# dog_extrema_scan

$ cat src/rtl/dog_extrema_scan.sv
// Scans interior pixels of a DoG image over a 2-cycle-latency BRAM port and flags strict local extrema.
// Latency: 12 cycles per centre, keypoint pulse one cycle after evaluation, done after the last centre.
// No backpressure: the scan runs open-loop; dog_ready is ignored while busy.
module dog_extrema_scan #(
    parameter int DIMENSION = 128,
    parameter int THRESHOLD = 3,
    parameter int ADDR_W    = 14
) (
    input  logic                    clk,
    input  logic                    rst_in_n,
    input  logic                    dog_ready,
    output logic [ADDR_W-1:0]       address,
    input  logic signed [8:0]       dog_pix,
    output logic                    busy,
    output logic                    kp_valid,
    output logic [ADDR_W/2-1:0]     kp_x,
    output logic [ADDR_W/2-1:0]     kp_y,
    output logic                    kp_is_max,
    output logic signed [8:0]       kp_value,
    output logic                    done
);

    localparam int CW = ADDR_W / 2;
    localparam logic [CW-1:0]     LAST  = CW'(DIMENSION - 2);
    localparam logic [ADDR_W-1:0] DIM_W = ADDR_W'(DIMENSION);

    typedef enum logic [2:0] {
        S_IDLE,
        S_FETCH,
        S_WAIT,
        S_EVAL,
        S_DONE
    } state_t;

    state_t               state_q, state_d;
    logic [3:0]           cnt_q;
    logic [CW-1:0]        x_q, y_q;
    logic [ADDR_W-1:0]    addr_q, fetch_addr;
    logic [ADDR_W-1:0]    row, col;
    logic [1:0]           dxp, dyp;
    logic signed [8:0]    slot_q [9];
    logic [1:0]           rd_vld_q;
    logic [3:0]           rd_k0_q, rd_k1_q;
    logic                 last_x, last_y;
    logic                 is_max, is_min, is_kp;
    logic signed [9:0]    centre_ext;
    logic [9:0]           centre_abs;

    assign last_x = (x_q == LAST);
    assign last_y = (y_q == LAST);

    always_comb begin
        state_d = state_q;
        case (state_q)
            S_IDLE:  if (dog_ready) state_d = (DIMENSION < 3) ? S_DONE : S_FETCH;
            S_FETCH: if (cnt_q == 4'd8) state_d = S_WAIT;
            S_WAIT:  if (cnt_q == 4'd1) state_d = S_EVAL;
            S_EVAL:  state_d = (last_x && last_y) ? S_DONE : S_FETCH;
            S_DONE:  state_d = S_IDLE;
            default: state_d = S_IDLE;
        endcase
    end

    always_ff @(posedge clk or negedge rst_in_n) begin
        if (!rst_in_n) state_q <= S_IDLE;
        else           state_q <= state_d;
    end

    // Neighbour offsets (+1 biased): centre first, then the 3x3 window in raster order.
    always_comb begin
        dxp = 2'd1;
        dyp = 2'd1;
        case (cnt_q)
            4'd1: begin dxp = 2'd0; dyp = 2'd0; end
            4'd2: begin dxp = 2'd1; dyp = 2'd0; end
            4'd3: begin dxp = 2'd2; dyp = 2'd0; end
            4'd4: begin dxp = 2'd0; dyp = 2'd1; end
            4'd5: begin dxp = 2'd2; dyp = 2'd1; end
            4'd6: begin dxp = 2'd0; dyp = 2'd2; end
            4'd7: begin dxp = 2'd1; dyp = 2'd2; end
            4'd8: begin dxp = 2'd2; dyp = 2'd2; end
            default: begin dxp = 2'd1; dyp = 2'd1; end
        endcase
        row        = ADDR_W'(y_q) + ADDR_W'(dyp) - ADDR_W'(1);
        col        = ADDR_W'(x_q) + ADDR_W'(dxp) - ADDR_W'(1);
        fetch_addr = row * DIM_W + col;
    end

    assign address = (state_q == S_FETCH) ? fetch_addr : addr_q;
    assign busy    = (state_q == S_FETCH) || (state_q == S_WAIT) || (state_q == S_EVAL);
    assign done    = (state_q == S_DONE);

    always_ff @(posedge clk or negedge rst_in_n) begin
        if (!rst_in_n) begin
            cnt_q  <= '0;
            x_q    <= '0;
            y_q    <= '0;
            addr_q <= '0;
        end else begin
            if (state_d != state_q)
                cnt_q <= '0;
            else if (state_q == S_FETCH || state_q == S_WAIT)
                cnt_q <= cnt_q + 4'd1;

            if (state_q == S_FETCH)
                addr_q <= fetch_addr;

            if (state_q == S_IDLE && dog_ready) begin
                x_q <= CW'(1);
                y_q <= CW'(1);
            end else if (state_q == S_EVAL) begin
                if (last_x) begin
                    x_q <= CW'(1);
                    y_q <= y_q + CW'(1);
                end else begin
                    x_q <= x_q + CW'(1);
                end
            end
        end
    end

    // Two-deep tag pipeline tracks which slot the returning BRAM word belongs to.
    always_ff @(posedge clk or negedge rst_in_n) begin
        if (!rst_in_n) begin
            rd_vld_q <= '0;
            rd_k0_q  <= '0;
            rd_k1_q  <= '0;
            for (int i = 0; i < 9; i++) slot_q[i] <= '0;
        end else begin
            rd_vld_q <= {rd_vld_q[0], state_q == S_FETCH};
            rd_k0_q  <= cnt_q;
            rd_k1_q  <= rd_k0_q;
            if (rd_vld_q[1])
                slot_q[rd_k1_q] <= dog_pix;
        end
    end

    always_comb begin
        is_max = 1'b1;
        is_min = 1'b1;
        for (int i = 1; i < 9; i++) begin
            if (!(slot_q[0] > slot_q[i])) is_max = 1'b0;
            if (!(slot_q[0] < slot_q[i])) is_min = 1'b0;
        end
        centre_ext = {slot_q[0][8], slot_q[0]};
        centre_abs = centre_ext[9] ? 10'(-centre_ext) : 10'(centre_ext);
        is_kp      = (is_max || is_min) && (centre_abs > 10'(THRESHOLD));
    end

    always_ff @(posedge clk or negedge rst_in_n) begin
        if (!rst_in_n) begin
            kp_valid  <= 1'b0;
            kp_x      <= '0;
            kp_y      <= '0;
            kp_is_max <= 1'b0;
            kp_value  <= '0;
        end else begin
            kp_valid <= (state_q == S_EVAL) && is_kp;
            if (state_q == S_EVAL && is_kp) begin
                kp_x      <= x_q;
                kp_y      <= y_q;
                kp_is_max <= is_max;
                kp_value  <= slot_q[0];
            end
        end
    end

endmodule
$ cat config.mk
export PLATFORM = sky130hd
export DESIGN_NAME = dog_extrema_scan
export DESIGN_NICKNAME = d
export VERILOG_FILES = /design/src/rtl/dog_extrema_scan.sv
export SDC_FILE = /design/constraint.sdc
export NUM_CORES = 1
export LEC_CHECK = 0
export CORE_MARGIN = 1
export CORE_UTILIZATION = 60
export DETAILED_ROUTE_END_ITERATION = 10
export GPL_TIMING_DRIVEN = 0
export PLACE_DENSITY = 0.8
export SLEW_MARGIN = 20
export SYNTH_ARGS = -nofsm -noshare
export SYNTH_HDL_FRONTEND = slang
export SYNTH_SLANG_ARGS = --single-unit
$ cat constraint.sdc
create_clock -name clk -period 7.45 [get_ports clk]
set_input_delay 1.49 -clock clk [delete_from_list [all_inputs] [get_ports clk]]
set_output_delay 1.49 -clock clk [all_outputs]
set_load 0.01 [all_outputs]
Figure 1. Supply network (dog_extrema_scan).
The bar under the picture is 20 um long. Pins as bars on the die edge.
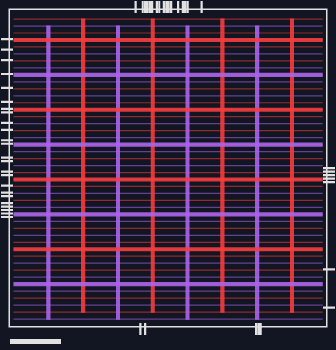
[red] VDD
[purple] VSS
signal pins: 53
rows: 43

==> impl_metrics.tcl <==
# collected from the flow reports
set metrics [dict create \
    hold_slack_ps 340 \
    die_area_um2 15200 \
    setup_ws_ps 318 \
    ys_sh_aoi_pct 10.5 \
    grt_overflow 0 \
    cpLargestDelayFamily "adder cells" \
    initialDrtViolationCount 395 \
    num_tap_cells 180 \
    inv_count 104 \
    outcome "complete, no violations" \
    htree_levels 4 \
    combGateArea_um2 4550 \
    min_path_type "flip-flop to flip-flop" \
    drive_above_1_share_pct 14.3 \
    fin_cells 1114 \
    cpMostUsedCell "ha_1" \
    drc 0 \
    fin_crit_sh_pct 95.7 \
    topCellsByArea "dfrtp_1 43%, ha_1 15%, mux2_2 6.5%" \
    yosys_most_used_dff "dfrtp_1" \
    syn_area_per_cell_um2 10.3 \
    comb_share_pct 44.5 \
    pin_count 53 \
    gr-usage-met1_pct 34.4 \
    fp.dieH_um 123 \
    async_reset_ff_share_pct 100 \
    synth.most_common_cell "dfrtp_1" \
    cts_tree "done" \
    crit_end "address[13]" \
    cts_resized 0 \
    diodes 0 \
]

# fetch_unit

Figure 2. Supply network (fetch_unit).
The bar under the picture is 50 um long. Pins as bars on the die edge.
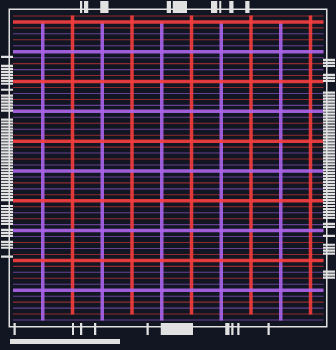
===== config.mk =====
export PLATFORM = sky130hd
export DESIGN_NAME = fetch_unit
export DESIGN_NICKNAME = d
export VERILOG_FILES = /design/src/rtl/fetch_pkg.sv /design/src/rtl/fetch_fifo.sv /design/src/rtl/fetch_unit.sv
export SDC_FILE = /design/constraint.sdc
export NUM_CORES = 1
export LEC_CHECK = 0
export CORE_MARGIN = 1
export CORE_UTILIZATION = 56
export CTS_BUF_LIST = sky130_fd_sc_hd__clkbuf_8
export CTS_CLUSTER_SIZE = 16
export DETAILED_ROUTE_END_ITERATION = 6
export HOLD_SLACK_MARGIN = 0.02
export PLACE_DENSITY = 0.82
export REMOVE_ABC_BUFFERS = 1
export SLEW_MARGIN = 20
export SYNTH_ARGS = -nofsm -noshare
export SYNTH_HDL_FRONTEND = slang
export SYNTH_HIERARCHICAL = 1
export SYNTH_SLANG_ARGS = --single-unit

===== constraint.sdc =====
create_clock -name clk -period 6.4 [get_ports clk]
set_input_delay 1.28 -clock clk [delete_from_list [all_inputs] [get_ports clk]]
set_output_delay 1.28 -clock clk [all_outputs]
set_load 0.02 [all_outputs]

===== src/rtl/fetch_pkg.sv =====
// Shared constants, prefetch entry type and PC-step helper for the fetch front end.
package fetch_pkg;

  localparam int          FETCH_ADDR_W     = 32;
  localparam int          FETCH_INSTR_W    = 16;
  localparam int          FETCH_FIFO_DEPTH = 4;
  localparam logic [31:0] FETCH_RESET_PC   = 32'h0000_0000;

  typedef struct packed {
    logic [FETCH_ADDR_W-1:0]  pc;
    logic [FETCH_INSTR_W-1:0] instr;
  } fifo_entry_t;

  // Byte distance between consecutive instructions.
  function automatic int pc_step(input int instr_w);
    return instr_w / 8;
  endfunction

endpackage


===== src/rtl/fetch_fifo.sv =====
// Prefetch buffer: synchronous FIFO with flush, occupancy count and async active-high reset.
module fetch_fifo
  import fetch_pkg::*;
#(
  parameter int  DEPTH   = FETCH_FIFO_DEPTH,
  parameter type entry_t = fifo_entry_t
) (
  input  logic                     clk,
  input  logic                     reset,
  input  logic                     push,
  input  entry_t                   push_data,
  input  logic                     pop,
  output entry_t                   head,
  input  logic                     flush,
  output logic [$clog2(DEPTH):0]   count,
  output logic                     full,
  output logic                     empty
);

  localparam int PTR_W = $clog2(DEPTH);
  localparam int CNT_W = PTR_W + 1;

  entry_t             mem [DEPTH];
  logic [PTR_W-1:0]   wr_ptr;
  logic [PTR_W-1:0]   rd_ptr;
  logic               do_push;
  logic               do_pop;

  assign full    = (count == CNT_W'(DEPTH));
  assign empty   = (count == '0);
  // A full FIFO still accepts a push when the head leaves in the same cycle.
  assign do_push = push && (!full || pop);
  assign do_pop  = pop && !empty;
  assign head    = mem[rd_ptr];

  always_ff @(posedge clk or posedge reset) begin
    if (reset) begin
      wr_ptr <= '0;
      rd_ptr <= '0;
      count  <= '0;
    end else if (flush) begin
      wr_ptr <= '0;
      rd_ptr <= '0;
      count  <= '0;
    end else begin
      if (do_push) wr_ptr <= wr_ptr + PTR_W'(1);
      if (do_pop)  rd_ptr <= rd_ptr + PTR_W'(1);
      count <= count + CNT_W'(do_push) - CNT_W'(do_pop);
    end
  end

  always_ff @(posedge clk) begin
    if (do_push && !flush) mem[wr_ptr] <= push_data;
  end

endmodule


===== src/rtl/fetch_unit.sv =====
// Decoupled, redirectable instruction fetch stage feeding decode over ready/valid.
// Optional FETCH_BYPASS_EN: a live response is forwarded to decode while the buffer is empty.
module fetch_unit
  import fetch_pkg::*;
#(
  parameter int                ADDR_W     = FETCH_ADDR_W,
  parameter int                INSTR_W    = FETCH_INSTR_W,
  parameter int                FIFO_DEPTH = FETCH_FIFO_DEPTH,
  parameter logic [ADDR_W-1:0] RESET_PC   = ADDR_W'(FETCH_RESET_PC)
) (
  input  logic               clk,
  input  logic               reset,
  output logic               imem_rd_en,
  output logic [ADDR_W-1:0]  imem_addr,
  input  logic [INSTR_W-1:0] imem_rdata,
  input  logic               redirect_valid,
  input  logic [ADDR_W-1:0]  redirect_pc,
  output logic               out_valid,
  input  logic               out_ready,
  output logic [INSTR_W-1:0] out_instr,
  output logic [ADDR_W-1:0]  out_pc,
  output logic [ADDR_W-1:0]  out_pc_next
);

  localparam int                CNT_W = $clog2(FIFO_DEPTH) + 1;
  localparam int                OCC_W = CNT_W + 1;
  localparam logic [ADDR_W-1:0] STEP  = ADDR_W'(pc_step(INSTR_W));

  typedef struct packed {
    logic [ADDR_W-1:0]  pc;
    logic [INSTR_W-1:0] instr;
  } entry_t;

  logic [ADDR_W-1:0] pc_p0;
  logic              vld_p1;
  logic [ADDR_W-1:0] pc_p1;

  logic              issue;
  logic              kill;
  logic              rsp_live;
  logic              bypass;
  logic              push;
  logic              pop;
  entry_t            push_data;
  entry_t            head;
  entry_t            sel;
  logic [CNT_W-1:0]  count;
  logic              full;
  logic              empty;

  // Every outstanding read owns a FIFO slot, so the buffer can never overflow.
  assign issue = !reset && !redirect_valid && !full &&
                 (({1'b0, count} + OCC_W'(vld_p1)) < OCC_W'(FIFO_DEPTH));

  assign imem_rd_en = issue;
  assign imem_addr  = pc_p0;

  // Stage p0: PC register and read issue.
  always_ff @(posedge clk or posedge reset) begin
    if (reset) begin
      pc_p0  <= RESET_PC;
      vld_p1 <= 1'b0;
    end else begin
      vld_p1 <= issue;
      if (redirect_valid)
        pc_p0 <= redirect_pc & ~ADDR_W'(1);
      else if (issue)
        pc_p0 <= pc_p0 + STEP;
    end
  end

  always_ff @(posedge clk) begin
    if (issue) pc_p1 <= pc_p0;
  end

  // Stage p1: response capture. A read that returns during a redirect belongs to the old path.
  assign kill     = vld_p1 && redirect_valid;
  assign rsp_live = vld_p1 && !kill;

`ifdef FETCH_BYPASS_EN
  assign bypass = rsp_live && empty;
`else
  assign bypass = 1'b0;
`endif

  assign push_data = '{pc: pc_p1, instr: imem_rdata};
  assign sel       = bypass ? push_data : head;

  assign out_valid   = !redirect_valid && (!empty || bypass);
  assign out_instr   = out_valid ? sel.instr : '0;
  assign out_pc      = out_valid ? sel.pc : '0;
  assign out_pc_next = out_valid ? (sel.pc + STEP) : '0;

  // A forwarded response that decode takes immediately never enters the buffer.
  assign push = rsp_live && !(bypass && out_ready);
  assign pop  = out_valid && out_ready && !bypass;

  fetch_fifo #(
    .DEPTH   (FIFO_DEPTH),
    .entry_t (entry_t)
  ) u_fifo (
    .clk       (clk),
    .reset     (reset),
    .push      (push),
    .push_data (push_data),
    .pop       (pop),
    .head      (head),
    .flush     (redirect_valid),
    .count     (count),
    .full      (full),
    .empty     (empty)
  );

endmodule


==> impl_metrics.tcl <==
# collected from the flow reports
set metrics [dict create \
    outcome "complete, no violations" \
    layout_top_cell "edfxtp_1" \
    viasPerCell 5.75 \
    setup_tns_ps 0 \
    fin_nets 994 \
    vias 7033 \
    crit_end "out_pc_next[28]" \
    lay_top_cells "223 x edfxtp_1, 162 x clkdlybuf4s50_1, 51 x and2_1, 50 x nor2_1, 48 x mux4_2" \
    seq_cells 262 \
    combGateArea_um2 3440 \
    finalHoldViolCount 0 \
    largest_class "registers" \
    avgRoutedWirePerCell_um 19.3 \
    fp.dieH_um 144 \
    comb_share_pct 24.6 \
    ys_seq_share_pct 67.8 \
    p_comb_uw 364 \
    clkbuf_count 42 \
    p_int_uw 2770 \
    endpoint_kind "output pin" \
    nonClkBufAreaFrac_pct 12.4 \
]
Notes on Figure 2 above:
[purple] VSS
[red] VDD
met4 straps: 10
signal pins: 166
met1 rails: 52
rows: 51


# haar_dwt_1d_ml

Figure 3. Wiring by layer (haar_dwt_1d_ml).
The bar under the picture is 50 um long. Only two layers are drawn.
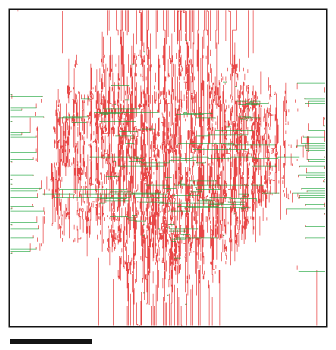
Figure 4. Clock network drawn from the DEF (haar_dwt_1d_ml).
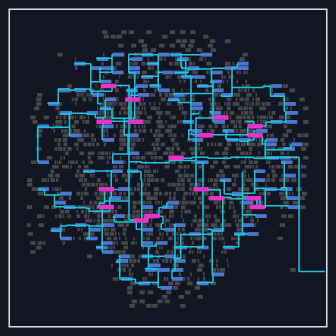
Figure 5. Clock wiring as the flow saved it (haar_dwt_1d_ml).
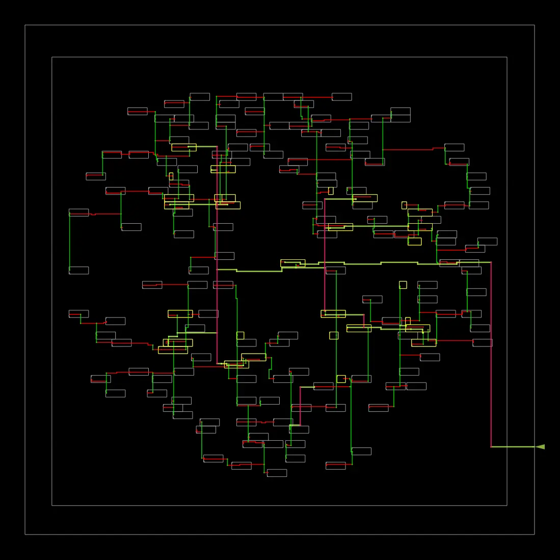
<file path="config.mk">
export PLATFORM = sky130hd
export DESIGN_NAME = haar_dwt_1d_ml
export DESIGN_NICKNAME = d
export VERILOG_FILES = /design/src/rtl/haar_dwt_1d_ml.sv
export SDC_FILE = /design/constraint.sdc
export NUM_CORES = 1
export LEC_CHECK = 0
export CAP_MARGIN = 20
export CORE_MARGIN = 10
export CORE_UTILIZATION = 30
export DETAILED_ROUTE_END_ITERATION = 10
export HOLD_SLACK_MARGIN = 0.12
export SETUP_SLACK_MARGIN = 0.02
export SYNTH_ARGS = -nofsm -noshare
export SYNTH_HDL_FRONTEND = slang
export SYNTH_SLANG_ARGS = --single-unit
</file>
<file path="constraint.sdc">
create_clock -name clk -period 6 [get_ports clk]
set_clock_uncertainty 0.15 [all_clocks]
set_input_delay 0.6 -clock clk [delete_from_list [all_inputs] [get_ports clk]]
set_output_delay 0.6 -clock clk [all_outputs]
set_load 0.005 [all_outputs]
</file>
<file path="src/rtl/haar_dwt_1d_ml.sv">
// Multi-level 1-D Haar analysis stage: one level per clock on the low band.
// The result is held until downstream takes it.
module haar_dwt_1d_ml #(
  parameter int PIX_W  = 8,
  parameter int N_PIX  = 8,
  parameter int LEVELS = 3
) (
  input  logic                   clk,
  input  logic                   rst,
  input  logic                   in_valid,
  output logic                   in_ready,
  input  logic [2:0]             levels,
  input  logic [N_PIX*PIX_W-1:0] pixel,
  output logic                   out_valid,
  input  logic                   out_ready,
  output logic [N_PIX*PIX_W-1:0] pix_out,
  output logic                   busy
);

  localparam int VW = N_PIX * PIX_W;
  localparam logic [2:0] LMAX = 3'(LEVELS);

  typedef enum logic [1:0] {
    IDLE,
    CALC,
    HOLD
  } state_t;

  state_t          r_state;
  logic [2:0]      r_lvl;
  logic [2:0]      r_depth;
  logic [VW-1:0]   r_work;
  logic [VW-1:0]   r_pix_out;
  logic            r_out_valid;
  logic            r_in_ready;
  logic            r_busy;

  logic [VW-1:0]   w_res [LEVELS];
  logic [VW-1:0]   w_next;
  logic [2:0]      w_depth;

  // Level j works on the top N_PIX>>(j-1) lanes only
  for (genvar j = 0; j < LEVELS; j++) begin : g_lvl
    localparam int M = N_PIX >> j;
    localparam int B = N_PIX - M;
    always_comb begin
      logic [PIX_W-1:0]        a;
      logic [PIX_W-1:0]        b;
      logic [PIX_W:0]          s;
      logic signed [PIX_W:0]   d;
      w_res[j] = r_work;
      a = '0;
      b = '0;
      s = '0;
      d = '0;
      for (int i = 0; i < M / 2; i++) begin
        a = r_work[PIX_W*(B+2*i) +: PIX_W];
        b = r_work[PIX_W*(B+2*i+1) +: PIX_W];
        s = {1'b0, a} + {1'b0, b};
        d = $signed({1'b0, a}) - $signed({1'b0, b});
        w_res[j][PIX_W*(B+M/2+i) +: PIX_W] = PIX_W'(s >> 1);
        w_res[j][PIX_W*(B+i) +: PIX_W] = PIX_W'(d >>> 1);
      end
    end
  end

  always_comb begin
    w_next = w_res[0];
    for (int k = 0; k < LEVELS; k++) begin
      if (r_lvl == 3'(k + 1)) w_next = w_res[k];
    end
  end

  always_comb begin
    w_depth = levels;
    unique case (1'b1)
      (levels == 3'd0): w_depth = 3'd1;
      (levels > LMAX):  w_depth = LMAX;
      default:          w_depth = levels;
    endcase
  end

  always_ff @(posedge clk) begin
    if (rst) begin
      r_state     <= IDLE;
      r_lvl       <= '0;
      r_depth     <= '0;
      r_work      <= '0;
      r_pix_out   <= '0;
      r_out_valid <= 1'b0;
      r_in_ready  <= 1'b1;
      r_busy      <= 1'b0;
    end else begin
      unique case (r_state)
        IDLE: begin
          if (in_valid) begin
            r_work     <= pixel;
            r_depth    <= w_depth;
            r_lvl      <= 3'd1;
            r_state    <= CALC;
            r_in_ready <= 1'b0;
            r_busy     <= 1'b1;
          end
        end
        CALC: begin
          r_work <= w_next;
          if (r_lvl == r_depth) begin
            r_pix_out   <= w_next;
            r_out_valid <= 1'b1;
            r_state     <= HOLD;
          end else begin
            r_lvl <= r_lvl + 3'd1;
          end
        end
        HOLD: begin
          // in_ready rises only once back in IDLE
          if (out_ready) begin
            r_out_valid <= 1'b0;
            r_state     <= IDLE;
            r_in_ready  <= 1'b1;
            r_busy      <= 1'b0;
          end
        end
        default: r_state <= IDLE;
      endcase
    end
  end

  assign in_ready  = r_in_ready;
  assign out_valid = r_out_valid;
  assign pix_out   = r_pix_out;
  assign busy      = r_busy;

endmodule
</file>
==> impl_metrics.tcl <==
# collected from the flow reports
set metrics [dict create \
    top_area_share_pct 31.5 \
    rows 62 \
    fp.dieW_um 192 \
    ys_types 72 \
    ys.flops 139 \
    clk_share_pct 5.25 \
    power.leakage_uw 0.00429 \
    fin_nets 1326 \
    dp_hpwl_um 24500 \
    crit-reg2reg-capture "pix_out[5]" \
    comb_share_pct 49.9 \
    num-fill-cells 3002 \
    initialDrtViolationCount 806 \
    synthMuxAreaShare_pct 2.85 \
    clk_latency_ps 430 \
    cts.clk_slew.worst_paths_ps 60 \
    placed_area_um2 10400 \
    critPathLaunch "r_lvl[0]" \
    outcome "complete, no violations" \
    cp_num_cells 8 \
    num_tap_cells 384 \
    fmaxAchievable_mhz 299 \
    worst_pin_slew_ps 903 \
    common_cells "139 x dfxtp_1, 128 x nor2_1, 98 x nand2_1" \
    ys_sh_aoi_pct 25.9 \
    initial_utilization_pct 30.6 \
]
Notes on Figure 3 above:
[green] M3 | wire length: 2,040 um
[red] M2 | wire length: 16,100 um

Notes on Figure 4 above:
[magenta] clock-net drivers | count: 17
[cyan] clock wires | length: 2,300 um
[blue] flip-flops | count: 139
routed clock nets: 18

Notes on Figure 5 above:
registers: 139
# clk buffers: 20
clk pwr: 1080 uW
CTS buffer count: 17


# freqdiv_ctrl

Figure 6. Clock network drawn from the DEF (freqdiv_ctrl).
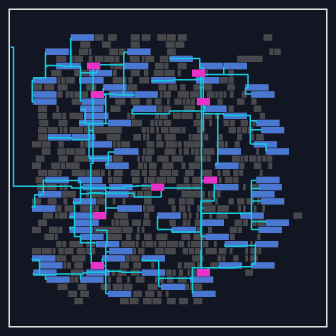
Figure 7. Supply network (freqdiv_ctrl).
The bar under the picture is 20 um long. Pins as bars on the die edge.
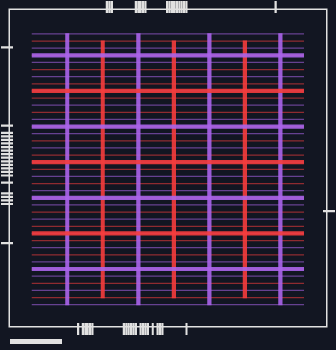
[config.mk]
export PLATFORM = sky130hd
export DESIGN_NAME = freqdiv_ctrl
export DESIGN_NICKNAME = d
export VERILOG_FILES = /design/src/rtl/freqdiv_ctrl.sv
export SDC_FILE = /design/constraint.sdc
export NUM_CORES = 1
export LEC_CHECK = 0
export CAP_MARGIN = 20
export CORE_MARGIN = 8
export CORE_UTILIZATION = 47
export CTS_CLUSTER_SIZE = 40
export DETAILED_ROUTE_END_ITERATION = 16
export PLACE_DENSITY_LB_ADDON = 0.25
export SYNTH_ARGS = -nofsm -noshare
export SYNTH_HDL_FRONTEND = slang
export SYNTH_SLANG_ARGS = --single-unit
[constraint.sdc]
create_clock -name clk -period 7.2 [get_ports clk]
set_input_delay 0.72 -clock clk [delete_from_list [all_inputs] [get_ports clk]]
set_output_delay 0.72 -clock clk [all_outputs]
set_load 0.05 [all_outputs]
[src/rtl/freqdiv_ctrl.sv]
// freqdiv_ctrl: run/stop controller and programmable half-period divider.
// Produces a square wave clk_out and a one-cycle tick on every clk_out toggle.
// A new divisor is accepted over a valid/ready port. While stopped it takes
// effect on the next cycle. While running it is held as pending and applied
// on the next counter wrap, so a half-period in progress always completes
// with the old divisor.
// Optional feature macro: FREQDIV_CTRL_ONESHOT_EN. When defined, it adds the
// oneshot/done ports and a single-period mode.
module freqdiv_ctrl #(
    parameter int CNT_W       = 26,
    parameter int DIV_DEFAULT = 25000000
) (
    input  logic             clk,
    input  logic             rst,
    input  logic             start,
    input  logic             stop,
    input  logic             cfg_valid,
    output logic             cfg_ready,
    input  logic [CNT_W-1:0] cfg_div,
    output logic             clk_out,
    output logic             tick,
    output logic             running,
    output logic [CNT_W-1:0] div_active
`ifdef FREQDIV_CTRL_ONESHOT_EN
    ,
    input  logic             oneshot,
    output logic             done
`endif
);

    typedef enum logic [0:0] {
        IDLE = 1'b0,
        RUN  = 1'b1
    } state_t;

    localparam logic [CNT_W-1:0] ONE      = {{(CNT_W-1){1'b0}}, 1'b1};
    localparam logic [CNT_W-1:0] ZERO     = {CNT_W{1'b0}};
    localparam logic [CNT_W-1:0] DIV_INIT = CNT_W'(DIV_DEFAULT);

    state_t           state_r, state_s;
    logic [CNT_W-1:0] count_r, count_s;
    logic             clk_out_r, clk_out_s;
    logic             tick_r, tick_s;
    logic             running_r, running_s;
    logic             cfg_ready_r, cfg_ready_s;
    logic [CNT_W-1:0] div_r, div_s;
    logic             pend_r, pend_s;
    logic [CNT_W-1:0] pend_div_r, pend_div_s;
`ifdef FREQDIV_CTRL_ONESHOT_EN
    logic             os_r, os_s;
    logic             tog_r, tog_s;
    logic             done_r, done_s;
`endif

    logic             xfer_s;
    logic             wrap_s;
    logic [CNT_W-1:0] cfg_clamped_s;

    // A divisor of zero is stored as one. The wrap compare uses >= so that the
    // counter can never run past the current divisor.
    always_comb begin
        xfer_s        = cfg_valid & cfg_ready_r;
        cfg_clamped_s = (cfg_div == ZERO) ? ONE : cfg_div;
        wrap_s        = (count_r >= (div_r - ONE));
    end

    // Next-state and next-output logic; every output is registered.
    always_comb begin
        state_s     = state_r;
        count_s     = count_r;
        clk_out_s   = clk_out_r;
        tick_s      = 1'b0;
        running_s   = running_r;
        cfg_ready_s = cfg_ready_r;
        div_s       = div_r;
        pend_s      = pend_r;
        pend_div_s  = pend_div_r;
`ifdef FREQDIV_CTRL_ONESHOT_EN
        os_s        = os_r;
        tog_s       = tog_r;
        done_s      = 1'b0;
`endif
        case (state_r)
            IDLE: begin
                count_s     = ZERO;
                clk_out_s   = 1'b1;
                running_s   = 1'b0;
                cfg_ready_s = 1'b1;
                if (xfer_s) begin
                    div_s = cfg_clamped_s;
                end else begin
                    div_s = div_r;
                end
                if (start && !stop) begin
                    state_s   = RUN;
                    running_s = 1'b1;
`ifdef FREQDIV_CTRL_ONESHOT_EN
                    os_s      = oneshot;
                    tog_s     = 1'b0;
`endif
                end else begin
                    state_s = IDLE;
                end
            end
            RUN: begin
                if (stop) begin
                    state_s     = IDLE;
                    count_s     = ZERO;
                    clk_out_s   = 1'b1;
                    running_s   = 1'b0;
                    cfg_ready_s = 1'b1;
                    pend_s      = 1'b0;
`ifdef FREQDIV_CTRL_ONESHOT_EN
                    os_s        = 1'b0;
`endif
                    if (pend_r) begin
                        div_s = pend_div_r;
                    end else if (xfer_s) begin
                        div_s = cfg_clamped_s;
                    end else begin
                        div_s = div_r;
                    end
                end else begin
                    if (xfer_s) begin
                        pend_s      = 1'b1;
                        pend_div_s  = cfg_clamped_s;
                        cfg_ready_s = 1'b0;
                    end else begin
                        pend_s = pend_r;
                    end
                    if (wrap_s) begin
                        count_s   = ZERO;
                        clk_out_s = ~clk_out_r;
                        tick_s    = 1'b1;
                        if (pend_r) begin
                            div_s       = pend_div_r;
                            pend_s      = 1'b0;
                            cfg_ready_s = 1'b1;
                        end else begin
                            div_s = div_r;
                        end
`ifdef FREQDIV_CTRL_ONESHOT_EN
                        if (os_r) begin
                            if (tog_r) begin
                                state_s   = IDLE;
                                running_s = 1'b0;
                                done_s    = 1'b1;
                                os_s      = 1'b0;
                                tog_s     = 1'b0;
                            end else begin
                                tog_s = 1'b1;
                            end
                        end else begin
                            tog_s = tog_r;
                        end
`endif
                    end else begin
                        count_s = count_r + ONE;
                    end
                end
            end
            default: begin
                state_s     = IDLE;
                count_s     = ZERO;
                clk_out_s   = 1'b1;
                running_s   = 1'b0;
                cfg_ready_s = 1'b1;
                pend_s      = 1'b0;
            end
        endcase
    end

    // State and output registers; reset discards any pending divisor.
    always_ff @(posedge clk or posedge rst) begin
        if (rst) begin
            state_r     <= IDLE;
            count_r     <= ZERO;
            clk_out_r   <= 1'b1;
            tick_r      <= 1'b0;
            running_r   <= 1'b0;
            cfg_ready_r <= 1'b1;
            div_r       <= DIV_INIT;
            pend_r      <= 1'b0;
            pend_div_r  <= ZERO;
`ifdef FREQDIV_CTRL_ONESHOT_EN
            os_r        <= 1'b0;
            tog_r       <= 1'b0;
            done_r      <= 1'b0;
`endif
        end else begin
            state_r     <= state_s;
            count_r     <= count_s;
            clk_out_r   <= clk_out_s;
            tick_r      <= tick_s;
            running_r   <= running_s;
            cfg_ready_r <= cfg_ready_s;
            div_r       <= div_s;
            pend_r      <= pend_s;
            pend_div_r  <= pend_div_s;
`ifdef FREQDIV_CTRL_ONESHOT_EN
            os_r        <= os_s;
            tog_r       <= tog_s;
            done_r      <= done_s;
`endif
        end
    end

    assign cfg_ready  = cfg_ready_r;
    assign clk_out    = clk_out_r;
    assign tick       = tick_r;
    assign running    = running_r;
    assign div_active = div_r;
`ifdef FREQDIV_CTRL_ONESHOT_EN
    assign done       = done_r;
`endif

endmodule

==> impl_metrics.tcl <==
# collected from the flow reports
set metrics [dict create \
    outcome "complete, no violations" \
    common_cells "70 x dfrtp_1, 61 x nor2_1, 36 x a21oi_1" \
    fin_nets 605 \
    placed_cells 674 \
    synth.most_common_cell "dfrtp_1" \
    simple_gate_share_pct 16.8 \
    placed_area_um2 5840 \
    cts-buffers-inserted 9 \
    grt_usage_pct 16.3 \
    clk_latency_ps 360 \
    seq_cells 84 \
    num-fill-cells 954 \
    core_area_um2 10700 \
    setup_viol 0 \
    power_switching_uw 598 \
    finalHoldViolCount 0 \
    cts_resized 0 \
    avgRoutedWirePerCell_um 16.5 \
    cts_tree "done" \
    ys_sh_aoi_pct 6.59 \
    xor_area_share_pct 8.00 \
    async_reset_ff_share_pct 100 \
]
## Picture notes: Figure 6
[cyan] clock wires | length: 1,110 um
[magenta] clock-net drivers | count: 9
[blue] flip-flops | count: 84
flops lie: all over the die

## Picture notes: Figure 7
[red] VDD
[purple] VSS
rows: 38
met5 straps: 7
met4 straps: 7


# cpu_controller

[src/rtl/cpu_pkg.sv]
`default_nettype none
// ============================================================================
// Module      : cpu_pkg
// Description : Shared types and constants for the ARM data-processing
//               controller: FSM state encoding, ALU operation codes, ARM
//               opcode / condition-code values and instruction field positions.
// Revision    : 1.0 - initial release
// ============================================================================
package cpu_pkg;

  // Controller sequencing states
  typedef enum logic [2:0] {
    ST_IDLE   = 3'd0,
    ST_DECODE = 3'd1,
    ST_LOAD   = 3'd2,
    ST_EXEC   = 3'd3,
    ST_WB     = 3'd4,
    ST_DONE   = 3'd5
  } state_t;

  // ALU operation encodings driven on ALU_op
  localparam logic [2:0] c_ALU_ADD = 3'b000;
  localparam logic [2:0] c_ALU_SUB = 3'b001;
  localparam logic [2:0] c_ALU_CMP = 3'b010;
  localparam logic [2:0] c_ALU_AND = 3'b011;
  localparam logic [2:0] c_ALU_ORR = 3'b100;
  localparam logic [2:0] c_ALU_EOR = 3'b101;
  localparam logic [2:0] c_ALU_MOV = 3'b110;

  // ARM data-processing opcodes (instr[24:21])
  localparam logic [3:0] c_OPC_AND = 4'b0000;
  localparam logic [3:0] c_OPC_EOR = 4'b0001;
  localparam logic [3:0] c_OPC_SUB = 4'b0010;
  localparam logic [3:0] c_OPC_ADD = 4'b0100;
  localparam logic [3:0] c_OPC_CMP = 4'b1010;
  localparam logic [3:0] c_OPC_ORR = 4'b1100;
  localparam logic [3:0] c_OPC_MOV = 4'b1101;

  // ARM condition codes (instr[31:28])
  localparam logic [3:0] c_COND_EQ = 4'b0000;
  localparam logic [3:0] c_COND_NE = 4'b0001;
  localparam logic [3:0] c_COND_CS = 4'b0010;
  localparam logic [3:0] c_COND_CC = 4'b0011;
  localparam logic [3:0] c_COND_MI = 4'b0100;
  localparam logic [3:0] c_COND_PL = 4'b0101;
  localparam logic [3:0] c_COND_VS = 4'b0110;
  localparam logic [3:0] c_COND_VC = 4'b0111;
  localparam logic [3:0] c_COND_HI = 4'b1000;
  localparam logic [3:0] c_COND_LS = 4'b1001;
  localparam logic [3:0] c_COND_GE = 4'b1010;
  localparam logic [3:0] c_COND_LT = 4'b1011;
  localparam logic [3:0] c_COND_GT = 4'b1100;
  localparam logic [3:0] c_COND_LE = 4'b1101;
  localparam logic [3:0] c_COND_AL = 4'b1110;
  localparam logic [3:0] c_COND_NV = 4'b1111;

  // Instruction field bit positions
  localparam int c_COND_MSB  = 31;
  localparam int c_COND_LSB  = 28;
  localparam int c_I_BIT     = 25;
  localparam int c_OPC_MSB   = 24;
  localparam int c_OPC_LSB   = 21;
  localparam int c_S_BIT     = 20;
  localparam int c_RN_MSB    = 19;
  localparam int c_RN_LSB    = 16;
  localparam int c_RD_MSB    = 15;
  localparam int c_RD_LSB    = 12;
  localparam int c_RS_MSB    = 11;
  localparam int c_RS_LSB    = 8;
  localparam int c_SHAMT_MSB = 11;
  localparam int c_SHAMT_LSB = 7;
  localparam int c_SHOP_MSB  = 6;
  localparam int c_SHOP_LSB  = 5;
  localparam int c_SHREG_BIT = 4;
  localparam int c_RM_MSB    = 3;
  localparam int c_RM_LSB    = 0;
  localparam int c_IMM8_MSB  = 7;
  localparam int c_IMM8_LSB  = 0;

  // NZCV position inside status_out
  localparam int c_NZCV_MSB  = 31;
  localparam int c_NZCV_LSB  = 28;

endpackage
`default_nettype wire

[src/rtl/cpu_controller_cond_check.sv]
`default_nettype none
// ============================================================================
// Module      : cond_check
// Description : Combinational ARM condition evaluation. Produces pass=1 when
//               the 4-bit cond field is satisfied by the NZCV flags.
// Revision    : 1.0 - initial release
// ============================================================================
module cond_check
  import cpu_pkg::*;
(
  input  logic [3:0] cond,
  input  logic [3:0] nzcv,
  output logic       pass
);

  logic w_n, w_z, w_c, w_v;

  assign w_n = nzcv[3];
  assign w_z = nzcv[2];
  assign w_c = nzcv[1];
  assign w_v = nzcv[0];

  // Evaluate the condition code against the flags
  always_comb begin
    pass = 1'b0;
    case (cond)
      c_COND_EQ: pass = w_z;
      c_COND_NE: pass = ~w_z;
      c_COND_CS: pass = w_c;
      c_COND_CC: pass = ~w_c;
      c_COND_MI: pass = w_n;
      c_COND_PL: pass = ~w_n;
      c_COND_VS: pass = w_v;
      c_COND_VC: pass = ~w_v;
      c_COND_HI: pass = w_c & ~w_z;
      c_COND_LS: pass = ~w_c | w_z;
      c_COND_GE: pass = (w_n == w_v);
      c_COND_LT: pass = (w_n != w_v);
      c_COND_GT: pass = ~w_z & (w_n == w_v);
      c_COND_LE: pass = w_z | (w_n != w_v);
      c_COND_AL: pass = 1'b1;
      c_COND_NV: pass = 1'b0;
      default:   pass = 1'b0;
    endcase
  end

endmodule
`default_nettype wire

[src/rtl/cpu_controller.sv]
`default_nettype none
// ============================================================================
// Module      : cpu_controller
// Description : Multi-cycle controller for ARM data-processing instructions.
//               Sequences IDLE -> DECODE -> LOAD -> EXEC -> WB -> DONE and
//               drives register-read, shifter, ALU and write-back controls.
//               Optional macro COND_EXEC_EN enables condition-code checking
//               against status_out[31:28]; without it every decodable
//               instruction executes.
// Revision    : 1.0 - initial release
// ============================================================================
module cpu_controller
  import cpu_pkg::*;
(
  input  logic        clk,
  input  logic        rst,
  input  logic        instr_valid,
  input  logic [31:0] instr,
  output logic        instr_ready,
  output logic        done,
  input  logic [31:0] status_out,
  output logic [3:0]  A_addr,
  output logic [3:0]  B_addr,
  output logic [3:0]  shift_addr,
  output logic        en_A,
  output logic        en_B,
  output logic        en_S,
  output logic [1:0]  shift_op,
  output logic [31:0] shift_imme,
  output logic        sel_shift,
  output logic        sel_A,
  output logic        sel_B,
  output logic [31:0] imme_data,
  output logic [2:0]  ALU_op,
  output logic        en_status,
  output logic        wb_sel,
  output logic [3:0]  w_addr,
  output logic        w_en
);

  state_t      r_state;
  logic [31:0] r_instr;

  logic [3:0]  w_opcode;
  logic        w_i;
  logic        w_s;
  logic [31:0] w_imm_ext;
  logic [4:0]  w_rot_amt;
  logic [31:0] w_imm_rot;
  logic [2:0]  w_alu_op;
  logic        w_decodable;
  logic        w_is_cmp;
  logic        w_is_mov;
  logic        w_cond_pass;
  logic        w_exec;

  assign w_opcode = r_instr[c_OPC_MSB:c_OPC_LSB];
  assign w_i      = r_instr[c_I_BIT];
  assign w_s      = r_instr[c_S_BIT];
  assign w_is_cmp = (w_opcode == c_OPC_CMP);
  assign w_is_mov = (w_opcode == c_OPC_MOV);

  // Immediate operand: imm8 rotated right by twice the 4-bit rotate field.
  // A left shift by 32 yields zero, so a zero rotation passes imm8 through.
  assign w_imm_ext = {24'd0, r_instr[c_IMM8_MSB:c_IMM8_LSB]};
  assign w_rot_amt = {r_instr[c_RS_MSB:c_RS_LSB], 1'b0};
  assign w_imm_rot = (w_imm_ext >> w_rot_amt) |
                     (w_imm_ext << (6'd32 - {1'b0, w_rot_amt}));

  // Map the ARM opcode onto the ALU operation; unsupported opcodes are skipped
  always_comb begin
    w_alu_op    = c_ALU_ADD;
    w_decodable = 1'b1;
    case (w_opcode)
      c_OPC_ADD: w_alu_op = c_ALU_ADD;
      c_OPC_SUB: w_alu_op = c_ALU_SUB;
      c_OPC_CMP: w_alu_op = c_ALU_CMP;
      c_OPC_AND: w_alu_op = c_ALU_AND;
      c_OPC_ORR: w_alu_op = c_ALU_ORR;
      c_OPC_EOR: w_alu_op = c_ALU_EOR;
      c_OPC_MOV: w_alu_op = c_ALU_MOV;
      default:   w_decodable = 1'b0;
    endcase
  end

  cond_check u_cond_check (
    .cond (r_instr[c_COND_MSB:c_COND_LSB]),
    .nzcv (status_out[c_NZCV_MSB:c_NZCV_LSB]),
    .pass (w_cond_pass)
  );

`ifdef COND_EXEC_EN
  assign w_exec = w_decodable & w_cond_pass;
  // Instruction and status bits that carry no meaning for this controller
  logic [29:0] w_unused_bits;
  assign w_unused_bits = {r_instr[27:26], status_out[27:0]};
`else
  // Condition field and flags are ignored in this build
  assign w_exec = w_decodable;
  logic [30:0] w_unused_bits;
  assign w_unused_bits = {w_cond_pass, r_instr[27:26], status_out[27:0]};
`endif

  // Sequencer with registered outputs; reset aborts any instruction in flight
  always_ff @(posedge clk or posedge rst) begin
    if (rst) begin
      r_state     <= ST_IDLE;
      r_instr     <= 32'd0;
      instr_ready <= 1'b1;
      done        <= 1'b0;
      A_addr      <= 4'd0;
      B_addr      <= 4'd0;
      shift_addr  <= 4'd0;
      en_A        <= 1'b0;
      en_B        <= 1'b0;
      en_S        <= 1'b0;
      shift_op    <= 2'd0;
      shift_imme  <= 32'd0;
      sel_shift   <= 1'b0;
      sel_A       <= 1'b0;
      sel_B       <= 1'b0;
      imme_data   <= 32'd0;
      ALU_op      <= 3'd0;
      en_status   <= 1'b0;
      wb_sel      <= 1'b0;
      w_addr      <= 4'd0;
      w_en        <= 1'b0;
    end else begin
      case (r_state)
        ST_IDLE: begin
          if (instr_valid) begin
            r_instr     <= instr;
            instr_ready <= 1'b0;
            r_state     <= ST_DECODE;
          end
        end
        ST_DECODE: begin
          if (w_exec) begin
            r_state    <= ST_LOAD;
            A_addr     <= r_instr[c_RN_MSB:c_RN_LSB];
            B_addr     <= r_instr[c_RM_MSB:c_RM_LSB];
            shift_addr <= r_instr[c_RS_MSB:c_RS_LSB];
            en_A       <= 1'b1;
            en_B       <= ~w_i;
            en_S       <= ~w_i;
            sel_A      <= w_is_mov;
            sel_B      <= w_i;
            imme_data  <= w_i ? w_imm_rot : 32'd0;
            shift_op   <= w_i ? 2'd0 : r_instr[c_SHOP_MSB:c_SHOP_LSB];
            sel_shift  <= w_i ? 1'b0 : r_instr[c_SHREG_BIT];
            shift_imme <= w_i ? 32'd0 : {27'd0, r_instr[c_SHAMT_MSB:c_SHAMT_LSB]};
            ALU_op     <= w_alu_op;
          end else begin
            r_state <= ST_DONE;
            done    <= 1'b1;
          end
        end
        ST_LOAD: begin
          en_A      <= 1'b0;
          en_B      <= 1'b0;
          en_S      <= 1'b0;
          en_status <= w_s | w_is_cmp;
          r_state   <= ST_EXEC;
        end
        ST_EXEC: begin
          en_status <= 1'b0;
          wb_sel    <= 1'b0;
          w_addr    <= r_instr[c_RD_MSB:c_RD_LSB];
          w_en      <= ~w_is_cmp;
          r_state   <= ST_WB;
        end
        ST_WB: begin
          // Retire: drop all datapath controls back to their idle values
          w_en       <= 1'b0;
          w_addr     <= 4'd0;
          A_addr     <= 4'd0;
          B_addr     <= 4'd0;
          shift_addr <= 4'd0;
          shift_op   <= 2'd0;
          shift_imme <= 32'd0;
          sel_shift  <= 1'b0;
          sel_A      <= 1'b0;
          sel_B      <= 1'b0;
          imme_data  <= 32'd0;
          ALU_op     <= 3'd0;
          done       <= 1'b1;
          r_state    <= ST_DONE;
        end
        ST_DONE: begin
          done        <= 1'b0;
          instr_ready <= 1'b1;
          r_state     <= ST_IDLE;
        end
        default: begin
          instr_ready <= 1'b1;
          done        <= 1'b0;
          r_state     <= ST_IDLE;
        end
      endcase
    end
  end

endmodule
`default_nettype wire

[config.mk]
export PLATFORM = sky130hd
export DESIGN_NAME = cpu_controller
export DESIGN_NICKNAME = d
export VERILOG_FILES = /design/src/rtl/cpu_pkg.sv /design/src/rtl/cpu_controller_cond_check.sv /design/src/rtl/cpu_controller.sv
export SDC_FILE = /design/constraint.sdc
export NUM_CORES = 1
export LEC_CHECK = 0
export CAP_MARGIN = 25
export CORE_MARGIN = 4
export CORE_UTILIZATION = 46
export DETAILED_ROUTE_END_ITERATION = 12
export PLACE_DENSITY = 0.84
export SLEW_MARGIN = 40
export SYNTH_ARGS = -nofsm -noshare
export SYNTH_HDL_FRONTEND = slang
export SYNTH_SLANG_ARGS = --single-unit
[constraint.sdc]
create_clock -name clk -period 3.43 [get_ports clk]
set_input_delay 0.686 -clock clk [delete_from_list [all_inputs] [get_ports clk]]
set_output_delay 0.686 -clock clk [all_outputs]
set_load 0.02 [all_outputs]
Figure 8. Supply network (cpu_controller).
The bar under the picture is 20 um long. Pins as bars on the die edge.
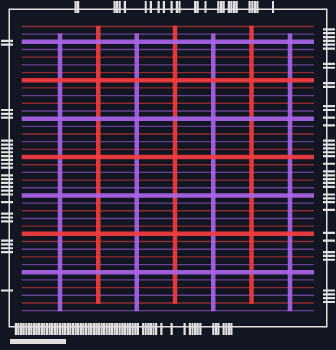
[red] VDD
[purple] VSS
met1 rails: 38
met5 straps: 7
rows: 37
signal pins: 163
met4 straps: 7

Figure 9. Placed cells, one colour a class (cpu_controller).
Fill, decap, tap and diode cells in grey.
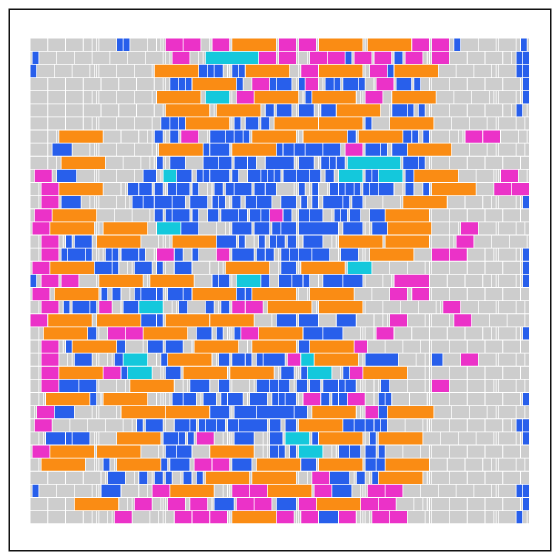
[magenta] remaining buffers and delay cells | cells: 106
[cyan] clock drivers and dummy loads | cells: 16
[orange] registers | cells: 96
[blue] remaining logic cells | cells: 356

==> impl_metrics.tcl <==
# collected from the flow reports
set metrics [dict create \
    clk_latency_ps 370 \
    startpoint_type "flip-flop" \
    critPathLaunch "r_instr[8]" \
    pin_count 163 \
    rsz0062_at_grt "no" \
    ys_chip_area_um2 4970 \
    swShare_pct 44.8 \
    async_reset_ff_share_pct 100 \
    core_area_um2 10400 \
    arrival_ps 2870 \
    gp_congestion 0.970 \
    grt_pass1_wl_um 19400 \
    slowest_delay_ps 480 \
    outcome "complete, no violations" \
    whs_path_depth 2 \
    fmaxAchievable_mhz 387 \
    ir_drop_v 0.000482 \
    cp_num_cells 8 \
    fp.dieH_um 112 \
    layout_top_cell "clkdlybuf4s50_1" \
    ys_sh_aoi_pct 16.0 \
    gr-usage-met1_pct 26.2 \
    xor_area_share_pct 0.353 \
    worst_pin_slew_ps 640 \
    cts_buffer_depth 2 \
    sequentialPowerShare_pct 33.7 \
    layout-area-overhead-vs-synth_pct 23.0 \
    nonClkBufAreaFrac_pct 17.2 \
    crit_fanout 35 \
    ys_warn_count 0 \
    finalHoldViolCount 0 \
    rows 37 \
    p_per_area_nw_per_um2 1030 \
]

# plaintext_tx_serializer

Figure 10. Supply network (plaintext_tx_serializer).
The bar under the picture is 50 um long. Pins as bars on the die edge.
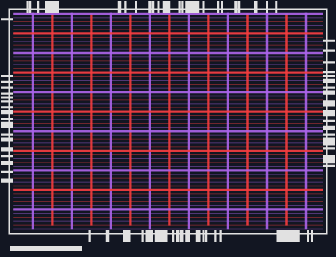
Figure 11. Wiring by layer (plaintext_tx_serializer).
The bar under the picture is 50 um long. Only two layers are drawn.
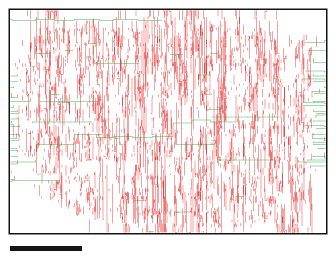
## config.mk

```make
export PLATFORM = sky130hd
export DESIGN_NAME = plaintext_tx_serializer
export DESIGN_NICKNAME = d
export VERILOG_FILES = /design/src/rtl/plaintext_tx_serializer.sv
export SDC_FILE = /design/constraint.sdc
export NUM_CORES = 1
export LEC_CHECK = 0
export ABC_CLOCK_PERIOD_IN_PS = 17100
export CAP_MARGIN = 15
export CORE_ASPECT_RATIO = 0.7
export CORE_MARGIN = 2
export CORE_UTILIZATION = 40
export CTS_CLUSTER_SIZE = 30
export DETAILED_ROUTE_END_ITERATION = 7
export PLACE_DENSITY_LB_ADDON = 0.08
export RECOVER_POWER = 25
export SYNTH_ARGS = -nofsm -noshare
export SYNTH_HDL_FRONTEND = slang
export SYNTH_SLANG_ARGS = --single-unit
```

## constraint.sdc

```tcl
create_clock -name clk -period 17.1 [get_ports clk]
set_clock_uncertainty 0.2 [all_clocks]
set_input_delay 2.565 -clock clk [delete_from_list [all_inputs] [get_ports clk]]
set_output_delay 2.565 -clock clk [all_outputs]
set_load 0.005 [all_outputs]
```

## src/rtl/plaintext_tx_serializer.sv

```systemverilog
// rtl/plaintext_tx_serializer.sv - double-buffered 128-bit plaintext block to byte-stream serializer
// Optional trailing XOR checksum byte per block: define PT_TX_CHECKSUM_EN.
module plaintext_tx_serializer #(
  parameter int BLOCK_BYTES = 16,
  parameter int GAP_CYCLES  = 0
) (
  input  logic                     clk,
  input  logic                     rst,
  input  logic [8*BLOCK_BYTES-1:0] plaintext,
  input  logic                     plaintext_valid,
  output logic                     plaintext_ready,
  output logic [7:0]               tx_data,
  output logic                     tx_valid,
  input  logic                     tx_ready,
  output logic                     busy,
  output logic [15:0]              blocks_sent,
  output logic                     overflow
);

  localparam int W  = 8 * BLOCK_BYTES;
  localparam int IW = (BLOCK_BYTES > 1) ? $clog2(BLOCK_BYTES) : 1;
  localparam logic [IW-1:0] LAST_IDX = IW'(BLOCK_BYTES - 1);
  localparam logic [15:0]   GAP_LAST = 16'(GAP_CYCLES - 1);

`ifdef PT_TX_CHECKSUM_EN
  typedef enum logic [1:0] {ST_IDLE = 2'd0, ST_SEND = 2'd1, ST_CSUM = 2'd2, ST_GAP = 2'd3} state_t;
`else
  typedef enum logic [1:0] {ST_IDLE = 2'd0, ST_SEND = 2'd1, ST_GAP = 2'd3} state_t;
`endif

  state_t          state_q, state_d;
  logic [W-1:0]    active_q, active_d;
  logic [W-1:0]    pend_q, pend_d;
  logic            pend_full_q, pend_full_d;
  logic [IW-1:0]   idx_q, idx_d;
  logic [15:0]     gap_q, gap_d;
  logic [15:0]     blocks_q, blocks_d;
  logic            overflow_q, overflow_d;
`ifdef PT_TX_CHECKSUM_EN
  logic [7:0]      csum_q, csum_d;
`endif

  logic accept, tx_hs, eob, gap_done, blk_end, direct, load;

  assign plaintext_ready = !pend_full_q;
  assign accept          = plaintext_valid && !pend_full_q;
  assign tx_hs           = tx_valid && tx_ready;
  assign busy            = (state_q != ST_IDLE) || pend_full_q;
  assign blocks_sent     = blocks_q;
  assign overflow        = overflow_q;

  always_ff @(posedge clk or posedge rst) begin
    if (rst) begin
      state_q     <= ST_IDLE;
      active_q    <= '0;
      pend_q      <= '0;
      pend_full_q <= 1'b0;
      idx_q       <= '0;
      gap_q       <= '0;
      blocks_q    <= '0;
      overflow_q  <= 1'b0;
`ifdef PT_TX_CHECKSUM_EN
      csum_q      <= '0;
`endif
    end else begin
      state_q     <= state_d;
      active_q    <= active_d;
      pend_q      <= pend_d;
      pend_full_q <= pend_full_d;
      idx_q       <= idx_d;
      gap_q       <= gap_d;
      blocks_q    <= blocks_d;
      overflow_q  <= overflow_d;
`ifdef PT_TX_CHECKSUM_EN
      csum_q      <= csum_d;
`endif
    end
  end

  always_comb begin
    state_d     = state_q;
    active_d    = active_q;
    pend_d      = pend_q;
    pend_full_d = pend_full_q;
    idx_d       = idx_q;
    gap_d       = gap_q;
    blocks_d    = blocks_q;
    overflow_d  = overflow_q | (plaintext_valid & pend_full_q);
`ifdef PT_TX_CHECKSUM_EN
    csum_d      = csum_q;
`endif
    eob         = 1'b0;
    gap_done    = 1'b0;
    load        = 1'b0;

    case (state_q)
      ST_IDLE: ;
      ST_SEND: begin
        if (tx_hs) begin
          active_d = active_q << 8;
          idx_d    = idx_q + 1'b1;
`ifdef PT_TX_CHECKSUM_EN
          csum_d   = csum_q ^ tx_data;
          if (idx_q == LAST_IDX) state_d = ST_CSUM;
`else
          eob      = (idx_q == LAST_IDX);
`endif
        end
      end
`ifdef PT_TX_CHECKSUM_EN
      ST_CSUM: eob = tx_hs;
`endif
      ST_GAP: begin
        if (gap_q == GAP_LAST) gap_done = 1'b1;
        else                   gap_d    = gap_q + 16'd1;
      end
      default: state_d = ST_IDLE;
    endcase

    // A block boundary with no gap behaves like IDLE for direct loads, so back-to-back has no bubble.
    blk_end = (eob && (GAP_CYCLES == 0)) || gap_done;
    direct  = accept && ((state_q == ST_IDLE) || blk_end);

    if (eob) blocks_d = blocks_q + 16'd1;

    if (eob && (GAP_CYCLES > 0)) begin
      state_d = ST_GAP;
      gap_d   = '0;
    end else if (blk_end && pend_full_q) begin
      active_d    = pend_q;
      pend_full_d = 1'b0;
      load        = 1'b1;
    end else if (direct) begin
      active_d = plaintext;
      load     = 1'b1;
    end else if (blk_end) begin
      state_d = ST_IDLE;
    end

    if (load) begin
      state_d = ST_SEND;
      idx_d   = '0;
`ifdef PT_TX_CHECKSUM_EN
      csum_d  = 8'h00;
`endif
    end

    if (accept && !direct) begin
      pend_d      = plaintext;
      pend_full_d = 1'b1;
    end
  end

  always_comb begin
    tx_valid = 1'b0;
    tx_data  = 8'h00;
    case (state_q)
      ST_SEND: begin
        tx_valid = 1'b1;
        tx_data  = active_q[W-1 -: 8];
      end
`ifdef PT_TX_CHECKSUM_EN
      ST_CSUM: begin
        tx_valid = 1'b1;
        tx_data  = csum_q;
      end
`endif
      default: ;
    endcase
  end

endmodule

```

==> impl_metrics.tcl <==
# collected from the flow reports
set metrics [dict create \
    outcome "complete, but fails checks" \
    violations "capacitance limit, slew limit" \
    cts_resized 0 \
    diodes 2 \
    met2_usage_pct 27.8 \
    seq-cell-share_pct 46.7 \
    r2r_start "gap_q[0]" \
    p_per_area_nw_per_um2 144 \
    drv_slew 158 \
    num-fill-cells 2895 \
    fmaxAchievable_mhz 118 \
    power.leakage_uw 0.00685 \
    setup_viol 0 \
    ir_drop_v 0.0000795 \
    crit_fanout 146 \
    crit_buf_inv 4 \
    fin_crit_sh_pct 49.6 \
    synth_area_um2 13000 \
    clk_latency_ps 560 \
    dpl_worst_slack_ps 10950 \
    ys_sh_aoi_pct 22.5 \
    largest_class "registers" \
    slowest_stage "clkinvlp_2" \
    fin_crit_ps 8490 \
    cts_tree "done" \
    m1WireLength_um 17000 \
    cpMostUsedCell "buf_4" \
    top_area_share_pct 56.8 \
    gp_congestion 0.772 \
    pin_count 160 \
    powerSeq_uw 1100 \
    initial_utilization_pct 40.5 \
    endpoint_kind "asynchronous set/reset pin" \
    warnings 28 \
    crit-reg2reg-capture "active_q[4]" \
    cap_violations 2 \
    edf_count 0 \
    top_layer "met4" \
    cts-root-buf "clkbuf_16" \
    fin_cells 1592 \
    topCellsByArea "dfrtp_1 57%, mux2_2 9.5%, o2bb2ai_1 8.1%" \
    layout_top_cell "dfrtp_1" \
    numPortBuffers 159 \
    critPathKind "primary input to asynchronous set/reset pin" \
]
About Figure 10:
[red] VDD
[purple] VSS
met1 rails: 56
rows: 55
met5 straps: 11
signal pins: 160

About Figure 11:
[green] M3 | wire length: 1,030 um
[red] M2 | wire length: 14,400 um


# prog_prediv

Figure 12. Supply network (prog_prediv).
The bar under the picture is 20 um long. Pins as bars on the die edge.
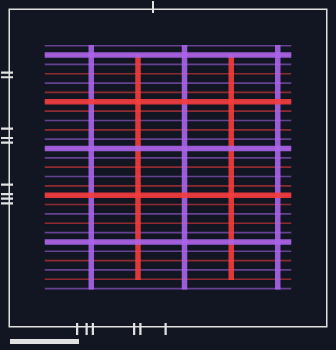
Figure 13. Placed cells, one colour a class (prog_prediv).
Fill, decap, tap and diode cells in grey.
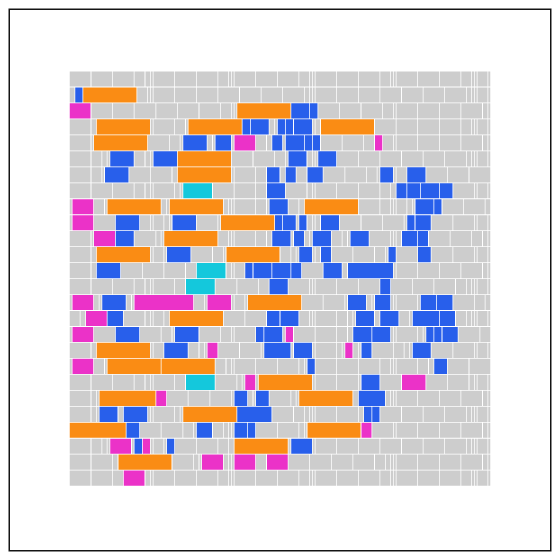
### config.mk
export PLATFORM = sky130hd
export DESIGN_NAME = prog_prediv
export DESIGN_NICKNAME = d
export VERILOG_FILES = /design/src/rtl/prog_prediv.sv
export SDC_FILE = /design/constraint.sdc
export NUM_CORES = 1
export LEC_CHECK = 0
export CAP_MARGIN = 20
export CELL_PAD_IN_SITES_DETAIL_PLACEMENT = 0
export CELL_PAD_IN_SITES_GLOBAL_PLACEMENT = 1
export CORE_MARGIN = 10
export CORE_UTILIZATION = 30
export DETAILED_ROUTE_END_ITERATION = 7
export GPL_TIMING_DRIVEN = 0
export PLACE_DENSITY_LB_ADDON = 0.1
export SETUP_SLACK_MARGIN = 0.5
export SYNTH_ARGS = -nofsm -noshare
export SYNTH_HDL_FRONTEND = slang
export SYNTH_SLANG_ARGS = --single-unit
export TNS_END_PERCENT = 30
### constraint.sdc
create_clock -name ckv -period 7.2 [get_ports ckv]
set_input_delay 1.44 -clock ckv [delete_from_list [all_inputs] [get_ports ckv]]
set_output_delay 1.44 -clock ckv [all_outputs]
set_load 0.05 [all_outputs]
### src/rtl/prog_prediv.sv
// Programmable CKV prescaler: divides by 2..2^CW-1 with a near-50% duty CKVCNT,
// a terminal-count strobe, glitch-free ratio updates and a phase realign input.
module prog_prediv #(
  parameter int unsigned CW      = 8,
  parameter int unsigned DIV_RST = 2
) (
  input  logic          ckv,
  input  logic          rstn,
  input  logic [CW-1:0] divn,
  input  logic          div_load,
  input  logic          sync,
  output logic          ckd2,
  output logic          ckvcnt,
  output logic          tc,
  output logic          busy
);

  logic [CW-1:0] cnt;
  logic [CW-1:0] n_act;
  logic [CW-1:0] n_pend;
  logic [CW-1:0] half;
  logic [CW-1:0] cnt_inc;
  logic [CW-1:0] divn_clamped;
  logic          wrap;
  logic          restart;

  assign half         = n_act >> 1;
  assign cnt_inc      = cnt + CW'(1);
  assign divn_clamped = (divn < CW'(2)) ? CW'(2) : divn;
  assign wrap         = (cnt == n_act - CW'(1));
  assign restart      = sync | wrap;

  // Fixed divide-by-2, independent of ratio and realign activity
  always_ff @(posedge ckv or negedge rstn) begin
    if (!rstn) begin
      ckd2 <= 1'b0;
    end else begin
      ckd2 <= ~ckd2;
    end
  end

  // Period counter; the active ratio only moves at a period boundary so no
  // CKVCNT phase is ever cut short. A same-edge load stays pending.
  always_ff @(posedge ckv or negedge rstn) begin
    if (!rstn) begin
      cnt    <= '0;
      n_act  <= CW'(DIV_RST);
      n_pend <= CW'(DIV_RST);
      ckvcnt <= 1'b0;
      tc     <= 1'b0;
      busy   <= 1'b0;
    end else begin
      if (restart) begin
        cnt    <= '0;
        ckvcnt <= 1'b1;
        tc     <= ~sync;
        if (busy) begin
          n_act <= n_pend;
        end
      end else begin
        cnt <= cnt_inc;
        tc  <= 1'b0;
        if (cnt_inc == half) begin
          ckvcnt <= 1'b0;
        end
      end

      if (div_load) begin
        n_pend <= divn_clamped;
        busy   <= 1'b1;
      end else if (restart) begin
        busy <= 1'b0;
      end
    end
  end

endmodule
==> impl_metrics.tcl <==
# collected from the flow reports
set metrics [dict create \
    ys_sh_aoi_pct 11.0 \
    fin_nets 177 \
    fp.dieW_um 92 \
    async_reset_ff_share_pct 100 \
    grt_usage_pct 7.98 \
    synth_top_cell_by_area "dfrtp_1" \
    topCellsByArea "dfrtp_1 42%, mux2_2 9.4%, xor2_1 6.8%" \
    r2r_start "n_act[1]" \
    drc 0 \
    whs_path_depth 1 \
    ys_seq_share_pct 45.2 \
    outcome "complete, no violations" \
    seqCellArea_um2 703 \
    setup_tns_ps 0 \
    min_to "ckd2" \
    top_layer "met4" \
    swShare_pct 30.6 \
    layout_top_cell "dfrtp_1" \
    simple_gate_share_pct 14.1 \
    finalClockSkew_ps 6.34 \
    num_tap_cells 70 \
    warnings 26 \
    rows 26 \
    inv_count 8 \
    grt_antenna_before_repair 0 \
    ff2ff_setup_slack_ps 4410 \
    maxPowerGroup "registers" \
    grt_overflow 0 \
    powerClk_uw 96.2 \
    min_from "ckd2" \
    rsz0062_at_grt "no" \
    hold_slack_ps 429 \
]
## Picture notes: Figure 12
[purple] VSS
[red] VDD
met1 rails: 27
signal pins: 16
met4 straps: 5
rows: 26
met5 straps: 5

## Picture notes: Figure 13
[blue] remaining logic cells | cells: 105
[cyan] clock drivers and dummy loads | cells: 4
[orange] registers | cells: 28
[magenta] remaining buffers and delay cells | cells: 25


# axi_arbiter_ysyx_flat

Figure 14. Supply network (axi_arbiter_ysyx_flat).
The bar under the picture is 50 um long. Pins as bars on the die edge.
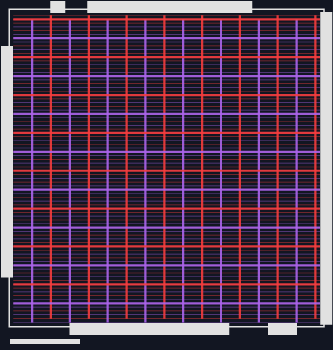
Figure 15. Placed cells, one colour a class (axi_arbiter_ysyx_flat).
Fill, decap, tap and diode cells in grey.
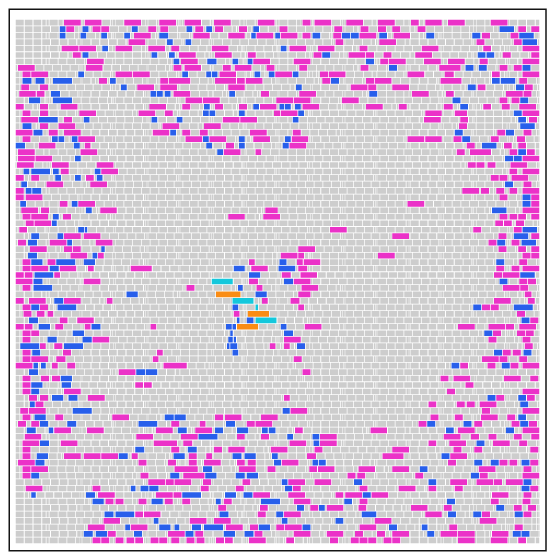
### src/rtl/axi_arbiter_ysyx_if.sv
// Full AXI4 channel set (AR/R/AW/W/B) shared by master ports and the slave port.
// Wiring only, no latency; backpressure is the usual per-channel valid/ready.
interface axi_arbiter_ysyx_if;
  logic        arvalid;
  logic        arready;
  logic [31:0] araddr;
  logic [3:0]  arid;
  logic [7:0]  arlen;
  logic [2:0]  arsize;
  logic [1:0]  arburst;

  logic        rvalid;
  logic        rready;
  logic [31:0] rdata;
  logic [1:0]  rresp;
  logic        rlast;
  logic [3:0]  rid;

  logic        awvalid;
  logic        awready;
  logic [31:0] awaddr;
  logic [3:0]  awid;
  logic [7:0]  awlen;
  logic [2:0]  awsize;
  logic [1:0]  awburst;

  logic        wvalid;
  logic        wready;
  logic [31:0] wdata;
  logic [3:0]  wstrb;
  logic        wlast;

  logic        bvalid;
  logic        bready;
  logic [1:0]  bresp;
  logic [3:0]  bid;

  modport master (
    output arvalid, araddr, arid, arlen, arsize, arburst,
    input  arready,
    input  rvalid, rdata, rresp, rlast, rid,
    output rready,
    output awvalid, awaddr, awid, awlen, awsize, awburst,
    input  awready,
    output wvalid, wdata, wstrb, wlast,
    input  wready,
    input  bvalid, bresp, bid,
    output bready
  );

  modport slave (
    input  arvalid, araddr, arid, arlen, arsize, arburst,
    output arready,
    output rvalid, rdata, rresp, rlast, rid,
    input  rready,
    input  awvalid, awaddr, awid, awlen, awsize, awburst,
    output awready,
    input  wvalid, wdata, wstrb, wlast,
    output wready,
    output bvalid, bresp, bid,
    input  bready
  );
endinterface

### src/rtl/axi_arbiter_ysyx.sv
// Two-master (IFU=m0, LSU=m1) to one-slave AXI4 arbiter, one whole transaction per grant; AXI_ARB_PERF_CNT_EN adds counters.
// Latency: request seen in IDLE reaches the slave next cycle; at least one IDLE cycle between transactions.
// Backpressure: owner's channels are combinationally wired to the slave; the non-owner sees no readies/valids.
module axi_arbiter_ysyx #(
  parameter int PERF_CNT_W = 32
) (
  input  logic                    clk,
  input  logic                    reset,
  axi_arbiter_ysyx_if.slave       m0,
  axi_arbiter_ysyx_if.slave       m1,
  axi_arbiter_ysyx_if.master      s
`ifdef AXI_ARB_PERF_CNT_EN
  ,
  output logic [PERF_CNT_W-1:0]   grant_cnt0,
  output logic [PERF_CNT_W-1:0]   grant_cnt1,
  output logic [PERF_CNT_W-1:0]   conflict_cnt
`endif
);

  localparam logic [1:0] IDLE  = 2'd0;
  localparam logic [1:0] READ  = 2'd1;
  localparam logic [1:0] WRITE = 2'd2;

  logic [1:0] state_q, state_d;
  logic       owner_q, owner_d;
  logic       last_grant_q, last_grant_d;

  logic req0, req1, winner, win_ar;
  logic g0_rd, g1_rd, g0_wr, g1_wr;

  assign req0   = m0.arvalid | m0.awvalid;
  assign req1   = m1.arvalid | m1.awvalid;
  // Round-robin only matters on a tie; a lone requester always wins.
  assign winner = (req0 & req1) ? ~last_grant_q : req1;
  assign win_ar = winner ? m1.arvalid : m0.arvalid;

  assign g0_rd = (state_q == READ)  & ~owner_q;
  assign g1_rd = (state_q == READ)  &  owner_q;
  assign g0_wr = (state_q == WRITE) & ~owner_q;
  assign g1_wr = (state_q == WRITE) &  owner_q;

  always_comb begin
    state_d      = state_q;
    owner_d      = owner_q;
    last_grant_d = last_grant_q;
    case (state_q)
      IDLE: begin
        if (req0 | req1) begin
          owner_d      = winner;
          last_grant_d = winner;
          state_d      = win_ar ? READ : WRITE;
        end
      end
      READ:    if (s.rvalid & s.rready & s.rlast) state_d = IDLE;
      WRITE:   if (s.bvalid & s.bready) state_d = IDLE;
      default: state_d = IDLE;
    endcase
  end

  always_ff @(posedge clk or negedge reset) begin
    if (!reset) begin
      state_q      <= IDLE;
      owner_q      <= 1'b0;
      last_grant_q <= 1'b0;
    end else begin
      state_q      <= state_d;
      owner_q      <= owner_d;
      last_grant_q <= last_grant_d;
    end
  end

  // Slave-side request channels: owner's signals while granted, zero otherwise.
  assign s.arvalid = (g0_rd & m0.arvalid) | (g1_rd & m1.arvalid);
  assign s.araddr  = g0_rd ? m0.araddr  : (g1_rd ? m1.araddr  : '0);
  assign s.arid    = g0_rd ? m0.arid    : (g1_rd ? m1.arid    : '0);
  assign s.arlen   = g0_rd ? m0.arlen   : (g1_rd ? m1.arlen   : '0);
  assign s.arsize  = g0_rd ? m0.arsize  : (g1_rd ? m1.arsize  : '0);
  assign s.arburst = g0_rd ? m0.arburst : (g1_rd ? m1.arburst : '0);
  assign s.rready  = (g0_rd & m0.rready) | (g1_rd & m1.rready);

  assign s.awvalid = (g0_wr & m0.awvalid) | (g1_wr & m1.awvalid);
  assign s.awaddr  = g0_wr ? m0.awaddr  : (g1_wr ? m1.awaddr  : '0);
  assign s.awid    = g0_wr ? m0.awid    : (g1_wr ? m1.awid    : '0);
  assign s.awlen   = g0_wr ? m0.awlen   : (g1_wr ? m1.awlen   : '0);
  assign s.awsize  = g0_wr ? m0.awsize  : (g1_wr ? m1.awsize  : '0);
  assign s.awburst = g0_wr ? m0.awburst : (g1_wr ? m1.awburst : '0);
  assign s.wvalid  = (g0_wr & m0.wvalid) | (g1_wr & m1.wvalid);
  assign s.wdata   = g0_wr ? m0.wdata   : (g1_wr ? m1.wdata   : '0);
  assign s.wstrb   = g0_wr ? m0.wstrb   : (g1_wr ? m1.wstrb   : '0);
  assign s.wlast   = (g0_wr & m0.wlast) | (g1_wr & m1.wlast);
  assign s.bready  = (g0_wr & m0.bready) | (g1_wr & m1.bready);

  // Responses follow owner_q only; rid/bid are passed through, never decoded.
  assign m0.arready = g0_rd & s.arready;
  assign m0.rvalid  = g0_rd & s.rvalid;
  assign m0.rdata   = g0_rd ? s.rdata : '0;
  assign m0.rresp   = g0_rd ? s.rresp : '0;
  assign m0.rlast   = g0_rd & s.rlast;
  assign m0.rid     = g0_rd ? s.rid   : '0;
  assign m0.awready = g0_wr & s.awready;
  assign m0.wready  = g0_wr & s.wready;
  assign m0.bvalid  = g0_wr & s.bvalid;
  assign m0.bresp   = g0_wr ? s.bresp : '0;
  assign m0.bid     = g0_wr ? s.bid   : '0;

  assign m1.arready = g1_rd & s.arready;
  assign m1.rvalid  = g1_rd & s.rvalid;
  assign m1.rdata   = g1_rd ? s.rdata : '0;
  assign m1.rresp   = g1_rd ? s.rresp : '0;
  assign m1.rlast   = g1_rd & s.rlast;
  assign m1.rid     = g1_rd ? s.rid   : '0;
  assign m1.awready = g1_wr & s.awready;
  assign m1.wready  = g1_wr & s.wready;
  assign m1.bvalid  = g1_wr & s.bvalid;
  assign m1.bresp   = g1_wr ? s.bresp : '0;
  assign m1.bid     = g1_wr ? s.bid   : '0;

`ifdef AXI_ARB_PERF_CNT_EN
  logic [PERF_CNT_W-1:0] grant_cnt0_q, grant_cnt0_d;
  logic [PERF_CNT_W-1:0] grant_cnt1_q, grant_cnt1_d;
  logic [PERF_CNT_W-1:0] conflict_cnt_q, conflict_cnt_d;

  always_comb begin
    grant_cnt0_d   = grant_cnt0_q;
    grant_cnt1_d   = grant_cnt1_q;
    conflict_cnt_d = conflict_cnt_q;
    if (state_q == IDLE) begin
      if (req0 | req1) begin
        if (winner) grant_cnt1_d = grant_cnt1_q + PERF_CNT_W'(1);
        else        grant_cnt0_d = grant_cnt0_q + PERF_CNT_W'(1);
      end
      if (req0 & req1) conflict_cnt_d = conflict_cnt_q + PERF_CNT_W'(1);
    end
  end

  always_ff @(posedge clk or negedge reset) begin
    if (!reset) begin
      grant_cnt0_q   <= '0;
      grant_cnt1_q   <= '0;
      conflict_cnt_q <= '0;
    end else begin
      grant_cnt0_q   <= grant_cnt0_d;
      grant_cnt1_q   <= grant_cnt1_d;
      conflict_cnt_q <= conflict_cnt_d;
    end
  end

  assign grant_cnt0   = grant_cnt0_q;
  assign grant_cnt1   = grant_cnt1_q;
  assign conflict_cnt = conflict_cnt_q;
`endif

endmodule

### src/flat_wrapper.sv
// flat-port wrapper written by rule: the top's interface ports become plain ports
module axi_arbiter_ysyx_flat 
#(
  parameter int PERF_CNT_W = 32
)
  (clk, reset, m0_arvalid, m0_araddr, m0_arid, m0_arlen, m0_arsize, m0_arburst, m0_arready, m0_rvalid, m0_rdata, m0_rresp, m0_rlast, m0_rid, m0_rready, m0_awvalid, m0_awaddr, m0_awid, m0_awlen, m0_awsize, m0_awburst, m0_awready, m0_wvalid, m0_wdata, m0_wstrb, m0_wlast, m0_wready, m0_bvalid, m0_bresp, m0_bid, m0_bready, m1_arvalid, m1_araddr, m1_arid, m1_arlen, m1_arsize, m1_arburst, m1_arready, m1_rvalid, m1_rdata, m1_rresp, m1_rlast, m1_rid, m1_rready, m1_awvalid, m1_awaddr, m1_awid, m1_awlen, m1_awsize, m1_awburst, m1_awready, m1_wvalid, m1_wdata, m1_wstrb, m1_wlast, m1_wready, m1_bvalid, m1_bresp, m1_bid, m1_bready, s_arvalid, s_araddr, s_arid, s_arlen, s_arsize, s_arburst, s_arready, s_rvalid, s_rdata, s_rresp, s_rlast, s_rid, s_rready, s_awvalid, s_awaddr, s_awid, s_awlen, s_awsize, s_awburst, s_awready, s_wvalid, s_wdata, s_wstrb, s_wlast, s_wready, s_bvalid, s_bresp, s_bid, s_bready);
  axi_arbiter_ysyx_if m0_i ();
  axi_arbiter_ysyx_if m1_i ();
  axi_arbiter_ysyx_if s_i ();
  input  logic clk;
  input  logic reset;
  input wire logic [$bits(m0_i.arvalid)-1:0] m0_arvalid;
  input wire logic [$bits(m0_i.araddr)-1:0] m0_araddr;
  input wire logic [$bits(m0_i.arid)-1:0] m0_arid;
  input wire logic [$bits(m0_i.arlen)-1:0] m0_arlen;
  input wire logic [$bits(m0_i.arsize)-1:0] m0_arsize;
  input wire logic [$bits(m0_i.arburst)-1:0] m0_arburst;
  output wire logic [$bits(m0_i.arready)-1:0] m0_arready;
  output wire logic [$bits(m0_i.rvalid)-1:0] m0_rvalid;
  output wire logic [$bits(m0_i.rdata)-1:0] m0_rdata;
  output wire logic [$bits(m0_i.rresp)-1:0] m0_rresp;
  output wire logic [$bits(m0_i.rlast)-1:0] m0_rlast;
  output wire logic [$bits(m0_i.rid)-1:0] m0_rid;
  input wire logic [$bits(m0_i.rready)-1:0] m0_rready;
  input wire logic [$bits(m0_i.awvalid)-1:0] m0_awvalid;
  input wire logic [$bits(m0_i.awaddr)-1:0] m0_awaddr;
  input wire logic [$bits(m0_i.awid)-1:0] m0_awid;
  input wire logic [$bits(m0_i.awlen)-1:0] m0_awlen;
  input wire logic [$bits(m0_i.awsize)-1:0] m0_awsize;
  input wire logic [$bits(m0_i.awburst)-1:0] m0_awburst;
  output wire logic [$bits(m0_i.awready)-1:0] m0_awready;
  input wire logic [$bits(m0_i.wvalid)-1:0] m0_wvalid;
  input wire logic [$bits(m0_i.wdata)-1:0] m0_wdata;
  input wire logic [$bits(m0_i.wstrb)-1:0] m0_wstrb;
  input wire logic [$bits(m0_i.wlast)-1:0] m0_wlast;
  output wire logic [$bits(m0_i.wready)-1:0] m0_wready;
  output wire logic [$bits(m0_i.bvalid)-1:0] m0_bvalid;
  output wire logic [$bits(m0_i.bresp)-1:0] m0_bresp;
  output wire logic [$bits(m0_i.bid)-1:0] m0_bid;
  input wire logic [$bits(m0_i.bready)-1:0] m0_bready;
  input wire logic [$bits(m1_i.arvalid)-1:0] m1_arvalid;
  input wire logic [$bits(m1_i.araddr)-1:0] m1_araddr;
  input wire logic [$bits(m1_i.arid)-1:0] m1_arid;
  input wire logic [$bits(m1_i.arlen)-1:0] m1_arlen;
  input wire logic [$bits(m1_i.arsize)-1:0] m1_arsize;
  input wire logic [$bits(m1_i.arburst)-1:0] m1_arburst;
  output wire logic [$bits(m1_i.arready)-1:0] m1_arready;
  output wire logic [$bits(m1_i.rvalid)-1:0] m1_rvalid;
  output wire logic [$bits(m1_i.rdata)-1:0] m1_rdata;
  output wire logic [$bits(m1_i.rresp)-1:0] m1_rresp;
  output wire logic [$bits(m1_i.rlast)-1:0] m1_rlast;
  output wire logic [$bits(m1_i.rid)-1:0] m1_rid;
  input wire logic [$bits(m1_i.rready)-1:0] m1_rready;
  input wire logic [$bits(m1_i.awvalid)-1:0] m1_awvalid;
  input wire logic [$bits(m1_i.awaddr)-1:0] m1_awaddr;
  input wire logic [$bits(m1_i.awid)-1:0] m1_awid;
  input wire logic [$bits(m1_i.awlen)-1:0] m1_awlen;
  input wire logic [$bits(m1_i.awsize)-1:0] m1_awsize;
  input wire logic [$bits(m1_i.awburst)-1:0] m1_awburst;
  output wire logic [$bits(m1_i.awready)-1:0] m1_awready;
  input wire logic [$bits(m1_i.wvalid)-1:0] m1_wvalid;
  input wire logic [$bits(m1_i.wdata)-1:0] m1_wdata;
  input wire logic [$bits(m1_i.wstrb)-1:0] m1_wstrb;
  input wire logic [$bits(m1_i.wlast)-1:0] m1_wlast;
  output wire logic [$bits(m1_i.wready)-1:0] m1_wready;
  output wire logic [$bits(m1_i.bvalid)-1:0] m1_bvalid;
  output wire logic [$bits(m1_i.bresp)-1:0] m1_bresp;
  output wire logic [$bits(m1_i.bid)-1:0] m1_bid;
  input wire logic [$bits(m1_i.bready)-1:0] m1_bready;
  output wire logic [$bits(s_i.arvalid)-1:0] s_arvalid;
  output wire logic [$bits(s_i.araddr)-1:0] s_araddr;
  output wire logic [$bits(s_i.arid)-1:0] s_arid;
  output wire logic [$bits(s_i.arlen)-1:0] s_arlen;
  output wire logic [$bits(s_i.arsize)-1:0] s_arsize;
  output wire logic [$bits(s_i.arburst)-1:0] s_arburst;
  input wire logic [$bits(s_i.arready)-1:0] s_arready;
  input wire logic [$bits(s_i.rvalid)-1:0] s_rvalid;
  input wire logic [$bits(s_i.rdata)-1:0] s_rdata;
  input wire logic [$bits(s_i.rresp)-1:0] s_rresp;
  input wire logic [$bits(s_i.rlast)-1:0] s_rlast;
  input wire logic [$bits(s_i.rid)-1:0] s_rid;
  output wire logic [$bits(s_i.rready)-1:0] s_rready;
  output wire logic [$bits(s_i.awvalid)-1:0] s_awvalid;
  output wire logic [$bits(s_i.awaddr)-1:0] s_awaddr;
  output wire logic [$bits(s_i.awid)-1:0] s_awid;
  output wire logic [$bits(s_i.awlen)-1:0] s_awlen;
  output wire logic [$bits(s_i.awsize)-1:0] s_awsize;
  output wire logic [$bits(s_i.awburst)-1:0] s_awburst;
  input wire logic [$bits(s_i.awready)-1:0] s_awready;
  output wire logic [$bits(s_i.wvalid)-1:0] s_wvalid;
  output wire logic [$bits(s_i.wdata)-1:0] s_wdata;
  output wire logic [$bits(s_i.wstrb)-1:0] s_wstrb;
  output wire logic [$bits(s_i.wlast)-1:0] s_wlast;
  input wire logic [$bits(s_i.wready)-1:0] s_wready;
  input wire logic [$bits(s_i.bvalid)-1:0] s_bvalid;
  input wire logic [$bits(s_i.bresp)-1:0] s_bresp;
  input wire logic [$bits(s_i.bid)-1:0] s_bid;
  output wire logic [$bits(s_i.bready)-1:0] s_bready;
  assign m0_i.arvalid = m0_arvalid;
  assign m0_i.araddr = m0_araddr;
  assign m0_i.arid = m0_arid;
  assign m0_i.arlen = m0_arlen;
  assign m0_i.arsize = m0_arsize;
  assign m0_i.arburst = m0_arburst;
  assign m0_arready = m0_i.arready;
  assign m0_rvalid = m0_i.rvalid;
  assign m0_rdata = m0_i.rdata;
  assign m0_rresp = m0_i.rresp;
  assign m0_rlast = m0_i.rlast;
  assign m0_rid = m0_i.rid;
  assign m0_i.rready = m0_rready;
  assign m0_i.awvalid = m0_awvalid;
  assign m0_i.awaddr = m0_awaddr;
  assign m0_i.awid = m0_awid;
  assign m0_i.awlen = m0_awlen;
  assign m0_i.awsize = m0_awsize;
  assign m0_i.awburst = m0_awburst;
  assign m0_awready = m0_i.awready;
  assign m0_i.wvalid = m0_wvalid;
  assign m0_i.wdata = m0_wdata;
  assign m0_i.wstrb = m0_wstrb;
  assign m0_i.wlast = m0_wlast;
  assign m0_wready = m0_i.wready;
  assign m0_bvalid = m0_i.bvalid;
  assign m0_bresp = m0_i.bresp;
  assign m0_bid = m0_i.bid;
  assign m0_i.bready = m0_bready;
  assign m1_i.arvalid = m1_arvalid;
  assign m1_i.araddr = m1_araddr;
  assign m1_i.arid = m1_arid;
  assign m1_i.arlen = m1_arlen;
  assign m1_i.arsize = m1_arsize;
  assign m1_i.arburst = m1_arburst;
  assign m1_arready = m1_i.arready;
  assign m1_rvalid = m1_i.rvalid;
  assign m1_rdata = m1_i.rdata;
  assign m1_rresp = m1_i.rresp;
  assign m1_rlast = m1_i.rlast;
  assign m1_rid = m1_i.rid;
  assign m1_i.rready = m1_rready;
  assign m1_i.awvalid = m1_awvalid;
  assign m1_i.awaddr = m1_awaddr;
  assign m1_i.awid = m1_awid;
  assign m1_i.awlen = m1_awlen;
  assign m1_i.awsize = m1_awsize;
  assign m1_i.awburst = m1_awburst;
  assign m1_awready = m1_i.awready;
  assign m1_i.wvalid = m1_wvalid;
  assign m1_i.wdata = m1_wdata;
  assign m1_i.wstrb = m1_wstrb;
  assign m1_i.wlast = m1_wlast;
  assign m1_wready = m1_i.wready;
  assign m1_bvalid = m1_i.bvalid;
  assign m1_bresp = m1_i.bresp;
  assign m1_bid = m1_i.bid;
  assign m1_i.bready = m1_bready;
  assign s_arvalid = s_i.arvalid;
  assign s_araddr = s_i.araddr;
  assign s_arid = s_i.arid;
  assign s_arlen = s_i.arlen;
  assign s_arsize = s_i.arsize;
  assign s_arburst = s_i.arburst;
  assign s_i.arready = s_arready;
  assign s_i.rvalid = s_rvalid;
  assign s_i.rdata = s_rdata;
  assign s_i.rresp = s_rresp;
  assign s_i.rlast = s_rlast;
  assign s_i.rid = s_rid;
  assign s_rready = s_i.rready;
  assign s_awvalid = s_i.awvalid;
  assign s_awaddr = s_i.awaddr;
  assign s_awid = s_i.awid;
  assign s_awlen = s_i.awlen;
  assign s_awsize = s_i.awsize;
  assign s_awburst = s_i.awburst;
  assign s_i.awready = s_awready;
  assign s_wvalid = s_i.wvalid;
  assign s_wdata = s_i.wdata;
  assign s_wstrb = s_i.wstrb;
  assign s_wlast = s_i.wlast;
  assign s_i.wready = s_wready;
  assign s_i.bvalid = s_bvalid;
  assign s_i.bresp = s_bresp;
  assign s_i.bid = s_bid;
  assign s_bready = s_i.bready;
  axi_arbiter_ysyx #(.PERF_CNT_W(PERF_CNT_W)) u_core (.clk(clk), .reset(reset), .m0(m0_i), .m1(m1_i), .s(s_i));
endmodule
### config.mk
export PLATFORM = sky130hd
export DESIGN_NAME = axi_arbiter_ysyx_flat
export DESIGN_NICKNAME = d
export VERILOG_FILES = /design/src/rtl/axi_arbiter_ysyx_if.sv /design/src/rtl/axi_arbiter_ysyx.sv /design/src/flat_wrapper.sv
export SDC_FILE = /design/constraint.sdc
export NUM_CORES = 1
export LEC_CHECK = 0
export CORE_AREA = 2 2 223 225
export DETAILED_ROUTE_END_ITERATION = 10
export DIE_AREA = 0 0 225 227
export PLACE_DENSITY_LB_ADDON = 0.12
export SLEW_MARGIN = 10
export SYNTH_ARGS = -nofsm -noshare
export SYNTH_HDL_FRONTEND = slang
export SYNTH_SLANG_ARGS = --single-unit
### constraint.sdc
create_clock -name clk -period 1.9 [get_ports clk]
set_clock_uncertainty 0.05 [all_clocks]
set_input_delay 0.57 -clock clk [delete_from_list [all_inputs] [get_ports clk]]
set_output_delay 0.57 -clock clk [all_outputs]
set_load 0.05 [all_outputs]
==> impl_metrics.tcl <==
# collected from the flow reports
set metrics [dict create \
    outcome "complete, but fails checks" \
    violations "setup timing" \
    fp.dieW_um 225 \
    required_ps 1280 \
    synthTopLogicFamily "simple AND/OR/NAND/NOR gates" \
    grt_overflow 0 \
    async_reset_ff_share_pct 100 \
    clock_sinks 3 \
    power_switching_uw 9870 \
    wl_met3_um 2710 \
    slew_headroom_pct 75.1 \
    post-route-util_pct 27.5 \
    syn-instance-count 366 \
    antenna_left 0 \
    fin_crit_sh_pct 120 \
    avgRoutedWirePerCell_um 20.8 \
    comb_share_pct 24.5 \
    drv_slew 0 \
    setup_ws_ps -374 \
    rsz0062_at_grt "yes" \
    ys_chip_area_um2 2640 \
    min_path_type "primary input to asynchronous set/reset pin" \
    slowest_stage "dfrtp_4" \
    setup_viol 240 \
    xor_area_share_pct 0 \
]
## Picture notes: Figure 14
[purple] VSS
[red] VDD
rows: 81
signal pins: 572
met1 rails: 82
met4 straps: 16
met5 straps: 16

## Picture notes: Figure 15
[magenta] remaining buffers and delay cells | cells: 641
[orange] registers | cells: 3
[blue] remaining logic cells | cells: 314
[cyan] clock drivers and dummy loads | cells: 4


# sqrt_iter_flat

Figure 16. Wiring by layer (sqrt_iter_flat).
The bar under the picture is 50 um long. Only two layers are drawn.
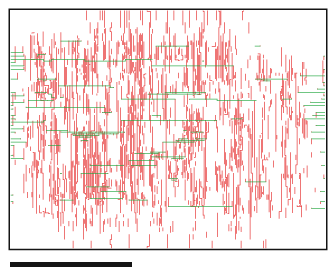
Figure 17. Clock wiring as the flow saved it (sqrt_iter_flat).
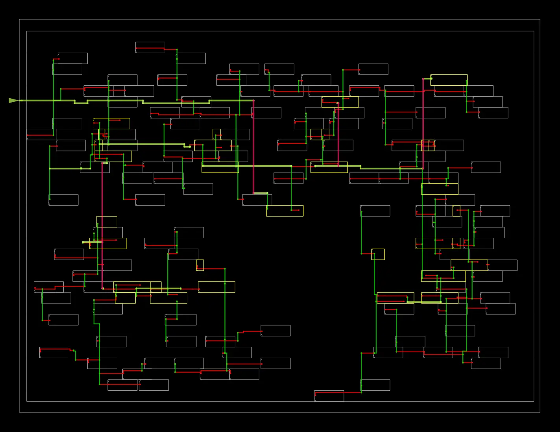
Figure 18. Clock network drawn from the DEF (sqrt_iter_flat).
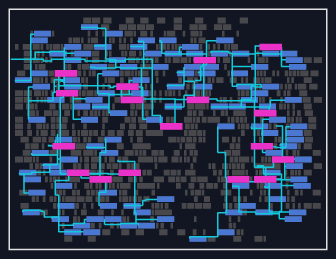
===== src/rtl/sqrt_iter_if.sv =====
// sqrt_iter_if: operand/result handshake bundle for the iterative square-root block
interface sqrt_iter_if #(
    parameter int IN_WIDTH  = 32,
    parameter int FRAC_OUT  = 0,
    parameter int TAG_WIDTH = 4
);
    localparam int OUT_WIDTH = IN_WIDTH / 2 + FRAC_OUT;
    localparam int REM_WIDTH = OUT_WIDTH + 1;
    logic                 in_valid;
    logic                 in_ready;
    logic [IN_WIDTH-1:0]  in;
    logic [TAG_WIDTH-1:0] in_tag;
    logic                 out_valid;
    logic                 out_ready;
    logic [OUT_WIDTH-1:0] out;
    logic [REM_WIDTH-1:0] rem;
    logic [TAG_WIDTH-1:0] out_tag;
    logic                 out_sat;
    modport master (
        output in_valid, in, in_tag, out_ready,
        input  in_ready, out_valid, out, rem, out_tag, out_sat
    );
    modport slave (
        input  in_valid, in, in_tag, out_ready,
        output in_ready, out_valid, out, rem, out_tag, out_sat
    );
endinterface


===== src/rtl/sqrt_iter.sv =====
// sqrt_iter: restoring digit-recurrence square root, one root bit per cycle, with tag and optional rounding
module sqrt_iter #(
    parameter int IN_WIDTH  = 32,
    parameter int FRAC_OUT  = 0,
    parameter int TAG_WIDTH = 4,
    parameter int ROUND     = 0
) (
    input  logic       clk,
    input  logic       reset,
    input  logic       flush,
    output logic       busy,
    sqrt_iter_if.slave sif
);
    localparam int OUT_WIDTH = IN_WIDTH / 2 + FRAC_OUT;
    localparam int REM_WIDTH = OUT_WIDTH + 1;
    localparam int X_WIDTH   = 2 * OUT_WIDTH;
    localparam int CNT_WIDTH = $clog2(OUT_WIDTH + 1);
    typedef enum logic [1:0] {IDLE, RUN, FIN, DONE} state_t;
    state_t               r_state, w_next;
    logic [X_WIDTH-1:0]   r_x;
    logic [OUT_WIDTH-1:0] r_root;
    logic [REM_WIDTH-1:0] r_acc;
    logic [CNT_WIDTH-1:0] r_cnt;
    logic [TAG_WIDTH-1:0] r_tag;
    logic [OUT_WIDTH-1:0] r_out;
    logic [REM_WIDTH-1:0] r_rem;
    logic [TAG_WIDTH-1:0] r_out_tag;
    logic                 r_sat;
    logic                 w_accept;
    logic [X_WIDTH-1:0]   w_xin;
    logic [REM_WIDTH+1:0] w_cat;
    logic [REM_WIDTH+1:0] w_sub;
    logic                 w_ge;
    logic [REM_WIDTH-1:0] w_acc_n;
    logic                 w_up;
    logic                 w_sat;
    assign sif.in_ready  = !reset && !flush && (r_state == IDLE || (r_state == DONE && sif.out_ready));
    assign w_accept      = sif.in_valid && sif.in_ready;
    assign w_xin         = X_WIDTH'(sif.in) << (2 * FRAC_OUT);
    // Trial subtraction: bring down the next radicand pair and test 4*root+1 against it
    assign w_cat         = {r_acc, r_x[X_WIDTH-1 -: 2]};
    assign w_sub         = {1'b0, r_root, 2'b01};
    assign w_ge          = w_cat >= w_sub;
    assign w_acc_n       = REM_WIDTH'(w_ge ? w_cat - w_sub : w_cat);
    // Round up when the remainder exceeds the root, unless the root is already all ones
    assign w_up          = (ROUND == 1) && (r_acc > {1'b0, r_root});
    assign w_sat         = w_up && (&r_root);
    assign sif.out_valid = r_state == DONE;
    assign sif.out       = r_out;
    assign sif.rem       = r_rem;
    assign sif.out_tag   = r_out_tag;
    assign sif.out_sat   = r_sat;
    assign busy          = r_state != IDLE;
    // State register
    always_ff @(posedge clk) begin
        r_state <= reset ? IDLE : w_next;
    end
    // Next-state: flush always returns to IDLE; a DONE handshake chains straight into RUN on accept
    always_comb begin
        w_next = r_state;
        case (r_state)
            IDLE:    w_next = w_accept ? RUN : IDLE;
            RUN:     w_next = (r_cnt == '0) ? FIN : RUN;
            FIN:     w_next = DONE;
            DONE:    w_next = sif.out_ready ? (w_accept ? RUN : IDLE) : DONE;
            default: w_next = IDLE;
        endcase
        if (flush) w_next = IDLE;
    end
    // Working datapath: load on accept, one recurrence step per RUN cycle
    always_ff @(posedge clk) begin
        if (reset) begin
            r_x    <= '0;
            r_root <= '0;
            r_acc  <= '0;
            r_cnt  <= '0;
            r_tag  <= '0;
        end else if (w_accept) begin
            r_x    <= w_xin;
            r_root <= '0;
            r_acc  <= '0;
            r_cnt  <= CNT_WIDTH'(OUT_WIDTH - 1);
            r_tag  <= sif.in_tag;
        end else if (r_state == RUN && !flush) begin
            r_x    <= r_x << 2;
            r_root <= {r_root[OUT_WIDTH-2:0], w_ge};
            r_acc  <= w_acc_n;
            r_cnt  <= r_cnt - 1'b1;
        end
    end
    // Result registers: written only in FIN so earlier results persist through a new RUN
    always_ff @(posedge clk) begin
        if (reset) begin
            r_out     <= '0;
            r_rem     <= '0;
            r_out_tag <= '0;
            r_sat     <= 1'b0;
        end else if (r_state == FIN && !flush) begin
            r_out     <= r_root + OUT_WIDTH'(w_up && !w_sat);
            r_rem     <= r_acc;
            r_out_tag <= r_tag;
            r_sat     <= w_sat;
        end
    end
endmodule


===== src/flat_wrapper.sv =====
// flat-port wrapper written by rule: the top's interface ports become plain ports
module sqrt_iter_flat 
#(
    parameter int IN_WIDTH  = 32,
    parameter int FRAC_OUT  = 0,
    parameter int TAG_WIDTH = 4,
    parameter int ROUND     = 0
)
  (clk, reset, flush, busy, sif_in_valid, sif_in, sif_in_tag, sif_out_ready, sif_in_ready, sif_out_valid, sif_out, sif_rem, sif_out_tag, sif_out_sat);
  sqrt_iter_if #(.IN_WIDTH(IN_WIDTH), .FRAC_OUT(FRAC_OUT), .TAG_WIDTH(TAG_WIDTH)) sif_i ();
  input  logic clk;
  input  logic reset;
  input  logic flush;
  output logic busy;
  input wire logic [$bits(sif_i.in_valid)-1:0] sif_in_valid;
  input wire logic [$bits(sif_i.in)-1:0] sif_in;
  input wire logic [$bits(sif_i.in_tag)-1:0] sif_in_tag;
  input wire logic [$bits(sif_i.out_ready)-1:0] sif_out_ready;
  output wire logic [$bits(sif_i.in_ready)-1:0] sif_in_ready;
  output wire logic [$bits(sif_i.out_valid)-1:0] sif_out_valid;
  output wire logic [$bits(sif_i.out)-1:0] sif_out;
  output wire logic [$bits(sif_i.rem)-1:0] sif_rem;
  output wire logic [$bits(sif_i.out_tag)-1:0] sif_out_tag;
  output wire logic [$bits(sif_i.out_sat)-1:0] sif_out_sat;
  assign sif_i.in_valid = sif_in_valid;
  assign sif_i.in = sif_in;
  assign sif_i.in_tag = sif_in_tag;
  assign sif_i.out_ready = sif_out_ready;
  assign sif_in_ready = sif_i.in_ready;
  assign sif_out_valid = sif_i.out_valid;
  assign sif_out = sif_i.out;
  assign sif_rem = sif_i.rem;
  assign sif_out_tag = sif_i.out_tag;
  assign sif_out_sat = sif_i.out_sat;
  sqrt_iter #(.IN_WIDTH(IN_WIDTH), .FRAC_OUT(FRAC_OUT), .TAG_WIDTH(TAG_WIDTH), .ROUND(ROUND)) u_core (.clk(clk), .reset(reset), .flush(flush), .busy(busy), .sif(sif_i));
endmodule

===== config.mk =====
export PLATFORM = sky130hd
export DESIGN_NAME = sqrt_iter_flat
export DESIGN_NICKNAME = d
export VERILOG_FILES = /design/src/rtl/sqrt_iter_if.sv /design/src/rtl/sqrt_iter.sv /design/src/flat_wrapper.sv
export SDC_FILE = /design/constraint.sdc
export NUM_CORES = 1
export LEC_CHECK = 0
export CORE_ASPECT_RATIO = 0.75
export CORE_MARGIN = 1.5
export CORE_UTILIZATION = 45
export DETAILED_ROUTE_END_ITERATION = 6
export PLACE_DENSITY = 0.78
export REMOVE_ABC_BUFFERS = 1
export SETUP_SLACK_MARGIN = 0.4
export SYNTH_ARGS = -nofsm -noshare
export SYNTH_HDL_FRONTEND = slang
export SYNTH_SLANG_ARGS = --single-unit

===== constraint.sdc =====
create_clock -name clk -period 3.1 [get_ports clk]
set_input_delay 0.31 -clock clk [delete_from_list [all_inputs] [get_ports clk]]
set_output_delay 0.31 -clock clk [all_outputs]
set_load 0.005 [all_outputs]

==> impl_metrics.tcl <==
# collected from the flow reports
set metrics [dict create \
    fmaxAchievable_mhz 382 \
    outcome "complete, no violations" \
    slowest_delay_ps 450 \
    ys_types 55 \
    finalClockSkew_ps 8.53 \
    setup_viol 0 \
    design_area_um2 6970 \
    synthTopLogicFamily "simple AND/OR/NAND/NOR gates" \
    critPathKind "flip-flop to flip-flop" \
    grt_pass1_wl_um 22600 \
    seqCellArea_um2 2260 \
    ys_chip_area_um2 5430 \
    cts_tree "done" \
    combGateArea_um2 2900 \
    met2_usage_pct 33.8 \
    p_int_uw 2910 \
    cts_resized 2 \
    gp_congestion 0.857 \
    initial_utilization_pct 46.4 \
    syn-instance-count 716 \
    layout-area-overhead-vs-synth_pct 28.3 \
    async_reset_ff_share_pct 0 \
    grt_pass1_vias 4736 \
    powerClk_uw 1790 \
    largest_class "multi-input combinational cells" \
    ir_drop_v 0.000395 \
    cts-buffers-inserted 17 \
    sequentialPowerShare_pct 38.6 \
    wl_met3_um 806 \
    drive_above_1_share_pct 8.54 \
    die_area_um2 12700 \
    num_tap_cells 162 \
    dpl_worst_slack_ps 216 \
    ys_seq_share_pct 41.6 \
    crit-reg2reg-capture "u_core.r_acc[14]" \
    diodes 0 \
    pin_count 82 \
]
## Picture notes: Figure 16
[green] M3 | wire length: 807 um
[red] M2 | wire length: 6,340 um

## Picture notes: Figure 17
clock sinks: 113
Late-Pin Clk Latency: 410 ps

## Picture notes: Figure 18
[magenta] clock-net drivers | count: 17
[cyan] clock wires | length: 1,440 um
[blue] flip-flops | count: 113
flops lie: all over the die
routed clock nets: 18


# alu_cc

==> src/rtl/alu_pkg.sv <==
`default_nettype none
// ============================================================================
//  Module      : alu_pkg
//  Description : Shared types, constants and helpers for the alu_cc execute
//                stage (operation codes, MUL sequencer states, imm5 extend).
//  Revision    : 1.0 - initial release
// ============================================================================
package alu_pkg;

    localparam int WORD_W = 16;

    typedef enum logic [2:0] {
        ALU_ADD  = 3'b000,
        ALU_AND  = 3'b001,
        ALU_NOT  = 3'b010,
        ALU_PASS = 3'b011,
        ALU_MUL  = 3'b100
    } alu_op_t;

    typedef enum logic [1:0] {
        S_IDLE = 2'b00,
        S_RUN  = 2'b01,
        S_DONE = 2'b10
    } mul_state_t;

    // Sign-extend the 5-bit immediate field of the instruction to a word
    function automatic logic [WORD_W-1:0] sext5(input logic [4:0] imm);
        return {{(WORD_W-5){imm[4]}}, imm};
    endfunction

endpackage
`default_nettype wire

==> src/rtl/alu_mul_seq.sv <==
`default_nettype none
// ============================================================================
//  Module      : alu_mul_seq
//  Description : Iterative shift-add multiplier. Latches A/B on Start, runs
//                MUL_CYCLES iterations, then presents the low word of the
//                product on PRODUCT with a one-cycle Done pulse.
//  Revision    : 1.0 - initial release
// ============================================================================
module alu_mul_seq
    import alu_pkg::*;
#(
    parameter int WIDTH      = 16,
    parameter int MUL_CYCLES = 16
) (
    input  logic             Clk,
    input  logic             Reset,
    input  logic             Start,
    input  logic [WIDTH-1:0] A,
    input  logic [WIDTH-1:0] B,
    output logic             Busy,
    output logic             Done,
    output logic [WIDTH-1:0] PRODUCT
);

    localparam int CNT_W = (MUL_CYCLES > 1) ? $clog2(MUL_CYCLES) : 1;
    localparam logic [CNT_W-1:0] LAST_CNT = CNT_W'(MUL_CYCLES - 1);

    mul_state_t       state_q, state_d;
    logic [WIDTH-1:0] a_q, a_d;
    logic [WIDTH-1:0] b_q, b_d;
    logic [WIDTH-1:0] acc_q, acc_d;
    logic [WIDTH-1:0] prod_q, prod_d;
    logic [CNT_W-1:0] cnt_q, cnt_d;
    logic [WIDTH-1:0] acc_sum;

    // Accumulator plus the current partial product (only low word is kept)
    assign acc_sum = acc_q + (b_q[0] ? a_q : '0);

    // Next-state and datapath update for the shift-add sequencer
    always_comb begin
        state_d = state_q;
        a_d     = a_q;
        b_d     = b_q;
        acc_d   = acc_q;
        cnt_d   = cnt_q;
        prod_d  = prod_q;
        case (state_q)
            S_IDLE: begin
                if (Start) begin
                    a_d     = A;
                    b_d     = B;
                    acc_d   = '0;
                    cnt_d   = '0;
                    state_d = S_RUN;
                end
            end
            S_RUN: begin
                acc_d = acc_sum;
                a_d   = a_q << 1;
                b_d   = b_q >> 1;
                cnt_d = cnt_q + CNT_W'(1);
                if (cnt_q == LAST_CNT) begin
                    prod_d  = acc_sum;
                    state_d = S_DONE;
                end
            end
            S_DONE: begin
                state_d = S_IDLE;
            end
            default: begin
                state_d = S_IDLE;
            end
        endcase
    end

    // State and datapath registers; reset abandons any multiply in flight
    always_ff @(posedge Clk) begin
        if (Reset) begin
            state_q <= S_IDLE;
            a_q     <= '0;
            b_q     <= '0;
            acc_q   <= '0;
            cnt_q   <= '0;
            prod_q  <= '0;
        end else begin
            state_q <= state_d;
            a_q     <= a_d;
            b_q     <= b_d;
            acc_q   <= acc_d;
            cnt_q   <= cnt_d;
            prod_q  <= prod_d;
        end
    end

    assign Busy    = (state_q == S_RUN);
    assign Done    = (state_q == S_DONE);
    assign PRODUCT = prod_q;

endmodule
`default_nettype wire

==> src/rtl/alu_cc.sv <==
`default_nettype none
// ============================================================================
//  Module      : alu_cc
//  Description : Execute stage: operand-B mux, combinational ADD/AND/NOT/PASS,
//                iterative MUL, NZP condition codes and the BEN branch flag.
//                Optional macro ALU_OVF_EN adds the registered overflow flag V.
//  Revision    : 1.0 - initial release
// ============================================================================
module alu_cc
    import alu_pkg::*;
#(
    parameter int WIDTH      = 16,
    parameter int MUL_CYCLES = 16
) (
    input  logic              Clk,
    input  logic              Reset,
    input  logic [WIDTH-1:0]  SR1_OUT,
    input  logic [WIDTH-1:0]  SR2_OUT,
    input  logic [WORD_W-1:0] IR,
    input  logic              SR2MUX,
    input  logic [2:0]        ALUK,
    input  logic              Start,
    input  logic              LD_CC,
    input  logic              LD_BEN,
    input  logic [WIDTH-1:0]  BUS,
    output logic [WIDTH-1:0]  ALU_OUT,
    output logic              Busy,
    output logic              Done,
    output logic              N,
    output logic              Z,
    output logic              P,
`ifdef ALU_OVF_EN
    output logic              V,
`endif
    output logic              BEN
);

    logic [WIDTH-1:0] b_op;
    logic [WIDTH-1:0] sum;
    logic [WIDTH-1:0] product;
    logic             mul_start;
    logic             n_q, z_q, p_q, ben_q;
    logic             unused_ir;

    // Only imm5 and the nzp mask are consumed here
    assign unused_ir = ^{IR[15:12], IR[8:5]};

    assign b_op      = SR2MUX ? WIDTH'(signed'(sext5(IR[4:0]))) : SR2_OUT;
    assign sum       = SR1_OUT + b_op;
    assign mul_start = Start && (ALUK == ALU_MUL);

    alu_mul_seq #(
        .WIDTH      (WIDTH),
        .MUL_CYCLES (MUL_CYCLES)
    ) u_mul (
        .Clk     (Clk),
        .Reset   (Reset),
        .Start   (mul_start),
        .A       (SR1_OUT),
        .B       (b_op),
        .Busy    (Busy),
        .Done    (Done),
        .PRODUCT (product)
    );

    // Result select; reserved operation codes drive zero
    always_comb begin
        ALU_OUT = '0;
        case (ALUK)
            ALU_ADD:  ALU_OUT = sum;
            ALU_AND:  ALU_OUT = SR1_OUT & b_op;
            ALU_NOT:  ALU_OUT = ~SR1_OUT;
            ALU_PASS: ALU_OUT = SR1_OUT;
            ALU_MUL:  ALU_OUT = product;
            default:  ALU_OUT = '0;
        endcase
    end

    // Condition codes and branch enable; BEN sees the NZP value before this edge
    always_ff @(posedge Clk) begin
        if (Reset) begin
            n_q   <= 1'b0;
            z_q   <= 1'b1;
            p_q   <= 1'b0;
            ben_q <= 1'b0;
        end else begin
            if (LD_CC) begin
                n_q <= BUS[WIDTH-1];
                z_q <= (BUS == '0);
                p_q <= !BUS[WIDTH-1] && (BUS != '0);
            end
            if (LD_BEN) begin
                ben_q <= (IR[11] & n_q) | (IR[10] & z_q) | (IR[9] & p_q);
            end
        end
    end

    assign N   = n_q;
    assign Z   = z_q;
    assign P   = p_q;
    assign BEN = ben_q;

`ifdef ALU_OVF_EN
    logic v_q;
    logic add_ovf;

    // Signed overflow of the ADD currently on the combinational path
    assign add_ovf = (ALUK == ALU_ADD) && (SR1_OUT[WIDTH-1] == b_op[WIDTH-1])
                     && (sum[WIDTH-1] != SR1_OUT[WIDTH-1]);

    // Overflow flag captured alongside the condition codes
    always_ff @(posedge Clk) begin
        if (Reset) begin
            v_q <= 1'b0;
        end else if (LD_CC) begin
            v_q <= add_ovf;
        end
    end

    assign V = v_q;
`endif

endmodule
`default_nettype wire

==> config.mk <==
export PLATFORM = sky130hd
export DESIGN_NAME = alu_cc
export DESIGN_NICKNAME = d
export VERILOG_FILES = /design/src/rtl/alu_pkg.sv /design/src/rtl/alu_mul_seq.sv /design/src/rtl/alu_cc.sv
export SDC_FILE = /design/constraint.sdc
export NUM_CORES = 1
export LEC_CHECK = 0
export ABC_CLOCK_PERIOD_IN_PS = 3920
export CORE_MARGIN = 2
export CORE_UTILIZATION = 50
export CTS_CLUSTER_SIZE = 28
export DETAILED_ROUTE_END_ITERATION = 6
export PLACE_DENSITY = 0.76
export SKIP_CTS_REPAIR_TIMING = 1
export SYNTH_ARGS = -nofsm -noshare
export SYNTH_HDL_FRONTEND = slang
export SYNTH_SLANG_ARGS = --single-unit
export TNS_END_PERCENT = 30
==> constraint.sdc <==
create_clock -name Clk -period 3.92 [get_ports Clk]
set_input_delay 0.392 -clock Clk [delete_from_list [all_inputs] [get_ports Clk]]
set_output_delay 0.392 -clock Clk [all_outputs]
set_load 0.01 [all_outputs]
==> impl_metrics.tcl <==
# collected from the flow reports
set metrics [dict create \
    outcome "complete, no violations" \
    placed_cells 922 \
    powerClk_uw 657 \
    total_power_uw 1900 \
    cts-buffers-inserted 9 \
    seq_cells 74 \
    simple_gate_share_pct 23.3 \
    cts_buffer_depth 2 \
    wl_um 15500 \
    fp.dieW_um 107 \
    top_usage_layer "met2" \
    critPathLaunch "IR[4]" \
    warnings 34 \
    synth_stat.cells 707 \
    met2_usage_pct 49.3 \
    num_tap_cells 136 \
    ir_drop_v 0.000200 \
    yosys_most_used_dff "dfxtp_1" \
    drc 0 \
    worst_pin_slew_ps 1070 \
    endpoint_kind "output pin" \
]
Figure 19. Placed cells, one colour a class (alu_cc).
Fill, decap, tap and diode cells in grey.
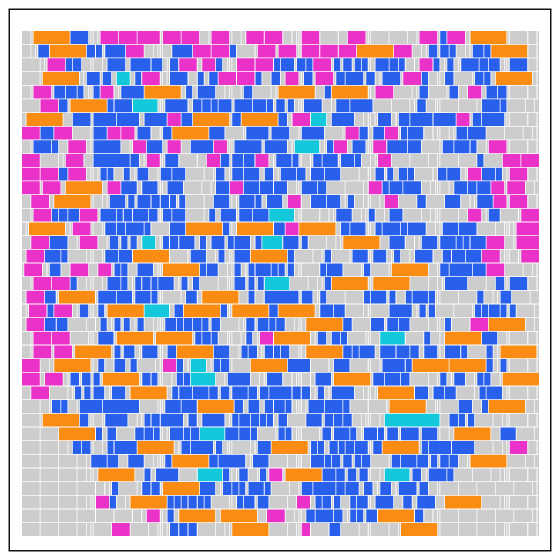
[cyan] clock drivers and dummy loads | cells: 16
[magenta] remaining buffers and delay cells | cells: 123
[orange] registers | cells: 74
[blue] remaining logic cells | cells: 589


# program_loader

--- src/rtl/program_loader.sv ---
// Byte-stream loader for the picoMIPS program memory; keeps the CPU in reset until the image is written.
// Optional trailing XOR checksum byte is enabled by defining LOADER_CHECKSUM_EN.
module program_loader #(
  parameter int ADDR_W  = 6,
  parameter int INSTR_W = 16
) (
  input  logic               clk,
  input  logic               reset,
  input  logic               start,
  input  logic [ADDR_W:0]    load_len,
  input  logic [7:0]         byte_data,
  input  logic               byte_valid,
  output logic               byte_ready,
  output logic               wr_en,
  output logic [ADDR_W-1:0]  wr_addr,
  output logic [INSTR_W-1:0] wr_data,
  output logic               cpu_hold,
  output logic               done,
  output logic               error
);

`ifdef LOADER_CHECKSUM_EN
  typedef enum logic [2:0] {
    S_IDLE, S_HI, S_LO, S_WRITE, S_CHECK, S_DONE, S_ERROR
  } state_t;
  localparam state_t S_FIN = S_CHECK;
`else
  typedef enum logic [2:0] {
    S_IDLE, S_HI, S_LO, S_WRITE, S_DONE, S_ERROR
  } state_t;
  localparam state_t S_FIN = S_DONE;
`endif

  state_t          state;
  state_t          nxt;
  logic [ADDR_W:0] cnt;
  logic            accept;

  // byte_ready is a registered copy of the state decode, so this is state-qualified
  assign accept = byte_valid && byte_ready;

`ifdef LOADER_CHECKSUM_EN
  logic [7:0] csum;
  logic       csum_ok;

  assign csum_ok = (byte_data == csum);
`else
  assign error = 1'b0;
`endif

  always_comb begin
    nxt = state;
    case (state)
      S_IDLE, S_DONE, S_ERROR: begin
        if (start) begin
          nxt = (load_len == '0) ? S_FIN : S_HI;
        end
      end
      S_HI: begin
        if (accept) begin
          nxt = S_LO;
        end
      end
      S_LO: begin
        if (accept) begin
          nxt = S_WRITE;
        end
      end
      S_WRITE: begin
        nxt = (cnt == (ADDR_W+1)'(1)) ? S_FIN : S_HI;
      end
`ifdef LOADER_CHECKSUM_EN
      S_CHECK: begin
        if (accept) begin
          nxt = csum_ok ? S_DONE : S_ERROR;
        end
      end
`endif
      default: nxt = S_IDLE;
    endcase
  end

  // Outputs are registered from the next state so they track the state register exactly
  always_ff @(posedge clk or posedge reset) begin
    if (reset) begin
      state      <= S_IDLE;
      cnt        <= '0;
      wr_addr    <= '0;
      wr_data    <= '0;
      wr_en      <= 1'b0;
      byte_ready <= 1'b0;
      cpu_hold   <= 1'b1;
      done       <= 1'b0;
`ifdef LOADER_CHECKSUM_EN
      error      <= 1'b0;
      csum       <= '0;
`endif
    end else begin
      state      <= nxt;
`ifdef LOADER_CHECKSUM_EN
      byte_ready <= (nxt == S_HI) || (nxt == S_LO) || (nxt == S_CHECK);
      error      <= (nxt == S_ERROR);
`else
      byte_ready <= (nxt == S_HI) || (nxt == S_LO);
`endif
      wr_en      <= (nxt == S_WRITE);
      done       <= (nxt == S_DONE);
      cpu_hold   <= (nxt != S_DONE);

      case (state)
        S_IDLE, S_DONE, S_ERROR: begin
          if (start) begin
            cnt     <= load_len;
            wr_addr <= '0;
`ifdef LOADER_CHECKSUM_EN
            csum    <= '0;
`endif
          end
        end
        S_HI: begin
          if (accept) begin
            wr_data[INSTR_W-1 -: 8] <= byte_data;
`ifdef LOADER_CHECKSUM_EN
            csum <= csum ^ byte_data;
`endif
          end
        end
        S_LO: begin
          if (accept) begin
            wr_data[7:0] <= byte_data;
`ifdef LOADER_CHECKSUM_EN
            csum <= csum ^ byte_data;
`endif
          end
        end
        S_WRITE: begin
          // After the final word the address may wrap to 0, but no write follows
          wr_addr <= wr_addr + ADDR_W'(1);
          cnt     <= cnt - (ADDR_W+1)'(1);
        end
        default: begin
        end
      endcase
    end
  end

endmodule

--- config.mk ---
export PLATFORM = sky130hd
export DESIGN_NAME = program_loader
export DESIGN_NICKNAME = d
export VERILOG_FILES = /design/src/rtl/program_loader.sv
export SDC_FILE = /design/constraint.sdc
export NUM_CORES = 1
export LEC_CHECK = 0
export CAP_MARGIN = 20
export CELL_PAD_IN_SITES_DETAIL_PLACEMENT = 0
export CELL_PAD_IN_SITES_GLOBAL_PLACEMENT = 1
export CORE_UTILIZATION = 37
export DETAILED_ROUTE_END_ITERATION = 12
export GPL_ROUTABILITY_DRIVEN = 0
export PLACE_DENSITY_LB_ADDON = 0.3
export SYNTH_ARGS = -nofsm -noshare
export SYNTH_HDL_FRONTEND = slang
export SYNTH_SLANG_ARGS = --single-unit
--- constraint.sdc ---
create_clock -name clk -period 2 [get_ports clk]
set_input_delay 0.4 -clock clk [delete_from_list [all_inputs] [get_ports clk]]
set_output_delay 0.4 -clock clk [all_outputs]
set_load 0.02 [all_outputs]
Figure 20. Supply network (program_loader).
The bar under the picture is 20 um long. Pins as bars on the die edge.
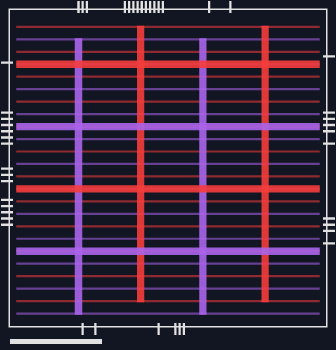
[red] VDD
[purple] VSS
met4 straps: 4
rows: 23
signal pins: 46
met1 rails: 24

==> impl_metrics.tcl <==
# collected from the flow reports
set metrics [dict create \
    outcome "complete, no violations" \
    ys.flops 36 \
    post-route-util_pct 55.8 \
    met2_usage_pct 28.5 \
    cts-root-buf "clkbuf_8" \
    met3_usage_pct 5.92 \
    signal_buffers 53 \
    fin_cells 246 \
    wl_met2_um 1820 \
    num-fill-cells 377 \
    adder_share_pct 2.26 \
    lay_top_cells "44 x clkdlybuf4s50_1, 35 x dfrtp_1, 19 x mux2_2, 10 x nand2_1, 9 x buf_4" \
    cts-buffers-inserted 5 \
    critPathKind "flip-flop to output pin" \
    slowest_stage "clkdlybuf4s50_1" \
    setup_tns_ps 0 \
    endpoint_kind "output pin" \
    die_area_um2 4760 \
    fmaxAchievable_mhz 560 \
    wl_met3_um 261 \
    warnings 27 \
    sequentialPowerShare_pct 36.9 \
    fp.dieW_um 69.0 \
    numPortBuffers 44 \
    ir_drop_v 0.000835 \
    num_tap_cells 50 \
    fin_nets 217 \
]

# vga_timing

Figure 21. Supply network (vga_timing).
The bar under the picture is 20 um long. Pins as bars on the die edge.
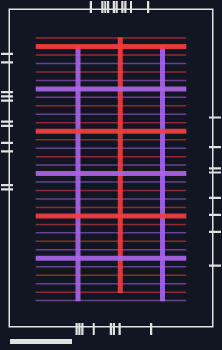
Figure 22. Placed cells, one colour a class (vga_timing).
Fill, decap, tap and diode cells in grey.
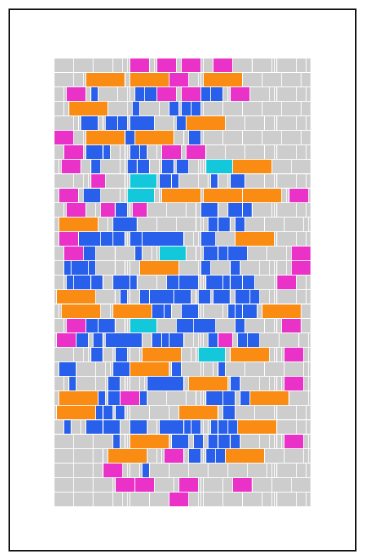
Figure 23. Clock network drawn from the DEF (vga_timing).
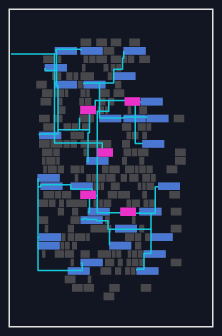
==> src/rtl/vga_timing.sv <==
// vga_timing: raster counters, sync/blank decode and the single registered
// output stage for the VGA connector. Everything that leaves this block
// (RGB, hsync, vsync, blank) is loaded on the same pix_en edge from the same
// counter value, so it all stays in one pixel slot.
//
// pix_en is a qualifier, not a handshake: there is no back-pressure. On a clk
// edge with pix_en=1 the raster advances one slot and the output stage loads.
// With pix_en=0 every register holds, except frame_start, which is a
// one-clk pulse and always clears on the following edge.
module vga_timing #(
  parameter int unsigned H_VIS    = 1024,
  parameter int unsigned H_FP     = 24,
  parameter int unsigned H_SYNC   = 136,
  parameter int unsigned H_BP     = 160,
  parameter int unsigned V_VIS    = 768,
  parameter int unsigned V_FP     = 3,
  parameter int unsigned V_SYNC   = 6,
  parameter int unsigned V_BP     = 29,
  parameter logic        SYNC_POL = 1'b0
) (
  input  logic        clk,
  input  logic        rst,
  input  logic        pix_en,
  output logic [11:0] hcounter,
  output logic [10:0] vcounter,
  input  logic [3:0]  color,
  output logic        vga_r,
  output logic        vga_g,
  output logic        vga_b,
  output logic        hsync,
  output logic        vsync,
  output logic        blank,
  output logic        frame_start
);

  localparam int unsigned H_TOT = H_VIS + H_FP + H_SYNC + H_BP;
  localparam int unsigned V_TOT = V_VIS + V_FP + V_SYNC + V_BP;

  // Decode constants sized to the counters they are compared against.
  localparam logic [11:0] H_LAST   = 12'(H_TOT - 1);
  localparam logic [11:0] H_VIS_W  = 12'(H_VIS);
  localparam logic [11:0] H_SS     = 12'(H_VIS + H_FP);
  localparam logic [11:0] H_SE     = 12'(H_VIS + H_FP + H_SYNC);
  localparam logic [10:0] V_LAST   = 11'(V_TOT - 1);
  localparam logic [10:0] V_VIS_W  = 11'(V_VIS);
  localparam logic [10:0] V_SS     = 11'(V_VIS + V_FP);
  localparam logic [10:0] V_SE     = 11'(V_VIS + V_FP + V_SYNC);

  logic [11:0] r_hcount;
  logic [10:0] r_vcount;
  logic [2:0]  r_rgb;
  logic        r_hsync;
  logic        r_vsync;
  logic        r_blank;
  logic        r_frame_start;

  logic [11:0] w_h_next;
  logic [10:0] w_v_next;
  logic        w_h_last;
  logic        w_v_last;
  logic        w_hs_act;
  logic        w_vs_act;
  logic        w_visible;
  logic [2:0]  w_rgb;

  // Next raster position and the per-slot decode of the current position.
  // Line wrap and frame wrap are decided together so (0, V_TOT) never exists.
  always_comb begin
    w_h_last  = (r_hcount == H_LAST);
    w_v_last  = (r_vcount == V_LAST);
    w_h_next  = w_h_last ? 12'd0 : r_hcount + 12'd1;
    w_v_next  = r_vcount;
    if (w_h_last) begin
      w_v_next = w_v_last ? 11'd0 : r_vcount + 11'd1;
    end
    w_hs_act  = (r_hcount >= H_SS) && (r_hcount < H_SE);
    w_vs_act  = (r_vcount >= V_SS) && (r_vcount < V_SE);
    w_visible = (r_hcount < H_VIS_W) && (r_vcount < V_VIS_W);
    // Palette: bit 3 enables the colour, bits 2:0 are {r,g,b}.
    w_rgb     = (w_visible && color[3]) ? color[2:0] : 3'b000;
  end

  // Raster counters advance one slot per enabled edge.
  always_ff @(posedge clk) begin
    if (rst) begin
      r_hcount <= 12'd0;
      r_vcount <= 11'd0;
    end else if (pix_en) begin
      r_hcount <= w_h_next;
      r_vcount <= w_v_next;
    end
  end

  // Output stage: RGB, syncs and blank load together from the same slot.
  always_ff @(posedge clk) begin
    if (rst) begin
      r_rgb   <= 3'b000;
      r_hsync <= ~SYNC_POL;
      r_vsync <= ~SYNC_POL;
      r_blank <= 1'b1;
    end else if (pix_en) begin
      r_rgb   <= w_rgb;
      r_hsync <= w_hs_act ? SYNC_POL : ~SYNC_POL;
      r_vsync <= w_vs_act ? SYNC_POL : ~SYNC_POL;
      r_blank <= ~w_visible;
    end
  end

  // Frame tick: set on the edge that loads (0,0) after the last slot, and
  // dropped on the very next clk edge whatever pix_en does.
  always_ff @(posedge clk) begin
    if (rst) begin
      r_frame_start <= 1'b0;
    end else begin
      r_frame_start <= pix_en && w_h_last && w_v_last;
    end
  end

  assign hcounter    = r_hcount;
  assign vcounter    = r_vcount;
  assign vga_r       = r_rgb[2];
  assign vga_g       = r_rgb[1];
  assign vga_b       = r_rgb[0];
  assign hsync       = r_hsync;
  assign vsync       = r_vsync;
  assign blank       = r_blank;
  assign frame_start = r_frame_start;

endmodule

==> config.mk <==
export PLATFORM = sky130hd
export DESIGN_NAME = vga_timing
export DESIGN_NICKNAME = d
export VERILOG_FILES = /design/src/rtl/vga_timing.sv
export SDC_FILE = /design/constraint.sdc
export NUM_CORES = 1
export LEC_CHECK = 0
export ABC_CLOCK_PERIOD_IN_PS = 2400
export CELL_PAD_IN_SITES_DETAIL_PLACEMENT = 0
export CELL_PAD_IN_SITES_GLOBAL_PLACEMENT = 1
export CORE_ASPECT_RATIO = 1.75
export CORE_MARGIN = 8
export CORE_UTILIZATION = 36
export DETAILED_ROUTE_END_ITERATION = 10
export PLACE_DENSITY = 0.8
export SKIP_CTS_REPAIR_TIMING = 1
export SLEW_MARGIN = 40
export SYNTH_ARGS = -nofsm -noshare
export SYNTH_HDL_FRONTEND = slang
export SYNTH_SLANG_ARGS = --single-unit
==> constraint.sdc <==
create_clock -name clk -period 2.4 [get_ports clk]
set_input_delay 0.36 -clock clk [delete_from_list [all_inputs] [get_ports clk]]
set_output_delay 0.36 -clock clk [all_outputs]
set_load 0.05 [all_outputs]
==> impl_metrics.tcl <==
# collected from the flow reports
set metrics [dict create \
    comb_cells 129 \
    cts.clk_slew.worst_paths_ps 60 \
    lay_top_cells "36 x clkdlybuf4s50_1, 30 x dfxtp_1, 15 x a21oi_1, 14 x nor2_1, 11 x nand3_1" \
    htree_levels 2 \
    fin_cells 258 \
    min_path_type "flip-flop to flip-flop" \
    slowest_delay_ps 880 \
    syn_area_per_cell_um2 8.74 \
    cp_num_cells 1 \
    arrival_ps 1670 \
    cap_violations 0 \
    grt_antenna_before_repair 0 \
    grt_pass1_vias 1346 \
    outcome "complete, no violations" \
    whs_path_depth 2 \
    num-fill-cells 408 \
    post-route-util_pct 49.0 \
    seq-cell-share_pct 30.1 \
    wl_um 3840 \
    core_area_um2 4070 \
]
About Figure 21:
[purple] VSS
[red] VDD
met4 straps: 3
rows: 31

About Figure 22:
[cyan] clock drivers and dummy loads | cells: 6
[blue] remaining logic cells | cells: 133
[magenta] remaining buffers and delay cells | cells: 40
[orange] registers | cells: 30

About Figure 23:
[cyan] clock wires | length: 431 um
[blue] flip-flops | count: 30
[magenta] clock-net drivers | count: 5
routed clock nets: 6



==> layout pictures side by side <==
Clock network drawn from the DEF.
image #1
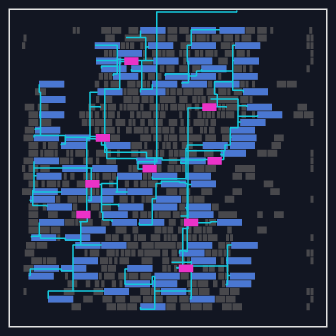
image #2
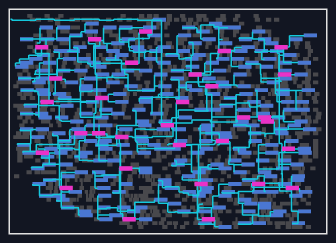
image #3
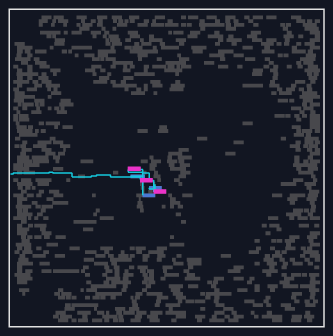
image #4
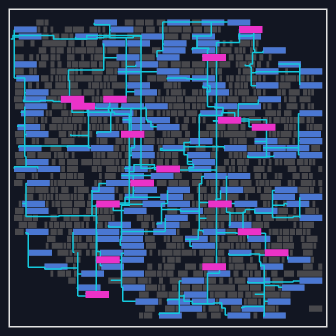
image #5
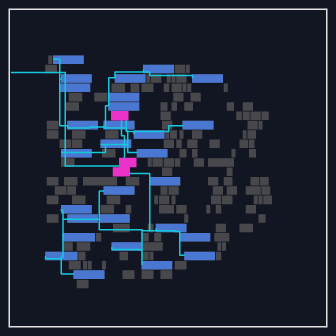
image #6
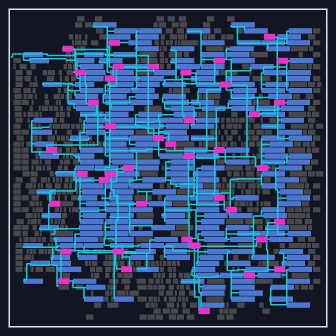
For axi_arbiter_ysyx_flat, see image #3.
For fetch_unit, see image #6.
For prog_prediv, see image #5.
For cpu_controller, see image #1.
For dog_extrema_scan, see image #4.
For plaintext_tx_serializer, see image #2.

Key to image #1:
[blue] flip-flops | count: 96
[cyan] clock wires | length: 1,060 um
[magenta] clock-net drivers | count: 9
flops lie: all over the die


## Gallery

Supply network.
(a)
The bar under the picture is 50 um long. Pins as bars on the die edge.
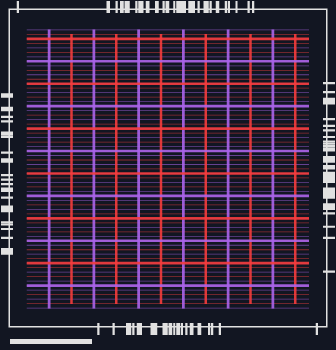
(b)
The bar under the picture is 50 um long. Pins as bars on the die edge.
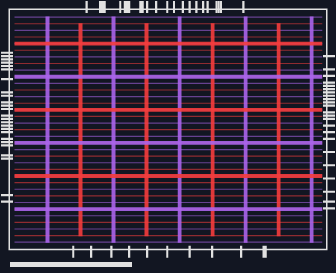
(c)
The bar under the picture is 20 um long. Pins as bars on the die edge.
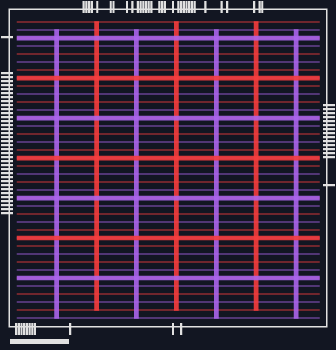
sqrt_iter_flat -> (b)
haar_dwt_1d_ml -> (a)
alu_cc -> (c)

Key to (c):
[purple] VSS
[red] VDD
signal pins: 95
met1 rails: 38
met5 straps: 7
rows: 37
met4 straps: 7

Power figures rest on the tool's default switching activity, not on a simulated workload.
